######## design 1 ########
==> design_1/gates.png <==
Scale bar: 20 µm.
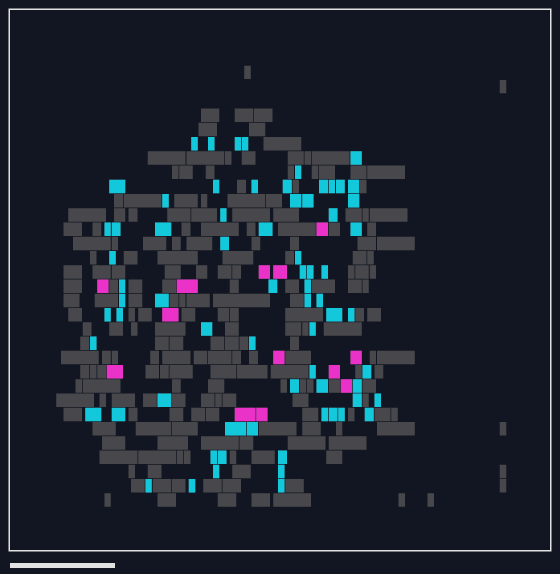

<file path="src/rtl/acc_taps_pkg.sv">
// Shared widths, cfg word layout and context state encoding for the tap accumulator.
package acc_taps_pkg;

  localparam int unsigned PROD_W  = 18;
  localparam int unsigned CFG_W   = 14;
  localparam int unsigned OUT_W   = 16;
  localparam int unsigned ACC_W   = 22;

  localparam int unsigned NTAP_W  = 3;
  localparam int unsigned SHIFT_W = 4;
  localparam int unsigned NOUT_W  = 7;

  localparam int unsigned CFG_NTAP_LSB  = 0;
  localparam int unsigned CFG_SHIFT_LSB = CFG_NTAP_LSB + NTAP_W;
  localparam int unsigned CFG_NOUT_LSB  = CFG_SHIFT_LSB + SHIFT_W;

  // cfg word = {nout, shift, ntap}, MSB first
  typedef struct packed {
    logic [NOUT_W-1:0]  nout;
    logic [SHIFT_W-1:0] shift;
    logic [NTAP_W-1:0]  ntap;
  } cfg_t;

  typedef enum logic {
    IDLE = 1'b0,
    ACC  = 1'b1
  } state_t;

endpackage

</file>
<file path="src/rtl/acc_taps_if.sv">
// Multi-flux FIFO handshake bundles: per-lane flags and data, actor side drives read/write.
interface read_interface #(
  parameter int unsigned WIDTH = 8,
  parameter int unsigned FLUX  = 2
);
  logic [FLUX-1:0]            empty;
  logic [FLUX-1:0]            read;
  logic [FLUX-1:0][WIDTH-1:0] dout;

  modport actor (input empty, input dout, output read);
  modport fifo  (output empty, output dout, input read);
endinterface

interface write_interface #(
  parameter int unsigned WIDTH = 8,
  parameter int unsigned FLUX  = 2
);
  logic [FLUX-1:0]  full;
  logic             write;
  logic [WIDTH-1:0] din;

  modport actor (input full, output write, output din);
  modport fifo  (output full, input write, input din);
endinterface

</file>
<file path="src/rtl/acc_taps_round_sat.sv">
// Rounding arithmetic right shift of a signed accumulator value, saturated to the output width.
module round_sat
  import acc_taps_pkg::*;
(
  input  logic signed [ACC_W-1:0]   i_s,
  input  logic        [SHIFT_W-1:0] i_shift,
  output logic signed [OUT_W-1:0]   o_result
);

  // One extra bit so the rounding bias cannot overflow at the largest sum
  localparam int unsigned EXT_W = ACC_W + 1;
  localparam logic signed [EXT_W-1:0] SAT_MAX = EXT_W'(32767);
  localparam logic signed [EXT_W-1:0] SAT_MIN = -EXT_W'(32768);

  logic signed [EXT_W-1:0] w_ext;
  logic signed [EXT_W-1:0] w_bias;
  logic signed [EXT_W-1:0] w_rnd;
  logic signed [EXT_W-1:0] w_r;

  always_comb begin
    w_ext  = {i_s[ACC_W-1], i_s};
    w_bias = '0;
    if (i_shift != '0) begin
      w_bias = EXT_W'(1) << (i_shift - SHIFT_W'(1));
    end
    w_rnd = w_ext + w_bias;
    w_r   = w_rnd >>> i_shift;
    if (w_r > SAT_MAX) begin
      o_result = SAT_MAX[OUT_W-1:0];
    end else if (w_r < SAT_MIN) begin
      o_result = SAT_MIN[OUT_W-1:0];
    end else begin
      o_result = w_r[OUT_W-1:0];
    end
  end

endmodule

</file>
<file path="src/rtl/acc_taps.sv">
// Time-multiplexed multi-flux tap accumulator: sums ntap+1 products per sample, rounds, saturates, writes tagged.
module acc_taps
  import acc_taps_pkg::*;
#(
  parameter int unsigned FLUX = 2
) (
  input logic           clk,
  input logic           rst,
  read_interface.actor  read_port_prod,
  read_interface.actor  read_port_cfg,
  write_interface.actor write_port_sum
);

  localparam int unsigned TAG_W = $clog2(FLUX);

  state_t                    r_state   [FLUX];
  logic signed [ACC_W-1:0]   r_acc     [FLUX];
  logic        [NTAP_W-1:0]  r_cnt_tap [FLUX];
  logic        [NOUT_W-1:0]  r_cnt_out [FLUX];
  logic        [NTAP_W-1:0]  r_ntap    [FLUX];
  logic        [SHIFT_W-1:0] r_shift   [FLUX];
  logic        [NOUT_W-1:0]  r_nout    [FLUX];

  state_t                    w_state_nxt   [FLUX];
  logic signed [ACC_W-1:0]   w_acc_nxt     [FLUX];
  logic        [NTAP_W-1:0]  w_cnt_tap_nxt [FLUX];
  logic        [NOUT_W-1:0]  w_cnt_out_nxt [FLUX];
  logic        [NTAP_W-1:0]  w_ntap_nxt    [FLUX];
  logic        [SHIFT_W-1:0] w_shift_nxt   [FLUX];
  logic        [NOUT_W-1:0]  w_nout_nxt    [FLUX];

  logic [FLUX-1:0]         w_e1;
  logic [FLUX-1:0]         w_e2;
  logic [FLUX-1:0]         w_e3;
  logic                    w_found;
  logic [TAG_W-1:0]        w_tag;
  logic                    w_sel_e1;
  logic                    w_sel_e2;
  logic                    w_sel_e3;
  logic [FLUX-1:0]         w_prod_read;
  logic [FLUX-1:0]         w_cfg_read;
  logic [PROD_W-1:0]       w_prod;
  logic signed [ACC_W-1:0] w_prod_ext;
  logic signed [ACC_W-1:0] w_sum;
  logic signed [OUT_W-1:0] w_result;
  cfg_t                    w_cfg;

  // Eligibility per flux and lowest-index arbitration; nothing acts while in reset
  always_comb begin
    w_e1    = '0;
    w_e2    = '0;
    w_e3    = '0;
    w_found = 1'b0;
    w_tag   = '0;
    for (int i = 0; i < FLUX; i++) begin
      w_e1[i] = rst && (r_state[i] == IDLE) && !read_port_cfg.empty[i];
      w_e2[i] = rst && (r_state[i] == ACC) && !read_port_prod.empty[i]
                && (r_cnt_tap[i] < r_ntap[i]);
      w_e3[i] = rst && (r_state[i] == ACC) && !read_port_prod.empty[i]
                && (r_cnt_tap[i] == r_ntap[i]) && !write_port_sum.full[i];
      if (!w_found && (w_e1[i] || w_e2[i] || w_e3[i])) begin
        w_found = 1'b1;
        w_tag   = TAG_W'(i);
      end
    end
  end

  assign w_sel_e1 = w_found && w_e1[w_tag];
  assign w_sel_e2 = w_found && w_e2[w_tag];
  assign w_sel_e3 = w_found && w_e3[w_tag];

  // Single shared datapath operating on the selected flux context
  assign w_prod     = read_port_prod.dout[w_tag][PROD_W-1:0];
  assign w_prod_ext = {{(ACC_W-PROD_W){w_prod[PROD_W-1]}}, w_prod};
  assign w_sum      = r_acc[w_tag] + w_prod_ext;
  assign w_cfg      = cfg_t'(read_port_cfg.dout[w_tag][CFG_W-1:0]);

  round_sat u_round_sat (
    .i_s      (w_sum),
    .i_shift  (r_shift[w_tag]),
    .o_result (w_result)
  );

  always_comb begin
    w_prod_read = '0;
    w_cfg_read  = '0;
    if (w_sel_e1) begin
      w_cfg_read[w_tag] = 1'b1;
    end
    if (w_sel_e2 || w_sel_e3) begin
      w_prod_read[w_tag] = 1'b1;
    end
  end

  assign read_port_prod.read  = w_prod_read;
  assign read_port_cfg.read   = w_cfg_read;
  assign write_port_sum.write = w_sel_e3;
  assign write_port_sum.din   = w_sel_e3 ? {w_tag, w_result} : 'x;

  // Next-context logic: only the selected flux changes
  always_comb begin
    for (int i = 0; i < FLUX; i++) begin
      w_state_nxt[i]   = r_state[i];
      w_acc_nxt[i]     = r_acc[i];
      w_cnt_tap_nxt[i] = r_cnt_tap[i];
      w_cnt_out_nxt[i] = r_cnt_out[i];
      w_ntap_nxt[i]    = r_ntap[i];
      w_shift_nxt[i]   = r_shift[i];
      w_nout_nxt[i]    = r_nout[i];
    end
    if (w_sel_e1) begin
      w_ntap_nxt[w_tag]    = w_cfg.ntap;
      w_shift_nxt[w_tag]   = w_cfg.shift;
      w_nout_nxt[w_tag]    = w_cfg.nout;
      w_acc_nxt[w_tag]     = '0;
      w_cnt_tap_nxt[w_tag] = '0;
      w_cnt_out_nxt[w_tag] = '0;
      w_state_nxt[w_tag]   = ACC;
    end else if (w_sel_e2) begin
      w_acc_nxt[w_tag]     = w_sum;
      w_cnt_tap_nxt[w_tag] = r_cnt_tap[w_tag] + NTAP_W'(1);
    end else if (w_sel_e3) begin
      w_acc_nxt[w_tag]     = '0;
      w_cnt_tap_nxt[w_tag] = '0;
      if (r_cnt_out[w_tag] == r_nout[w_tag]) begin
        w_state_nxt[w_tag]   = IDLE;
        w_cnt_out_nxt[w_tag] = '0;
      end else begin
        w_cnt_out_nxt[w_tag] = r_cnt_out[w_tag] + NOUT_W'(1);
      end
    end
  end

  // Context registers; reset discards any partial sum
  always_ff @(posedge clk) begin
    for (int i = 0; i < FLUX; i++) begin
      if (!rst) begin
        r_state[i]   <= IDLE;
        r_acc[i]     <= '0;
        r_cnt_tap[i] <= '0;
        r_cnt_out[i] <= '0;
        r_ntap[i]    <= '0;
        r_shift[i]   <= '0;
        r_nout[i]    <= '0;
      end else begin
        r_state[i]   <= w_state_nxt[i];
        r_acc[i]     <= w_acc_nxt[i];
        r_cnt_tap[i] <= w_cnt_tap_nxt[i];
        r_cnt_out[i] <= w_cnt_out_nxt[i];
        r_ntap[i]    <= w_ntap_nxt[i];
        r_shift[i]   <= w_shift_nxt[i];
        r_nout[i]    <= w_nout_nxt[i];
      end
    end
  end

endmodule
</file>
<file path="src/flat_wrapper.sv">
// flat-port wrapper written by rule: the top's interface ports become plain ports
module acc_taps_flat import acc_taps_pkg::*;
#(
  parameter int unsigned FLUX = 2
)
  (clk, rst, read_port_prod_empty, read_port_prod_dout, read_port_prod_read, read_port_cfg_empty, read_port_cfg_dout, read_port_cfg_read, write_port_sum_full, write_port_sum_write, write_port_sum_din);
  read_interface #(.FLUX(FLUX)) read_port_prod_i ();
  read_interface #(.FLUX(FLUX)) read_port_cfg_i ();
  write_interface #(.FLUX(FLUX)) write_port_sum_i ();
  input logic clk;
  input logic rst;
  input wire logic [$bits(read_port_prod_i.empty)-1:0] read_port_prod_empty;
  input wire logic [$bits(read_port_prod_i.dout)-1:0] read_port_prod_dout;
  output wire logic [$bits(read_port_prod_i.read)-1:0] read_port_prod_read;
  input wire logic [$bits(read_port_cfg_i.empty)-1:0] read_port_cfg_empty;
  input wire logic [$bits(read_port_cfg_i.dout)-1:0] read_port_cfg_dout;
  output wire logic [$bits(read_port_cfg_i.read)-1:0] read_port_cfg_read;
  input wire logic [$bits(write_port_sum_i.full)-1:0] write_port_sum_full;
  output wire logic [$bits(write_port_sum_i.write)-1:0] write_port_sum_write;
  output wire logic [$bits(write_port_sum_i.din)-1:0] write_port_sum_din;
  assign read_port_prod_i.empty = read_port_prod_empty;
  assign read_port_prod_i.dout = read_port_prod_dout;
  assign read_port_prod_read = read_port_prod_i.read;
  assign read_port_cfg_i.empty = read_port_cfg_empty;
  assign read_port_cfg_i.dout = read_port_cfg_dout;
  assign read_port_cfg_read = read_port_cfg_i.read;
  assign write_port_sum_i.full = write_port_sum_full;
  assign write_port_sum_write = write_port_sum_i.write;
  assign write_port_sum_din = write_port_sum_i.din;
  acc_taps #(.FLUX(FLUX)) u_core (.clk(clk), .rst(rst), .read_port_prod(read_port_prod_i), .read_port_cfg(read_port_cfg_i), .write_port_sum(write_port_sum_i));
endmodule
</file>
<file path="config.mk">
export PLATFORM = sky130hd
export DESIGN_NAME = acc_taps_flat
export DESIGN_NICKNAME = d
export VERILOG_FILES = /design/src/rtl/acc_taps_pkg.sv /design/src/rtl/acc_taps_if.sv /design/src/rtl/acc_taps_round_sat.sv /design/src/rtl/acc_taps.sv /design/src/flat_wrapper.sv
export SDC_FILE = /design/constraint.sdc
export NUM_CORES = 1
export LEC_CHECK = 0
export CAP_MARGIN = 15
export CORE_MARGIN = 8
export CORE_UTILIZATION = 25
export CTS_CLUSTER_DIAMETER = 150
export CTS_CLUSTER_SIZE = 16
export DETAILED_ROUTE_END_ITERATION = 12
export PLACE_DENSITY = 0.56
export SETUP_SLACK_MARGIN = 0.02
export SYNTH_ARGS = -nofsm -noshare
export SYNTH_HDL_FRONTEND = slang
export SYNTH_SLANG_ARGS = --single-unit
</file>
<file path="constraint.sdc">
create_clock -name clk -period 3.31 [get_ports clk]
set_clock_uncertainty 0.15 [all_clocks]
set_input_delay 0.662 -clock clk [delete_from_list [all_inputs] [get_ports clk]]
set_output_delay 0.662 -clock clk [all_outputs]
set_load 0.01 [all_outputs]
</file>
######## design 2 ########
$ cat src/rtl/imm_ext_arbiter.sv
// imm_ext_arbiter: time-shares one 16->32-bit immediate extender between two requesters.
// Define IMM_EXT_ARB_RR_EN for round-robin contention; otherwise requester 0 has fixed priority.
module imm_ext_arbiter (
  input  logic        clk,
  input  logic        rst_n,
  input  logic        req0_i,
  input  logic        req1_i,
  input  logic [15:0] imm0_i,
  input  logic [15:0] imm1_i,
  input  logic        sext0_i,
  input  logic        sext1_i,
  input  logic [31:0] ext_out_i,
  output logic [15:0] ext_imm_o,
  output logic        ext_sext_o,
  output logic        ack0_o,
  output logic        ack1_o,
  output logic [31:0] resp_data_o,
  output logic        busy_o
);
  typedef enum logic [1:0] {IDLE, EXT, RESP} state_e;
  state_e      state_q, state_d;
  logic [15:0] imm_q, imm_d;
  logic        sext_q, sext_d;
  logic        win_q, win_d;
  logic [31:0] resp_q, resp_d;
  logic        win;
  logic        grant;
  assign grant = (state_q == IDLE) && (req0_i || req1_i);
`ifdef IMM_EXT_ARB_RR_EN
  logic last_q;
  // Requester 1 wins contention only if requester 0 was granted last.
  assign win = req1_i && (!req0_i || !last_q);
  always_ff @(posedge clk or negedge rst_n)
    if (!rst_n) last_q <= 1'b1;
    else if (grant) last_q <= win;
`else
  assign win = req1_i && !req0_i;
`endif
  always_comb begin
    state_d = state_q;
    imm_d   = imm_q;
    sext_d  = sext_q;
    win_d   = win_q;
    resp_d  = resp_q;
    if (grant) begin
      state_d = EXT;
      imm_d   = win ? imm1_i : imm0_i;
      sext_d  = win ? sext1_i : sext0_i;
      win_d   = win;
    end else if (state_q == EXT) begin
      state_d = RESP;
      resp_d  = ext_out_i;
    end else if (state_q == RESP) begin
      state_d = IDLE;
    end
  end
  always_ff @(posedge clk or negedge rst_n)
    if (!rst_n) begin
      state_q <= IDLE;
      imm_q   <= '0;
      sext_q  <= 1'b0;
      win_q   <= 1'b0;
      resp_q  <= '0;
    end else begin
      state_q <= state_d;
      imm_q   <= imm_d;
      sext_q  <= sext_d;
      win_q   <= win_d;
      resp_q  <= resp_d;
    end
  assign ext_imm_o   = imm_q;
  assign ext_sext_o  = sext_q;
  assign resp_data_o = resp_q;
  assign ack0_o      = (state_q == RESP) && !win_q;
  assign ack1_o      = (state_q == RESP) && win_q;
  assign busy_o      = state_q != IDLE;
endmodule

$ cat config.mk
export PLATFORM = sky130hd
export DESIGN_NAME = imm_ext_arbiter
export DESIGN_NICKNAME = d
export VERILOG_FILES = /design/src/rtl/imm_ext_arbiter.sv
export SDC_FILE = /design/constraint.sdc
export NUM_CORES = 1
export LEC_CHECK = 0
export CAP_MARGIN = 20
export CORE_ASPECT_RATIO = 1.25
export CORE_MARGIN = 3
export CORE_UTILIZATION = 35
export DETAILED_ROUTE_END_ITERATION = 10
export PLACE_DENSITY = 0.7
export SETUP_SLACK_MARGIN = 0.1
export SLEW_MARGIN = 40
export SYNTH_ARGS = -nofsm -noshare
export SYNTH_HDL_FRONTEND = slang
export SYNTH_SLANG_ARGS = --single-unit
$ cat constraint.sdc
create_clock -name clk -period 3.27 [get_ports clk]
set_clock_uncertainty 0.15 [all_clocks]
set_input_delay 0.654 -clock clk [delete_from_list [all_inputs] [get_ports clk]]
set_output_delay 0.654 -clock clk [all_outputs]
set_load 0.01 [all_outputs]
######## design 3 ########
--- src/rtl/z2_cycle_fsm_if.sv ---
// Zorro II cycle-tracker bus bundle: 68000 strobes and target ready in, cycle state and DTACK/data enables out.
interface z2_cycle_fsm_if;
    logic       AS_n;
    logic       UDS_n;
    logic       LDS_n;
    logic       RW;
    logic       select;
    logic       slave_ready;
    logic [1:0] z2_state;
    logic       addr_latch;
    logic       dtack_oe;
    logic       data_oe;
    logic       timeout;

    modport master (
        output AS_n, UDS_n, LDS_n, RW, select, slave_ready,
        input  z2_state, addr_latch, dtack_oe, data_oe, timeout
    );

    modport slave (
        input  AS_n, UDS_n, LDS_n, RW, select, slave_ready,
        output z2_state, addr_latch, dtack_oe, data_oe, timeout
    );
endinterface

--- src/rtl/z2_cycle_fsm.sv ---
// Zorro II bus-cycle tracker, card DTACK generator and watchdog.
// Optional Z2_WAITSTATE_EN inserts WAIT_CYCLES extra cycles between the ready flag and DTACK.
module z2_cycle_fsm #(
    parameter int unsigned TIMEOUT_CYCLES = 64,
    parameter int unsigned WAIT_CYCLES    = 2
) (
    input logic           CLK,
    input logic           RESET,
    z2_cycle_fsm_if.slave bus
);
    localparam int unsigned WDOG_W = 8;
    localparam int unsigned WAIT_W = 4;

    typedef enum logic [1:0] {
        Z2_IDLE  = 2'b00,
        Z2_START = 2'b01,
        Z2_DATA  = 2'b10,
        Z2_END   = 2'b11
    } z2_state_t;

    if (TIMEOUT_CYCLES < 2 || TIMEOUT_CYCLES > 255 || WAIT_CYCLES > 15) begin : g_param_err
        $error("z2_cycle_fsm: parameter out of range");
    end

    z2_state_t           state;
    logic                as_m, as_s, as_prev;
    logic                uds_m, uds_s, lds_m, lds_s;
    logic                rw_m, rw_s;
    logic [1:0]          sync_v;
    logic                as_armed;
    logic                flag;
    logic [WDOG_W-1:0]   wdog;
    logic                addr_latch, dtack_oe, data_oe, timeout;
`ifdef Z2_WAITSTATE_EN
    logic [WAIT_W-1:0]   wcnt;
    logic                wait_run;
`endif

    logic ds_s_c, as_fall_c, ready_hit_c;

    // A fall only counts once a genuine high AS has passed through the synchroniser since reset.
    assign ds_s_c      = !(uds_s & lds_s);
    assign as_fall_c   = as_armed & as_prev & !as_s;
    assign ready_hit_c = bus.select & !flag &
                         (bus.slave_ready | (wdog == WDOG_W'(TIMEOUT_CYCLES)));

    assign bus.z2_state   = state;
    assign bus.addr_latch = addr_latch;
    assign bus.dtack_oe   = dtack_oe;
    assign bus.data_oe    = data_oe;
    assign bus.timeout    = timeout;

    always_ff @(posedge CLK) begin
        if (RESET) begin
            state      <= Z2_IDLE;
            as_m       <= 1'b1;
            as_s       <= 1'b1;
            as_prev    <= 1'b1;
            uds_m      <= 1'b1;
            uds_s      <= 1'b1;
            lds_m      <= 1'b1;
            lds_s      <= 1'b1;
            rw_m       <= 1'b1;
            rw_s       <= 1'b1;
            sync_v     <= 2'b00;
            as_armed   <= 1'b0;
            flag       <= 1'b0;
            wdog       <= '0;
            addr_latch <= 1'b0;
            dtack_oe   <= 1'b0;
            data_oe    <= 1'b0;
            timeout    <= 1'b0;
`ifdef Z2_WAITSTATE_EN
            wcnt       <= '0;
            wait_run   <= 1'b0;
`endif
        end else begin
            as_m    <= bus.AS_n;
            as_s    <= as_m;
            as_prev <= as_s;
            uds_m   <= bus.UDS_n;
            uds_s   <= uds_m;
            lds_m   <= bus.LDS_n;
            lds_s   <= lds_m;
            rw_m    <= bus.RW;
            rw_s    <= rw_m;
            sync_v  <= {sync_v[0], 1'b1};
            if (sync_v[1] && as_s) as_armed <= 1'b1;

            addr_latch <= 1'b0;
            timeout    <= 1'b0;

            case (state)
                Z2_IDLE: begin
                    if (as_fall_c) begin
                        state      <= Z2_START;
                        addr_latch <= 1'b1;
                    end
                end
                Z2_START: begin
                    if (as_s) begin
                        state <= Z2_END;
                    end else if (ds_s_c) begin
                        state   <= Z2_DATA;
                        data_oe <= bus.select & rw_s;
                    end
                end
                Z2_DATA: begin
                    if (as_s) begin
                        state    <= Z2_END;
                        dtack_oe <= 1'b0;
                        data_oe  <= 1'b0;
                    end else begin
                        data_oe <= bus.select & rw_s;
                        if (ready_hit_c) begin
                            flag <= 1'b1;
`ifdef Z2_WAITSTATE_EN
                            if (WAIT_CYCLES == 0) begin
                                dtack_oe <= 1'b1;
                            end else begin
                                wcnt     <= WAIT_W'(WAIT_CYCLES);
                                wait_run <= 1'b1;
                            end
`else
                            dtack_oe <= 1'b1;
`endif
                        end else if (bus.select && !flag && wdog != {WDOG_W{1'b1}}) begin
                            wdog <= wdog + WDOG_W'(1);
                            if (wdog + WDOG_W'(1) == WDOG_W'(TIMEOUT_CYCLES)) timeout <= 1'b1;
                        end
`ifdef Z2_WAITSTATE_EN
                        if (wait_run) begin
                            wcnt <= wcnt - WAIT_W'(1);
                            if (wcnt == WAIT_W'(1)) begin
                                dtack_oe <= 1'b1;
                                wait_run <= 1'b0;
                            end
                        end
`endif
                    end
                end
                Z2_END: begin
                    state    <= Z2_IDLE;
                    flag     <= 1'b0;
                    wdog     <= '0;
                    dtack_oe <= 1'b0;
                    data_oe  <= 1'b0;
`ifdef Z2_WAITSTATE_EN
                    wcnt     <= '0;
                    wait_run <= 1'b0;
`endif
                end
                default: state <= Z2_IDLE;
            endcase
        end
    end
endmodule
--- src/flat_wrapper.sv ---
// flat-port wrapper written by rule: the top's interface ports become plain ports
module z2_cycle_fsm_flat 
#(
    parameter int unsigned TIMEOUT_CYCLES = 64,
    parameter int unsigned WAIT_CYCLES    = 2
)
  (CLK, RESET, bus_AS_n, bus_UDS_n, bus_LDS_n, bus_RW, bus_select, bus_slave_ready, bus_z2_state, bus_addr_latch, bus_dtack_oe, bus_data_oe, bus_timeout);
  z2_cycle_fsm_if bus_i ();
  input logic CLK;
  input logic RESET;
  input wire logic [$bits(bus_i.AS_n)-1:0] bus_AS_n;
  input wire logic [$bits(bus_i.UDS_n)-1:0] bus_UDS_n;
  input wire logic [$bits(bus_i.LDS_n)-1:0] bus_LDS_n;
  input wire logic [$bits(bus_i.RW)-1:0] bus_RW;
  input wire logic [$bits(bus_i.select)-1:0] bus_select;
  input wire logic [$bits(bus_i.slave_ready)-1:0] bus_slave_ready;
  output wire logic [$bits(bus_i.z2_state)-1:0] bus_z2_state;
  output wire logic [$bits(bus_i.addr_latch)-1:0] bus_addr_latch;
  output wire logic [$bits(bus_i.dtack_oe)-1:0] bus_dtack_oe;
  output wire logic [$bits(bus_i.data_oe)-1:0] bus_data_oe;
  output wire logic [$bits(bus_i.timeout)-1:0] bus_timeout;
  assign bus_i.AS_n = bus_AS_n;
  assign bus_i.UDS_n = bus_UDS_n;
  assign bus_i.LDS_n = bus_LDS_n;
  assign bus_i.RW = bus_RW;
  assign bus_i.select = bus_select;
  assign bus_i.slave_ready = bus_slave_ready;
  assign bus_z2_state = bus_i.z2_state;
  assign bus_addr_latch = bus_i.addr_latch;
  assign bus_dtack_oe = bus_i.dtack_oe;
  assign bus_data_oe = bus_i.data_oe;
  assign bus_timeout = bus_i.timeout;
  z2_cycle_fsm #(.TIMEOUT_CYCLES(TIMEOUT_CYCLES), .WAIT_CYCLES(WAIT_CYCLES)) u_core (.CLK(CLK), .RESET(RESET), .bus(bus_i));
endmodule
--- config.mk ---
export PLATFORM = sky130hd
export DESIGN_NAME = z2_cycle_fsm_flat
export DESIGN_NICKNAME = d
export VERILOG_FILES = /design/src/rtl/z2_cycle_fsm_if.sv /design/src/rtl/z2_cycle_fsm.sv /design/src/flat_wrapper.sv
export SDC_FILE = /design/constraint.sdc
export NUM_CORES = 1
export LEC_CHECK = 0
export CORE_MARGIN = 8
export CORE_UTILIZATION = 30
export CTS_CLUSTER_SIZE = 20
export DETAILED_ROUTE_END_ITERATION = 6
export PLACE_DENSITY = 0.45
export SLEW_MARGIN = 20
export SYNTH_ARGS = -nofsm -noshare
export SYNTH_HDL_FRONTEND = slang
export SYNTH_SLANG_ARGS = --single-unit
--- constraint.sdc ---
create_clock -name CLK -period 3.1 [get_ports CLK]
set_input_delay 0.62 -clock CLK [delete_from_list [all_inputs] [get_ports CLK]]
set_output_delay 0.62 -clock CLK [all_outputs]
set_load 0.05 [all_outputs]
######## design 4 ########
`config.mk`:
```
export PLATFORM = sky130hd
export DESIGN_NAME = adder_rr_scheduler
export DESIGN_NICKNAME = d
export VERILOG_FILES = /design/src/rtl/adder_rr_scheduler.sv
export SDC_FILE = /design/constraint.sdc
export NUM_CORES = 1
export LEC_CHECK = 0
export ABC_CLOCK_PERIOD_IN_PS = 2600
export CORE_AREA = 10 10 84 50
export CTS_CLUSTER_DIAMETER = 50
export DETAILED_ROUTE_END_ITERATION = 10
export DIE_AREA = 0 0 94 60
export GPL_TIMING_DRIVEN = 0
export PLACE_DENSITY = 0.81
export SLEW_MARGIN = 10
export SYNTH_ARGS = -nofsm -noshare
export SYNTH_HDL_FRONTEND = slang
export SYNTH_SLANG_ARGS = --single-unit
export TNS_END_PERCENT = 100
```
`constraint.sdc`:
```
create_clock -name clk -period 2.6 [get_ports clk]
set_input_delay 0.39 -clock clk [delete_from_list [all_inputs] [get_ports clk]]
set_output_delay 0.39 -clock clk [all_outputs]
set_load 0.03 [all_outputs]
```
`src/rtl/adder_rr_scheduler.sv`:
```
// Round-robin scheduler sharing one WIDTH-bit adder among NREQ requesters.
// Define ADDER_SCHED_CARRY_EN to add the registered rsp_carry output.
module adder_rr_scheduler #(
  parameter int NREQ  = 4,
  parameter int WIDTH = 4
) (
  input  logic                     clk,
  input  logic                     rst_n,
  input  logic [NREQ-1:0]          req_valid,
  input  logic [NREQ*WIDTH-1:0]    req_a,
  input  logic [NREQ*WIDTH-1:0]    req_b,
  output logic [NREQ-1:0]          req_ready,
  output logic                     rsp_valid,
  input  logic                     rsp_ready,
  output logic [$clog2(NREQ)-1:0]  rsp_id,
  output logic [WIDTH-1:0]         rsp_sum
`ifdef ADDER_SCHED_CARRY_EN
  ,
  output logic                     rsp_carry
`endif
);

  // state | meaning
  // IDLE  | offering a grant to the next valid requester
  // CALC  | operands captured, sum being registered
  // RESP  | response presented, waiting for rsp_ready
  localparam int IDW = $clog2(NREQ);
  localparam logic [1:0] IDLE = 2'd0;
  localparam logic [1:0] CALC = 2'd1;
  localparam logic [1:0] RESP = 2'd2;

  logic [1:0]       state;
  logic [IDW-1:0]   last_grant;
  logic [IDW-1:0]   grant_id;
  logic [IDW-1:0]   cand;
  logic             found;
  logic [WIDTH-1:0] sel_a;
  logic [WIDTH-1:0] sel_b;
  logic [WIDTH-1:0] op_a;
  logic [WIDTH-1:0] op_b;
  logic [IDW-1:0]   op_id;
  logic             transfer;

  // Rotating search: start one past the last winner so every requester gets a turn.
  always_comb begin
    found    = 1'b0;
    grant_id = '0;
    cand     = '0;
    for (int k = 1; k <= NREQ; k++) begin
      cand = IDW'((int'(last_grant) + k) % NREQ);
      if (!found && req_valid[cand]) begin
        found    = 1'b1;
        grant_id = cand;
      end
    end
  end

  always_comb begin
    sel_a = '0;
    sel_b = '0;
    for (int i = 0; i < NREQ; i++) begin
      if (IDW'(i) == grant_id) begin
        sel_a = req_a[i*WIDTH +: WIDTH];
        sel_b = req_b[i*WIDTH +: WIDTH];
      end
    end
  end

  always_comb begin
    req_ready = '0;
    if (state == IDLE && found) req_ready[grant_id] = 1'b1;
  end

  assign transfer  = (state == IDLE) && found;
  assign rsp_valid = (state == RESP);

`ifdef ADDER_SCHED_CARRY_EN
  logic [WIDTH:0] full_sum;
  assign full_sum = {1'b0, op_a} + {1'b0, op_b};
`endif

  always_ff @(posedge clk or negedge rst_n) begin
    if (!rst_n) begin
      state      <= IDLE;
      last_grant <= IDW'(NREQ - 1);
      op_a       <= '0;
      op_b       <= '0;
      op_id      <= '0;
      rsp_id     <= '0;
      rsp_sum    <= '0;
`ifdef ADDER_SCHED_CARRY_EN
      rsp_carry  <= 1'b0;
`endif
    end else begin
      case (state)
        IDLE: begin
          if (transfer) begin
            op_a       <= sel_a;
            op_b       <= sel_b;
            op_id      <= grant_id;
            last_grant <= grant_id;
            state      <= CALC;
          end
        end
        CALC: begin
          rsp_id    <= op_id;
`ifdef ADDER_SCHED_CARRY_EN
          rsp_sum   <= full_sum[WIDTH-1:0];
          rsp_carry <= full_sum[WIDTH];
`else
          rsp_sum   <= op_a + op_b;
`endif
          state     <= RESP;
        end
        RESP: begin
          if (rsp_ready) state <= IDLE;
        end
        default: state <= IDLE;
      endcase
    end
  end

endmodule

```
==> design_2/placed.png <==
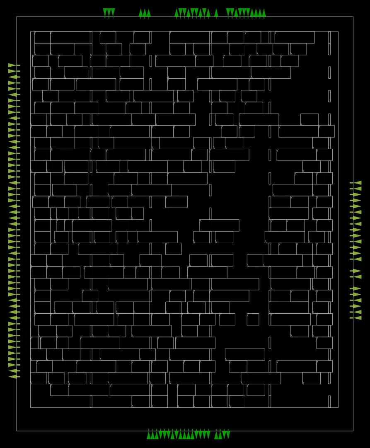
flop share of the area: 35.7%
fin util: 58.7%
final instance count without filler cells: 346

==> impl_metrics.yaml, design 2 <==
# synthesis and place-and-route metrics
yosys:
  synth_area_um2: 2260
  yosys_cells: 137
  ys_sh_simple_pct: 1.55
  synthArstFlopShare_pct: 100
  topCellsByArea: "dfrtp_1 (57%), mux2_2 (22%), mux2_4 (13%)"
  synth_top_cell_by_count: "dfrtp_1"
worst_setup_path:
  r2r-end: "resp_data_o[26]"
  ff2ff_setup_slack_ps: 1290
  path_class: "primary input to register"
floorplanning:
  die-area_um2: 7480
  fp_util_pct: 36.5
  tap_cells: 85
power:
  powerSeq_mw: 1.15
  comb_power_mw: 1.64
  p_int_mw: 2.27
cells_and_area:
  inverters_excl_clock: 1
  area.combinational_um2: 883
  n_clock_buffer: 5
  flops: 52
  lay_top_count: "clkdlybuf4s50_1"
  largest_reg_flops: 32
cts:
  cts_setup_buffers: 0
  clockBufferDepth: 2
  htreeDepth: 2
outcome:
  status: "complete, no violations"
detailed_routing:
  routedWlPerCell_um: 14.5
  num_vias: 1564
  drt-met1-wl_um: 2000
grt:
  use_met1_pct: 16.5
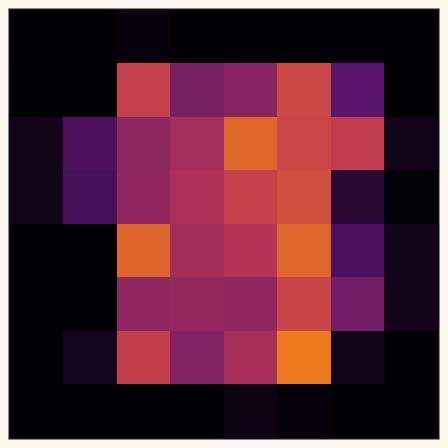
(design_3/util_map.png)
8 x 8 tiles, from black (low) to pale yellow (high), 0 to 100% covered.
The fullest tile reaches 69%. The densest ninth of the die: centre. The mean over all tiles is 22%. The emptiest ninth of the die: lower left.
core region area: 4350 µm²
fin util: 36.1%
Core Util at FP: 31.1%

==> impl_metrics.yaml, design 3 <==
# synthesis and place-and-route metrics
place:
  dp_slack_ps: 490
power:
  power_density_nw_per_um2: 475
  powerSeq_mw: 0.384
  p_leak_nw: 0.497
yosys:
  synth_seq_share_pct: 39.9
  synthTopCellsByCount: "dfxtp_1 (27), a21oi_1 (15), or2_1 (9)"
  ys_warn_count: 0
  ys_sh_mux_pct: 0.739
  edf_count: 0
detailed_routing:
  firstDrtPassIters: 4
  drt-met1-wl_um: 1550
  drc: 0
timing:
  fin_tns_setup_ps: 0
  postLayoutSetupSlackWorst_ps: 769
cells_and_area:
  comb_cells: 109
  area.combinational_um2: 757
  lay_top_count: "dfxtp_1"
outcome:
  status: "complete, no violations"
grt:
  grtUsageMet3_pct: 1.95
  use_met2_pct: 13.4
cts:
  clkTransAtPathRegs_ps: 100
floorplanning:
  die_h_um: 83.2
worst_setup_path:
  max_stage_delay_ps: 580
  path_max_fanout: 13
  cp_cell_sequence: "clkdlybuf4s50_1 > nand4bb_4 > a311o_1 > or4_1 > a21oi_1"
  crit_slowest_cell: "clkdlybuf4s50_1"
  reg2reg_depth: 6
  worst_r2r_startpoint: "u_core.bus.z2_state[0]"
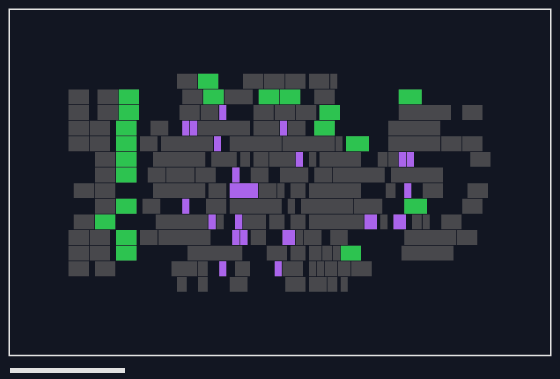
(design_4/gates.png)
Scale bar: 20 µm.
mux cells: in green, cells 20. nand cells: in purple, cells 21.
logic share of the area: 34.3%
final instance count without filler cells: 205
most instantiated logic cell after routing: clkdlybuf4s50_1

==> design_4/util_map.png <==
9 x 6 tiles, from black (low) to pale yellow (high), 0 to 100% covered.
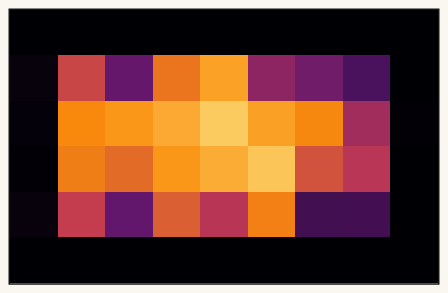
The fullest tile reaches 89%. The emptiest ninth of the die: lower right. 48% of the tiles are nearly empty. 15% of the tiles are over 75% full. The mean over all tiles is 30%.

==> impl_metrics.yaml, design 4 <==
# synthesis and place-and-route metrics
grt:
  use_met1_pct: 13.3
  track_usage_pct: 11.1
  grt.busiest_layer: "met2"
  grt_antenna_before_repair: 0
power:
  combPwrFrac_pct: 57.2
outcome:
  status: "complete, no violations"
cells_and_area:
  reg.largest.list: "op_a (4), op_b (4), rsp_sum (4)"
  flops: 20
yosys:
  synth_top_cell_by_count: "dfrtp_1"
  ys_sh_xor_pct: 2.25
  syn-num-nets: 155
  topCellsByArea: "dfrtp_1 (39%), mux2i_1 (15%), o221ai_1 (6.0%)"
  ys_ff: 20
cts:
  cts_tree: "built"
  clkTransAtPathRegs_ps: 70
worst_setup_path:
  cp_cell_sequence: "clkdlybuf4s50_1 > nor2_1 > a211o_1 > inv_2 > nand2_1 > nor2_1 > clkdlybuf4s15_1"
  cp.depth: 7
worst_hold_path:
  hp-start: "rsp_sum[2]"
flow_run:
  drv_cap: 0
==> design_1/util_map.png <==
10 x 10 tiles, from black (low) to pale yellow (high), 0 to 100% covered.
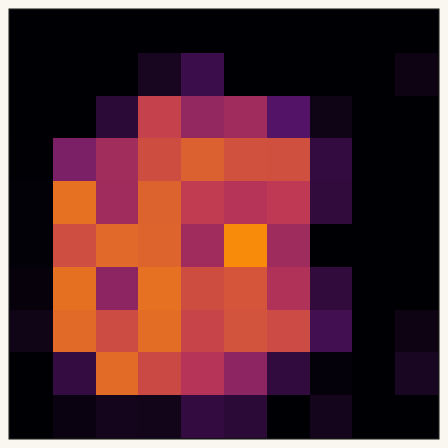
The mean over all tiles is 22%. 42% of the tiles are nearly empty. The emptiest ninth of the die: upper right. The densest ninth of the die: centre. The fullest tile reaches 75%.

About design_1/gates.png:
nand cells: in cyan, cells 70. and/or cells: in magenta, cells 13.
logic share of the area: 46.9%
most instantiated logic cell after routing: nand2_1

==> impl_metrics.yaml, design 1 <==
# synthesis and place-and-route metrics
power:
  pg_clk_mw: 0.308
  power_density_nw_per_um2: 364
  clockPowerShare_pct: 34.1
floorplanning:
  fp_util_pct: 26.0
  die_width_um: 103
  core_um2: 7290
place:
  dpl.cell_count: 380
  placed_area_um2: 2370
  hpwl_um: 3690
detailed_routing:
  via_per_inst: 4.65
  firstDrtPassIters: 4
  wl_met3_um: 150
  num_vias: 1810
yosys:
  ys_warn_count: 0
  synthTopCellsByCount: "nand2_1 (37), dfxtp_1 (29), inv_1 (19)"
  ys_sh_mux_pct: 1.06
  ys_area_um2: 1890
  synth_seq_share_pct: 32.3
worst_setup_path:
  critPathCaptureType: "output pin"
  worstPathRequired_ps: 2500
  path_delay_family: "buffers and inverters"
outcome:
  status: "complete, no violations"
cells_and_area:
  area.combinational_um2: 1160
  regMostFlops: "u_core.r_cnt_out"
  largest_reg_flops: 14
  reg.largest.list: "u_core.r_cnt_out (14), u_core.r_cnt_tap (6), u_core.r_ntap (6)"
  nonClkBufAreaFrac_pct: 16.9
  sh_seq_area_pct: 24.6
  clk_share_pct: 3.68
  final_util_pct: 34.0
grt:
  grt_max_degree: 13
  use_met2_pct: 16.9
  grt_antenna_before_repair: 0
timing:
  max_freq_mhz: 318
  hold_slack_ps: 312
  post-route-min-period_ps: 3150
cts:
  ctsRootBufferMaster: "clkbuf_8"
  clkTransAtPathRegs_ps: 60
worst_hold_path:
  holdPathEnd: "u_core.r_ntap[1][2]"

######## design 5 ########
==> design_5/gates.png <==
Scale bar: 20 µm.
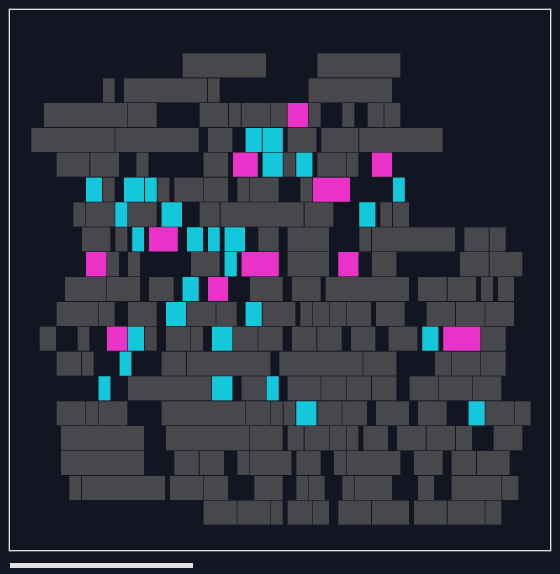

`config.mk`:
```
export PLATFORM = sky130hd
export DESIGN_NAME = pipeline_ctrl_flat
export DESIGN_NICKNAME = d
export VERILOG_FILES = /design/src/rtl/pipeline_ctrl_pkg.sv /design/src/rtl/pipeline_ctrl_if.sv /design/src/rtl/pipeline_ctrl_hazard_detect.sv /design/src/rtl/pipeline_ctrl.sv /design/src/flat_wrapper.sv
export SDC_FILE = /design/constraint.sdc
export NUM_CORES = 1
export LEC_CHECK = 0
export CAP_MARGIN = 20
export CORE_MARGIN = 2
export CORE_UTILIZATION = 45
export CTS_BUF_LIST = sky130_fd_sc_hd__clkbuf_4
export CTS_CLUSTER_SIZE = 10
export DETAILED_ROUTE_END_ITERATION = 16
export GPL_ROUTABILITY_DRIVEN = 0
export PLACE_DENSITY = 0.73
export REMOVE_ABC_BUFFERS = 1
export SLEW_MARGIN = 30
export SYNTH_ARGS = -nofsm -noshare
export SYNTH_HDL_FRONTEND = slang
export SYNTH_HIERARCHICAL = 1
export SYNTH_SLANG_ARGS = --single-unit
```
`constraint.sdc`:
```
create_clock -name clk -period 2.45 [get_ports clk]
set_clock_uncertainty 0.05 [all_clocks]
set_input_delay 0.735 -clock clk [delete_from_list [all_inputs] [get_ports clk]]
set_output_delay 0.735 -clock clk [all_outputs]
set_load 0.02 [all_outputs]
```
`src/rtl/pipeline_ctrl_pkg.sv`:
```
// Shared types and constants for the pipeline sequencer.
package pipe_ctrl_pkg;

  typedef enum logic [1:0] {
    RUN      = 2'd0,
    MEM_WAIT = 2'd1,
    MEM_DONE = 2'd2
  } state_t;

  localparam logic [4:0] ZERO_REG = 5'd0;

endpackage

```
`src/rtl/pipeline_ctrl_if.sv`:
```
// Pipeline-control bundle between the sequencer (master) and the datapath (slave).
// The stall_cycles member exists only when STALL_CNT_EN is defined.
interface pipeline_ctrl_if;
  logic [4:0] id_rs;
  logic [4:0] id_rt;
  logic       ex_memread;
  logic [4:0] ex_rt;
  logic       ex_branch_taken;
  logic       mem_memread;
  logic       mem_memwrite;
  logic       dmem_ready;
  logic       dmem_req;
  logic       pc_en;
  logic       ifid_en;
  logic       idex_en;
  logic       exmem_en;
  logic       memwb_en;
  logic       ifid_flush;
  logic       idex_bubble;
  logic       memwb_bubble;
  logic       mem_timeout;
`ifdef STALL_CNT_EN
  logic [31:0] stall_cycles;
`endif

  modport master (
    input  id_rs, id_rt, ex_memread, ex_rt, ex_branch_taken,
    input  mem_memread, mem_memwrite, dmem_ready,
    output dmem_req, pc_en, ifid_en, idex_en, exmem_en, memwb_en,
    output ifid_flush, idex_bubble, memwb_bubble, mem_timeout
`ifdef STALL_CNT_EN
    , output stall_cycles
`endif
  );

  modport slave (
    output id_rs, id_rt, ex_memread, ex_rt, ex_branch_taken,
    output mem_memread, mem_memwrite, dmem_ready,
    input  dmem_req, pc_en, ifid_en, idex_en, exmem_en, memwb_en,
    input  ifid_flush, idex_bubble, memwb_bubble, mem_timeout
`ifdef STALL_CNT_EN
    , input stall_cycles
`endif
  );

endinterface

```
`src/rtl/pipeline_ctrl_hazard_detect.sv`:
```
// Combinational load-use hazard compare between the load in EX and the instruction in ID.
module hazard_detect
  import pipe_ctrl_pkg::*;
(
  input  logic       ex_memread,
  input  logic [4:0] ex_rt,
  input  logic [4:0] id_rs,
  input  logic [4:0] id_rt,
  output logic       luse
);

  // Writes to the zero register never create a real dependency.
  assign luse = ex_memread && (ex_rt != ZERO_REG) &&
                ((ex_rt == id_rs) || (ex_rt == id_rt));

endmodule

```
`src/rtl/pipeline_ctrl.sv`:
```
// Pipeline sequencer: memory freeze, load-use bubble and taken-branch flush control.
// Optional STALL_CNT_EN adds a saturating stall_cycles counter on the interface.
module pipeline_ctrl
  import pipe_ctrl_pkg::*;
#(
  parameter int unsigned TIMEOUT_CYC = 255
) (
  input logic            clk,
  input logic            rst,
  pipeline_ctrl_if.master bus
);

  state_t      state;
  logic [15:0] wait_cnt;
  logic [16:0] cnt_inc;
  logic        timeout_hit;
  logic        mem_access;
  logic        luse;
  logic        dmem_req_q;
  logic        timeout_q;
  logic        freeze;

  logic pc_en, ifid_en, idex_en, exmem_en, memwb_en;
  logic ifid_flush, idex_bubble, memwb_bubble;

  assign mem_access  = bus.mem_memread | bus.mem_memwrite;
  assign cnt_inc     = {1'b0, wait_cnt} + 17'd1;
  assign timeout_hit = (cnt_inc == 17'(TIMEOUT_CYC));
  assign freeze      = (state == MEM_WAIT) || ((state == RUN) && mem_access);

  hazard_detect u_hazard (
    .ex_memread (bus.ex_memread),
    .ex_rt      (bus.ex_rt),
    .id_rs      (bus.id_rs),
    .id_rt      (bus.id_rt),
    .luse       (luse)
  );

  always_ff @(posedge clk or posedge rst) begin
    if (rst) begin
      state      <= RUN;
      wait_cnt   <= '0;
      dmem_req_q <= 1'b0;
      timeout_q  <= 1'b0;
    end else begin
      case (state)
        RUN: begin
          if (mem_access) begin
            state      <= MEM_WAIT;
            dmem_req_q <= 1'b1;
          end
        end
        MEM_WAIT: begin
          wait_cnt <= cnt_inc[15:0];
          if (bus.dmem_ready) begin
            state      <= MEM_DONE;
            dmem_req_q <= 1'b0;
          end else if (timeout_hit) begin
            state      <= MEM_DONE;
            dmem_req_q <= 1'b0;
            timeout_q  <= 1'b1;
          end
        end
        MEM_DONE: begin
          state      <= RUN;
          wait_cnt   <= '0;
          dmem_req_q <= 1'b0;
        end
        default: begin
          state      <= RUN;
          wait_cnt   <= '0;
          dmem_req_q <= 1'b0;
        end
      endcase
    end
  end

  // Reset forces a safe all-hold/all-bubble pattern; branch flush outranks load-use.
  always_comb begin
    pc_en        = 1'b0;
    ifid_en      = 1'b0;
    idex_en      = 1'b0;
    exmem_en     = 1'b0;
    memwb_en     = 1'b0;
    ifid_flush   = 1'b0;
    idex_bubble  = 1'b1;
    memwb_bubble = 1'b1;
    if (!rst) begin
      if (freeze) begin
        memwb_en     = 1'b1;
        idex_bubble  = 1'b0;
      end else begin
        pc_en        = 1'b1;
        ifid_en      = 1'b1;
        idex_en      = 1'b1;
        exmem_en     = 1'b1;
        memwb_en     = 1'b1;
        idex_bubble  = 1'b0;
        memwb_bubble = 1'b0;
        if (bus.ex_branch_taken) begin
          ifid_flush  = 1'b1;
          idex_bubble = 1'b1;
        end else if (luse) begin
          pc_en       = 1'b0;
          ifid_en     = 1'b0;
          idex_bubble = 1'b1;
        end
      end
    end
  end

  assign bus.dmem_req     = dmem_req_q;
  assign bus.mem_timeout  = timeout_q;
  assign bus.pc_en        = pc_en;
  assign bus.ifid_en      = ifid_en;
  assign bus.idex_en      = idex_en;
  assign bus.exmem_en     = exmem_en;
  assign bus.memwb_en     = memwb_en;
  assign bus.ifid_flush   = ifid_flush;
  assign bus.idex_bubble  = idex_bubble;
  assign bus.memwb_bubble = memwb_bubble;

`ifdef STALL_CNT_EN
  logic [31:0] stall_cnt;

  always_ff @(posedge clk or posedge rst) begin
    if (rst) begin
      stall_cnt <= '0;
    end else if (!pc_en && (stall_cnt != 32'hFFFF_FFFF)) begin
      stall_cnt <= stall_cnt + 32'd1;
    end
  end

  assign bus.stall_cycles = stall_cnt;
`endif

endmodule

```
`src/flat_wrapper.sv`:
```
// flat-port wrapper written by rule: the top's interface ports become plain ports
module pipeline_ctrl_flat import pipe_ctrl_pkg::*;
#(
  parameter int unsigned TIMEOUT_CYC = 255
)
  (clk, rst, bus_id_rs, bus_id_rt, bus_ex_memread, bus_ex_rt, bus_ex_branch_taken, bus_mem_memread, bus_mem_memwrite, bus_dmem_ready, bus_dmem_req, bus_pc_en, bus_ifid_en, bus_idex_en, bus_exmem_en, bus_memwb_en, bus_ifid_flush, bus_idex_bubble, bus_memwb_bubble, bus_mem_timeout);
  pipeline_ctrl_if bus_i ();
  input logic clk;
  input logic rst;
  input wire logic [$bits(bus_i.id_rs)-1:0] bus_id_rs;
  input wire logic [$bits(bus_i.id_rt)-1:0] bus_id_rt;
  input wire logic [$bits(bus_i.ex_memread)-1:0] bus_ex_memread;
  input wire logic [$bits(bus_i.ex_rt)-1:0] bus_ex_rt;
  input wire logic [$bits(bus_i.ex_branch_taken)-1:0] bus_ex_branch_taken;
  input wire logic [$bits(bus_i.mem_memread)-1:0] bus_mem_memread;
  input wire logic [$bits(bus_i.mem_memwrite)-1:0] bus_mem_memwrite;
  input wire logic [$bits(bus_i.dmem_ready)-1:0] bus_dmem_ready;
  output wire logic [$bits(bus_i.dmem_req)-1:0] bus_dmem_req;
  output wire logic [$bits(bus_i.pc_en)-1:0] bus_pc_en;
  output wire logic [$bits(bus_i.ifid_en)-1:0] bus_ifid_en;
  output wire logic [$bits(bus_i.idex_en)-1:0] bus_idex_en;
  output wire logic [$bits(bus_i.exmem_en)-1:0] bus_exmem_en;
  output wire logic [$bits(bus_i.memwb_en)-1:0] bus_memwb_en;
  output wire logic [$bits(bus_i.ifid_flush)-1:0] bus_ifid_flush;
  output wire logic [$bits(bus_i.idex_bubble)-1:0] bus_idex_bubble;
  output wire logic [$bits(bus_i.memwb_bubble)-1:0] bus_memwb_bubble;
  output wire logic [$bits(bus_i.mem_timeout)-1:0] bus_mem_timeout;
  assign bus_i.id_rs = bus_id_rs;
  assign bus_i.id_rt = bus_id_rt;
  assign bus_i.ex_memread = bus_ex_memread;
  assign bus_i.ex_rt = bus_ex_rt;
  assign bus_i.ex_branch_taken = bus_ex_branch_taken;
  assign bus_i.mem_memread = bus_mem_memread;
  assign bus_i.mem_memwrite = bus_mem_memwrite;
  assign bus_i.dmem_ready = bus_dmem_ready;
  assign bus_dmem_req = bus_i.dmem_req;
  assign bus_pc_en = bus_i.pc_en;
  assign bus_ifid_en = bus_i.ifid_en;
  assign bus_idex_en = bus_i.idex_en;
  assign bus_exmem_en = bus_i.exmem_en;
  assign bus_memwb_en = bus_i.memwb_en;
  assign bus_ifid_flush = bus_i.ifid_flush;
  assign bus_idex_bubble = bus_i.idex_bubble;
  assign bus_memwb_bubble = bus_i.memwb_bubble;
  assign bus_mem_timeout = bus_i.mem_timeout;
  pipeline_ctrl #(.TIMEOUT_CYC(TIMEOUT_CYC)) u_core (.clk(clk), .rst(rst), .bus(bus_i));
endmodule
```
######## design 6 ########
$ cat src/rtl/instruction_fetch_unit.sv
// Fetch stage: owns the PC, addresses instruction memory and fills the IF/ID
// register through a valid/ready handshake, with branch redirect and fault trapping.
module instruction_fetch_unit #(
    parameter logic [31:0] RESET_PC   = 32'h0000_0000,
    parameter int unsigned PC_STEP    = 4,
    parameter int unsigned IMEM_DEPTH = 64
) (
    input  logic        clk,
    input  logic        rst,
    output logic [31:0] Read_address,
    input  logic [31:0] instruction_in,
    input  logic        branch_taken,
    input  logic [31:0] branch_target,
    input  logic        id_ready,
    output logic        if_id_valid,
    output logic [31:0] if_id_instr,
    output logic [31:0] if_id_pc,
    output logic        fetch_fault,
    output logic [31:0] fetch_count
);

    localparam logic [1:0] BOOT  = 2'd0;
    localparam logic [1:0] FETCH = 2'd1;
    localparam logic [1:0] FAULT = 2'd2;

    logic [1:0]  state;
    logic [31:0] pc;
    logic        load;
    logic        handshake;
    logic        out_of_range;
    logic        target_misaligned;

    assign load              = !if_id_valid || id_ready;
    assign handshake         = if_id_valid && id_ready;
    assign out_of_range      = {2'b00, pc[31:2]} >= 32'(IMEM_DEPTH);
    assign target_misaligned = branch_target[1:0] != 2'b00;

    assign Read_address = pc;
    assign fetch_fault  = (state == FAULT);

    // Redirect beats the range check, which beats a normal load; a handshake
    // still counts in the same cycle a redirect or fault squashes IF/ID.
    always_ff @(posedge clk) begin
        if (rst) begin
            state       <= BOOT;
            pc          <= RESET_PC;
            if_id_valid <= 1'b0;
            if_id_instr <= 32'h0;
            if_id_pc    <= 32'h0;
            fetch_count <= 32'h0;
        end else begin
            case (state)
                BOOT: begin
                    state <= FETCH;
                end
                FETCH: begin
                    if (handshake) begin
                        fetch_count <= fetch_count + 32'd1;
                    end
                    if (branch_taken) begin
                        pc          <= branch_target;
                        if_id_valid <= 1'b0;
                        if (target_misaligned) begin
                            state <= FAULT;
                        end
                    end else if (out_of_range) begin
                        state       <= FAULT;
                        if_id_valid <= 1'b0;
                    end else if (load) begin
                        if_id_instr <= instruction_in;
                        if_id_pc    <= pc;
                        if_id_valid <= 1'b1;
                        pc          <= pc + 32'(PC_STEP);
                    end
                end
                FAULT: begin
                    if_id_valid <= 1'b0;
                end
                default: begin
                    state <= BOOT;
                end
            endcase
        end
    end

endmodule

$ cat config.mk
export PLATFORM = sky130hd
export DESIGN_NAME = instruction_fetch_unit
export DESIGN_NICKNAME = d
export VERILOG_FILES = /design/src/rtl/instruction_fetch_unit.sv
export SDC_FILE = /design/constraint.sdc
export NUM_CORES = 1
export LEC_CHECK = 0
export ABC_AREA = 1
export ABC_CLOCK_PERIOD_IN_PS = 2700
export CAP_MARGIN = 25
export CELL_PAD_IN_SITES_DETAIL_PLACEMENT = 0
export CELL_PAD_IN_SITES_GLOBAL_PLACEMENT = 2
export CORE_MARGIN = 2
export CORE_UTILIZATION = 26
export DETAILED_ROUTE_END_ITERATION = 6
export MAX_ROUTING_LAYER = met4
export PLACE_DENSITY_LB_ADDON = 0.1
export SYNTH_ARGS = -nofsm -noshare
export SYNTH_HDL_FRONTEND = slang
export SYNTH_SLANG_ARGS = --single-unit
$ cat constraint.sdc
create_clock -name clk -period 2.7 [get_ports clk]
set_input_delay 0.27 -clock clk [delete_from_list [all_inputs] [get_ports clk]]
set_output_delay 0.27 -clock clk [all_outputs]
set_load 0.02 [all_outputs]
######## design 7 ########
File: config.mk
export PLATFORM = sky130hd
export DESIGN_NAME = pe_feeder
export DESIGN_NICKNAME = d
export VERILOG_FILES = /design/src/rtl/pe_feeder.sv
export SDC_FILE = /design/constraint.sdc
export NUM_CORES = 1
export LEC_CHECK = 0
export CAP_MARGIN = 20
export CORE_MARGIN = 2
export CORE_UTILIZATION = 52
export DETAILED_ROUTE_END_ITERATION = 16
export GPL_TIMING_DRIVEN = 0
export PLACE_DENSITY = 0.83
export SYNTH_ARGS = -nofsm -noshare
export SYNTH_HDL_FRONTEND = slang
export SYNTH_SLANG_ARGS = --single-unit
export TNS_END_PERCENT = 10
File: constraint.sdc
create_clock -name clk -period 2.4 [get_ports clk]
set_input_delay 0.48 -clock clk [delete_from_list [all_inputs] [get_ports clk]]
set_output_delay 0.48 -clock clk [all_outputs]
set_load 0.005 [all_outputs]
File: src/rtl/pe_feeder.sv
// rtl/pe_feeder.sv - 3x3 valid-convolution sequencer feeding one MAC PE, with result handshake
// Optional feature: define PE_FEEDER_RELU_EN to zero results whose bit 7 is set.
module pe_feeder #(
  parameter int IMG_W   = 5,
  parameter int IMG_H   = 5,
  parameter int TIMEOUT = 16,
  localparam int AW     = (IMG_W * IMG_H > 1) ? $clog2(IMG_W * IMG_H) : 1,
  localparam int NWIN   = (IMG_W - 2) * (IMG_H - 2),
  localparam int RW     = (NWIN > 1) ? $clog2(NWIN) : 1
) (
  input  logic          clk,
  input  logic          rst,
  input  logic          start,
  output logic          busy,
  output logic          done,
  output logic          err,
  output logic [AW-1:0] img_addr,
  input  logic [7:0]    img_data,
  output logic [3:0]    flt_addr,
  input  logic [7:0]    flt_data,
  output logic [7:0]    pe_in,
  output logic [7:0]    pe_filter,
  output logic [1:0]    mode_o,
  input  logic [7:0]    pe_result,
  input  logic          pe_count_9,
  output logic          res_valid,
  input  logic          res_ready,
  output logic [7:0]    res_data,
  output logic [RW-1:0] res_addr
);

  localparam int WCW = $clog2(TIMEOUT + 2);

  typedef enum logic [2:0] {IDLE, FETCH, WAIT, OUT, FIN} state_t;

  state_t         state_q;
  logic [AW-1:0]  base_q;
  logic [AW-1:0]  img_addr_q;
  logic [AW-1:0]  tap_next_d;
  logic [AW-1:0]  base_next_d;
  logic [3:0]     flt_addr_q;
  logic [1:0]     kc_q;
  logic [1:0]     mode_q;
  logic [15:0]    c_q;
  logic [RW-1:0]  win_q;
  logic [RW-1:0]  res_addr_q;
  logic [WCW-1:0] wait_q;
  logic           busy_q;
  logic           done_q;
  logic           err_q;
  logic           res_valid_q;
  logic [7:0]     res_data_q;
  logic [7:0]     res_data_d;
  logic           last_win;

  // Addresses advance incrementally: +1 along a row, jump to the next row start at the edge.
  always_comb begin
    tap_next_d  = (kc_q == 2'd2) ? img_addr_q + AW'(IMG_W - 2) : img_addr_q + AW'(1);
    base_next_d = (c_q == 16'(IMG_W - 3)) ? base_q + AW'(3) : base_q + AW'(1);
    res_data_d  = pe_result;
`ifdef PE_FEEDER_RELU_EN
    if (pe_result[7]) res_data_d = 8'h00;
`endif
  end

  assign last_win = (win_q == RW'(NWIN - 1));

  always_ff @(posedge clk or posedge rst) begin
    if (rst) begin
      state_q     <= IDLE;
      base_q      <= '0;
      img_addr_q  <= '0;
      flt_addr_q  <= '0;
      kc_q        <= '0;
      mode_q      <= 2'b00;
      c_q         <= '0;
      win_q       <= '0;
      res_addr_q  <= '0;
      wait_q      <= '0;
      busy_q      <= 1'b0;
      done_q      <= 1'b0;
      err_q       <= 1'b0;
      res_valid_q <= 1'b0;
      res_data_q  <= '0;
    end else begin
      mode_q <= 2'b00;
      done_q <= 1'b0;
      case (state_q)
        IDLE: begin
          if (start) begin
            busy_q     <= 1'b1;
            err_q      <= 1'b0;
            base_q     <= '0;
            img_addr_q <= '0;
            flt_addr_q <= '0;
            kc_q       <= '0;
            c_q        <= '0;
            win_q      <= '0;
            state_q    <= FETCH;
          end
        end
        FETCH: begin
          // Data for the address shown now arrives next cycle, so the PE pair is valid then.
          mode_q <= 2'b01;
          if (flt_addr_q == 4'd8) begin
            wait_q  <= '0;
            state_q <= WAIT;
          end else begin
            img_addr_q <= tap_next_d;
            flt_addr_q <= flt_addr_q + 4'd1;
            kc_q       <= (kc_q == 2'd2) ? 2'd0 : kc_q + 2'd1;
          end
        end
        WAIT: begin
          if (pe_count_9) begin
            res_data_q  <= res_data_d;
            res_addr_q  <= win_q;
            res_valid_q <= 1'b1;
            state_q     <= OUT;
          end else if (wait_q == WCW'(TIMEOUT)) begin
            err_q   <= 1'b1;
            done_q  <= 1'b1;
            state_q <= FIN;
          end else begin
            wait_q <= wait_q + WCW'(1);
          end
        end
        OUT: begin
          if (res_ready) begin
            res_valid_q <= 1'b0;
            if (last_win) begin
              done_q  <= 1'b1;
              state_q <= FIN;
            end else begin
              win_q      <= win_q + RW'(1);
              base_q     <= base_next_d;
              img_addr_q <= base_next_d;
              flt_addr_q <= '0;
              kc_q       <= '0;
              c_q        <= (c_q == 16'(IMG_W - 3)) ? 16'd0 : c_q + 16'd1;
              state_q    <= FETCH;
            end
          end
        end
        FIN: begin
          busy_q  <= 1'b0;
          state_q <= IDLE;
        end
        default: state_q <= IDLE;
      endcase
    end
  end

  assign busy      = busy_q;
  assign done      = done_q;
  assign err       = err_q;
  assign img_addr  = img_addr_q;
  assign flt_addr  = flt_addr_q;
  assign pe_in     = img_data;
  assign pe_filter = flt_data;
  assign mode_o    = mode_q;
  assign res_valid = res_valid_q;
  assign res_data  = res_data_q;
  assign res_addr  = res_addr_q;

endmodule

######## design 8 ########
**config.mk**
```make
export PLATFORM = sky130hd
export DESIGN_NAME = bcd_day_counter
export DESIGN_NICKNAME = d
export VERILOG_FILES = /design/src/rtl/bcd_counter_pkg.sv /design/src/rtl/seg7_decode.sv /design/src/rtl/bcd_day_counter.sv
export SDC_FILE = /design/constraint.sdc
export NUM_CORES = 1
export LEC_CHECK = 0
export ABC_AREA = 0
export CAP_MARGIN = 20
export CORE_UTILIZATION = 40
export CTS_BUF_LIST = sky130_fd_sc_hd__clkbuf_8
export DETAILED_ROUTE_END_ITERATION = 12
export SYNTH_ARGS = -nofsm -noshare
export SYNTH_HDL_FRONTEND = slang
export SYNTH_SLANG_ARGS = --single-unit
```
**constraint.sdc**
```tcl
create_clock -name ADC_CLK_10 -period 2.7 [get_ports ADC_CLK_10]
set_input_delay 0.54 -clock ADC_CLK_10 [delete_from_list [all_inputs] [get_ports ADC_CLK_10]]
set_output_delay 0.54 -clock ADC_CLK_10 [all_outputs]
set_load 0.02 [all_outputs]
```
**src/rtl/bcd_counter_pkg.sv**
```systemverilog
// Shared types, segment codes and parameter helpers for the BCD day counter.
// Segment bytes are active-low: bit7 = DP, bits6:0 = g..a.
package bcd_counter_pkg;

    typedef logic [3:0] bcd_digit_t;

    localparam int MAX_DIGITS = 6;

    localparam logic [7:0] SEG_0     = 8'hC0;
    localparam logic [7:0] SEG_1     = 8'hF9;
    localparam logic [7:0] SEG_2     = 8'hA4;
    localparam logic [7:0] SEG_3     = 8'hB0;
    localparam logic [7:0] SEG_4     = 8'h99;
    localparam logic [7:0] SEG_5     = 8'h92;
    localparam logic [7:0] SEG_6     = 8'h82;
    localparam logic [7:0] SEG_7     = 8'hF8;
    localparam logic [7:0] SEG_8     = 8'h80;
    localparam logic [7:0] SEG_9     = 8'h90;
    localparam logic [7:0] SEG_BLANK = 8'hFF;

    // Packs a decimal integer into BCD, digit 0 in the low nibble.
    function automatic logic [4*MAX_DIGITS-1:0] int_to_bcd(input int unsigned value);
        logic [4*MAX_DIGITS-1:0] bcd;
        int unsigned rem;
        bcd = '0;
        rem = value;
        for (int i = 0; i < MAX_DIGITS; i++) begin
            bcd[4*i +: 4] = 4'(rem % 10);
            rem = rem / 10;
        end
        return bcd;
    endfunction

endpackage

```
**src/rtl/seg7_decode.sv**
```systemverilog
// Single BCD digit to active-low 7-segment byte, with blanking and decimal point.
module seg7_decode
    import bcd_counter_pkg::*;
(
    input  bcd_digit_t  digit,
    input  logic        dp,
    input  logic        blank,
    output logic [7:0]  seg
);

    always_comb begin
        seg = SEG_BLANK;
        if (!blank) begin
            case (digit)
                4'd0:    seg = SEG_0;
                4'd1:    seg = SEG_1;
                4'd2:    seg = SEG_2;
                4'd3:    seg = SEG_3;
                4'd4:    seg = SEG_4;
                4'd5:    seg = SEG_5;
                4'd6:    seg = SEG_6;
                4'd7:    seg = SEG_7;
                4'd8:    seg = SEG_8;
                4'd9:    seg = SEG_9;
                default: seg = SEG_BLANK;
            endcase
        end
        if (dp) seg[7] = 1'b0;
    end

endmodule

```
**src/rtl/bcd_day_counter.sv**
```systemverilog
// Prescaled up/down BCD counter between MIN_COUNT and MAX_COUNT with load and wrap pulse.
// Optional build macro LEADING_ZERO_BLANK_EN blanks leading zero digits on the display.
module bcd_day_counter
    import bcd_counter_pkg::*;
#(
    parameter int                DIGITS    = 2,
    parameter int                MIN_COUNT = 1,
    parameter int                MAX_COUNT = 99,
    parameter int                PRESCALE  = 10000000,
    parameter logic [DIGITS-1:0] DP_MASK   = '0
) (
    input  logic                  ADC_CLK_10,
    input  logic                  reset,
    input  logic                  enable,
    input  logic                  dir,
    input  logic                  load,
    input  logic [4*DIGITS-1:0]   load_value,
    output logic [4*DIGITS-1:0]   count_bcd,
    output logic [8*DIGITS-1:0]   hex,
    output logic                  tick,
    output logic                  wrap
);

    localparam int W    = 4 * DIGITS;
    localparam int PS_W = $clog2(PRESCALE);

    localparam logic [4*MAX_DIGITS-1:0] MIN_FULL = int_to_bcd(MIN_COUNT);
    localparam logic [4*MAX_DIGITS-1:0] MAX_FULL = int_to_bcd(MAX_COUNT);
    localparam logic [W-1:0]            MIN_BCD  = MIN_FULL[W-1:0];
    localparam logic [W-1:0]            MAX_BCD  = MAX_FULL[W-1:0];
    localparam logic [PS_W-1:0]         PS_LAST  = PS_W'(PRESCALE - 1);

    logic [W-1:0]      count_q;
    logic [W-1:0]      count_inc;
    logic [W-1:0]      count_dec;
    logic [PS_W-1:0]   prescaler_q;
    logic              load_ok;
    logic              carry;
    logic              borrow;
    logic [DIGITS-1:0] blank;

    assign tick      = enable && (prescaler_q == PS_LAST);
    assign count_bcd = count_q;

    // With all digits valid, packed BCD orders the same as the decimal value.
    always_comb begin
        load_ok = (load_value >= MIN_BCD) && (load_value <= MAX_BCD);
        for (int i = 0; i < DIGITS; i++) begin
            if (load_value[4*i +: 4] > 4'd9) load_ok = 1'b0;
        end
    end

    always_comb begin
        count_inc = count_q;
        count_dec = count_q;
        carry     = 1'b1;
        borrow    = 1'b1;
        for (int i = 0; i < DIGITS; i++) begin
            if (carry) begin
                if (count_q[4*i +: 4] == 4'd9) begin
                    count_inc[4*i +: 4] = 4'd0;
                end else begin
                    count_inc[4*i +: 4] = count_q[4*i +: 4] + 4'd1;
                    carry = 1'b0;
                end
            end
            if (borrow) begin
                if (count_q[4*i +: 4] == 4'd0) begin
                    count_dec[4*i +: 4] = 4'd9;
                end else begin
                    count_dec[4*i +: 4] = count_q[4*i +: 4] - 4'd1;
                    borrow = 1'b0;
                end
            end
        end
    end

    // A valid load beats a tick in the same cycle; an invalid one is ignored entirely.
    always_ff @(posedge ADC_CLK_10 or negedge reset) begin
        if (!reset) begin
            count_q     <= MIN_BCD;
            prescaler_q <= '0;
            wrap        <= 1'b0;
        end else begin
            wrap <= 1'b0;
            if (load && load_ok) begin
                count_q     <= load_value;
                prescaler_q <= '0;
            end else begin
                if (enable) begin
                    prescaler_q <= tick ? '0 : prescaler_q + PS_W'(1);
                end
                if (tick) begin
                    if (dir) begin
                        if (count_q == MAX_BCD) begin
                            count_q <= MIN_BCD;
                            wrap    <= 1'b1;
                        end else begin
                            count_q <= count_inc;
                        end
                    end else begin
                        if (count_q == MIN_BCD) begin
                            count_q <= MAX_BCD;
                            wrap    <= 1'b1;
                        end else begin
                            count_q <= count_dec;
                        end
                    end
                end
            end
        end
    end

`ifdef LEADING_ZERO_BLANK_EN
    logic higher_zero;

    // Walk down from the top digit; digit 0 always shows.
    always_comb begin
        blank       = '0;
        higher_zero = 1'b1;
        for (int i = DIGITS - 1; i > 0; i--) begin
            higher_zero = higher_zero && (count_q[4*i +: 4] == 4'd0);
            blank[i]    = higher_zero;
        end
    end
`else
    always_comb begin
        blank = '0;
    end
`endif

    for (genvar g = 0; g < DIGITS; g++) begin : g_digit
        seg7_decode u_seg7 (
            .digit (count_q[4*g +: 4]),
            .dp    (DP_MASK[g]),
            .blank (blank[g]),
            .seg   (hex[8*g +: 8])
        );
    end

endmodule

```
==> design_8/port_trees.png <==
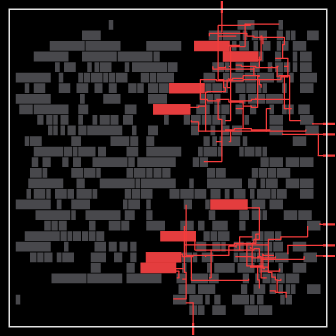
count_bcd: in red, bits 8, direction output, end cells 8, buffers 12, wire 693 µm.

==> design_8/util_map.png <==
8 x 8 tiles, from black (low) to pale yellow (high), 0 to 100% covered.
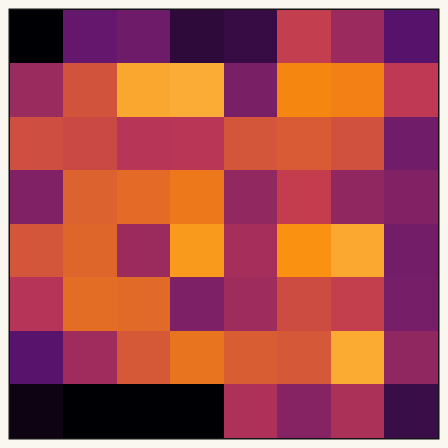
6.2% of the tiles are nearly empty. The mean over all tiles is 46%. 9.4% of the tiles are over 75% full. The fullest tile reaches 82%. The emptiest ninth of the die: lower left.
fin util: 52.6%
core region area: 5990 µm²
Core Util at FP: 42.0%

==> impl_metrics.yaml, design 8 <==
# synthesis and place-and-route metrics
outcome:
  status: "complete, no violations"
worst_setup_path:
  cp.depth: 5
  critPathLaunch: "count_bcd[0]"
  crit_path_end: "hex[6]"
  reg2reg_depth: 6
  arrival_ps: 2050
place:
  hpwl_um: 4530
yosys:
  yosys_cells: 306
  synth_top_area_share_pct: 31.8
  synth_top_cell_by_count: "nor2_1"
  netlist_instances: 306
  synthAoiAreaFrac_pct: 17.4
timing:
  postLayoutSetupSlackWorst_ps: 107
  post-route-min-period_ps: 2590
cts:
  clkTransAtPathRegs_ps: 70
  cts_resized: 5
  htreeDepth: 2
power:
  p_leak_nw: 1.39
  comb_power_mw: 0.744
cells_and_area:
  drive_above_1_share_pct: 13.4
  fin_area_um2: 3150
  largestClassByArea: "logic gates"
  nonClkBufAreaFrac_pct: 16.3
  num_antenna_cells: 0
  n_all_buffers: 57
grt:
  grt_pass1_vias: 2146
detailed_routing:
  drt-met1-wl_um: 2960
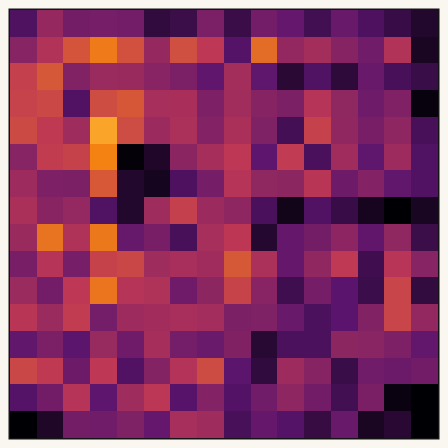
(design_6/util_map.png)
16 x 16 tiles, from black (low) to pale yellow (high), 0 to 100% covered.
2.0% of the tiles are nearly empty. The densest ninth of the die: upper left. The fullest tile reaches 80%. 0.40% of the tiles are over 75% full.

==> impl_metrics.yaml, design 6 <==
# synthesis and place-and-route metrics
outcome:
  status: "complete, no violations"
yosys:
  synth_area_per_cell_um2: 6.58
  ys_sh_adder_pct: 1.16
  ys_area_um2: 6500
  top_area_cell: "dfxtp_1"
power:
  swShare_pct: 37.5
worst_setup_path:
  arrival_ps: 2420
floorplanning:
  ios: 198
cells_and_area:
  clk_share_pct: 6.30
  lay_top_count: "nand2_1"
  largestClassByArea: "logic gates"
place:
  dpl.cell_count: 1487
grt:
  track_usage_pct: 18.8
  grt.busiest_layer: "met2"
worst_hold_path:
  hp-class: "primary input to register"
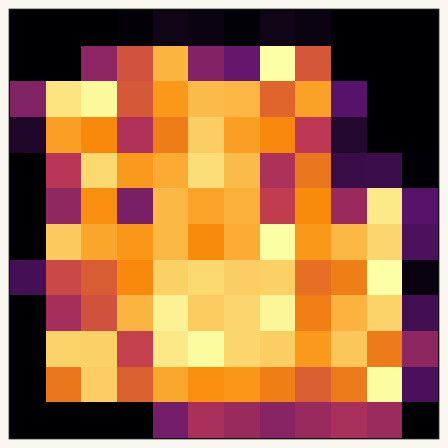
(design_5/util_map.png)
12 x 12 tiles, from black (low) to pale yellow (high), 0 to 100% covered.
The densest ninth of the die: centre. 20% of the tiles are nearly empty. 38% of the tiles are over 75% full.

## Picture notes: design_5/gates.png
and/or cells: in magenta, cells 11. nand cells: in cyan, cells 28.
logic share of the area: 45.5%
final instance count without filler cells: 241

==> impl_metrics.yaml, design 5 <==
# synthesis and place-and-route metrics
outcome:
  status: "complete, but fails checks"
  violations: "negative setup slack"
worst_setup_path:
  ff2ff_setup_slack_ps: 310
  max_stage_delay_ps: 520
  path_max_fanout: 2
  r2r-end: "u_core/bus.mem_timeout"
  cp.depth: 7
timing:
  setup_viol: 3
  postLayoutSetupSlackWorst_ps: -300
  maxSlewViolCount: 0
yosys:
  ys_warn_count: 6
  synth_area_um2: 1370
worst_hold_path:
  hp-class: "register to register"
cts:
  cts_tree: "built"
  clkTransAtPathRegs_ps: 100
  clk_latency_ps: 290
  cts_sinks: 19
floorplanning:
  die-area_um2: 3490
  die_h_um: 59.1
grt:
  grtUsageMet3_pct: 3.49
  grt_max_degree: 18
place:
  dpl.cell_count: 225
power:
  switching_power_mw: 0.392
  p_leak_nw: 0.835
  pg_clk_mw: 0.164
detailed_routing:
  ant_nets: 0
  via_per_inst: 5.70
cells_and_area:
  fillers: 250
==> design_7/placed.png <==
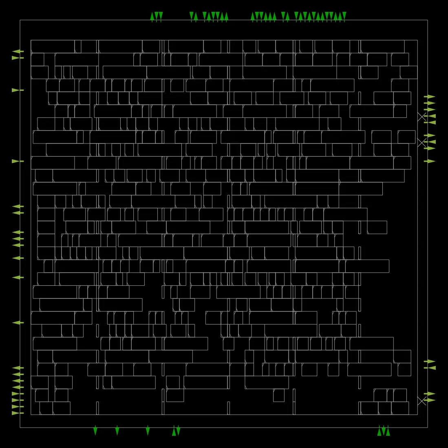
num tapcells: 77
core region area: 6420 µm²
number of placement rows: 29
flip-flops: 61

==> impl_metrics.yaml, design 7 <==
# synthesis and place-and-route metrics
outcome:
  status: "complete, but fails checks"
  violations: "design-rule violations"
timing:
  clock_skew_ps: 7.94
  max_freq_mhz: 443
  rsz0062_at_grt: "false"
  worst_slew_pin_slew_ps: 578
  slew_headroom_pct: 61.4
  fin_tns_setup_ps: 0
  maxSlewViolCount: 0
worst_setup_path:
  reg2reg_depth: 11
  arrival_ps: 2480
  path_class: "register to register"
  critPathLaunch: "c_q[0]"
  ff2ff_setup_slack_ps: 140
detailed_routing:
  wl_met2_um: 3990
  routedWlPerCell_um: 15.7
  drc: 3
  drt-total-wl_um: 7760
  drt-met1-wl_um: 3250
  initialDrtViolationCount: 173
grt:
  grt_pass1_wl_um: 13200
  grt_antenna_before_repair: 0
  grt.busiest_layer: "met2"
  grtUsageMet3_pct: 5.39
worst_hold_path:
  hp-class: "register to register"
power:
  comb_power_mw: 1.71
  clockPowerShare_pct: 23.6
  powerSeq_mw: 1.46
yosys:
  synth_area_um2: 3480
  ys_sh_mux_pct: 4.53
  synthArstFlopShare_pct: 100
  syn-num-nets: 384
cts:
  numCtsBuffers: 9
  ctsRootBufferMaster: "clkbuf_8"
  htreeDepth: 3
floorplanning:
  die_width_um: 85.8
place:
  dpl.cell_count: 475
  placed_area_um2: 4140
  gp_congestion: 0.794
  dp_slack_ps: 35.0
cells_and_area:
  largest_reg_flops: 16
  comb_cells: 232
  inverters_excl_clock: 16
flow_run:
  warnings: 30


==> screenshots <==
Wires at chosen ports, followed through buffers.
Plate I
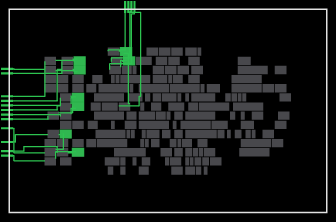
Plate II
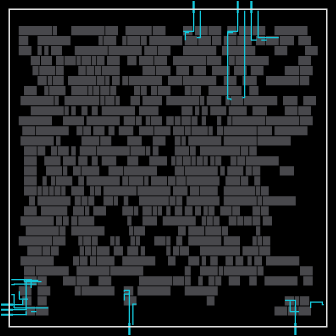
Plate III
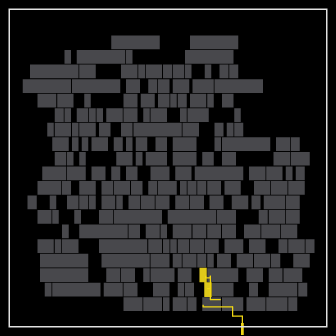
Plate IV
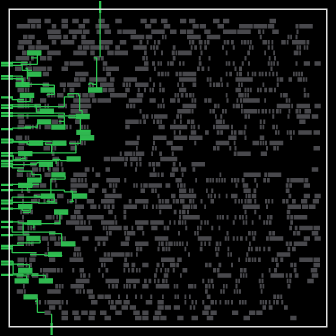
Plate V
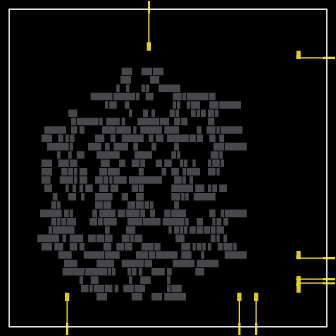
Plate VI
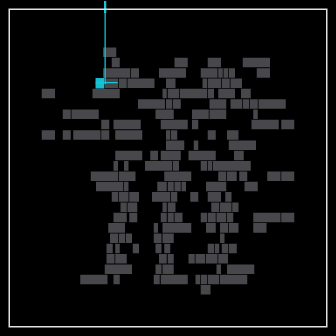
- most cells: Plate IV
design 5 -> Plate III
design 3 -> Plate VI
design 7 -> Plate II
design 1 -> Plate V
design 6 -> Plate IV
design 4 -> Plate I

Key to Plate I:
req_a: in green, bits 16, direction input, end cells 8, buffers 16, wire 358 µm.


==> layout pictures side by side <==
Cell outlines without signal wires.
panel A
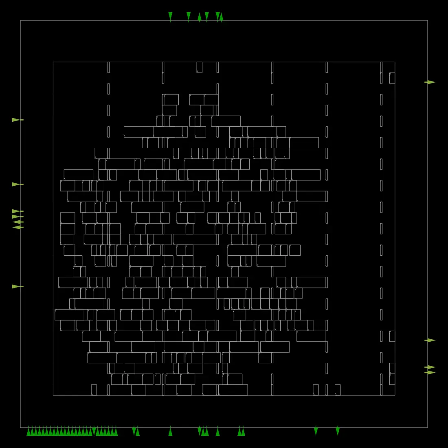
panel B
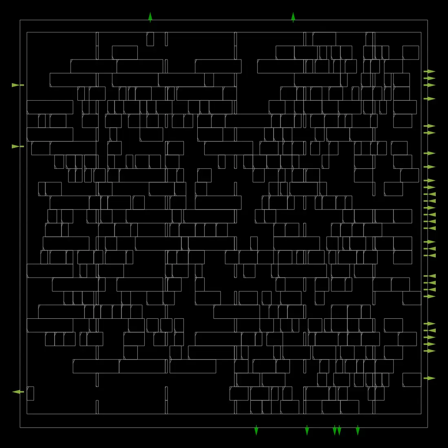
panel C
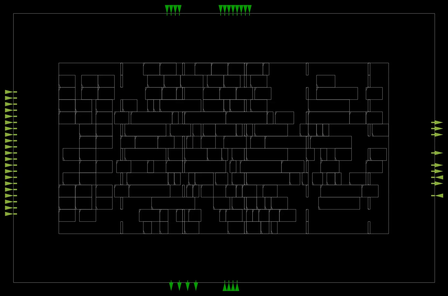
panel D
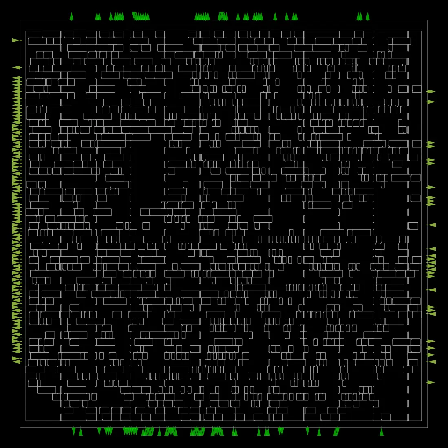
The one with the fewest sequential cells is panel C.
Panel C is design 4.
Panel A is design 1.
Panel D is design 6.
Panel B is design 8.

Power figures rest on the tool's default switching activity, not on a simulated workload.
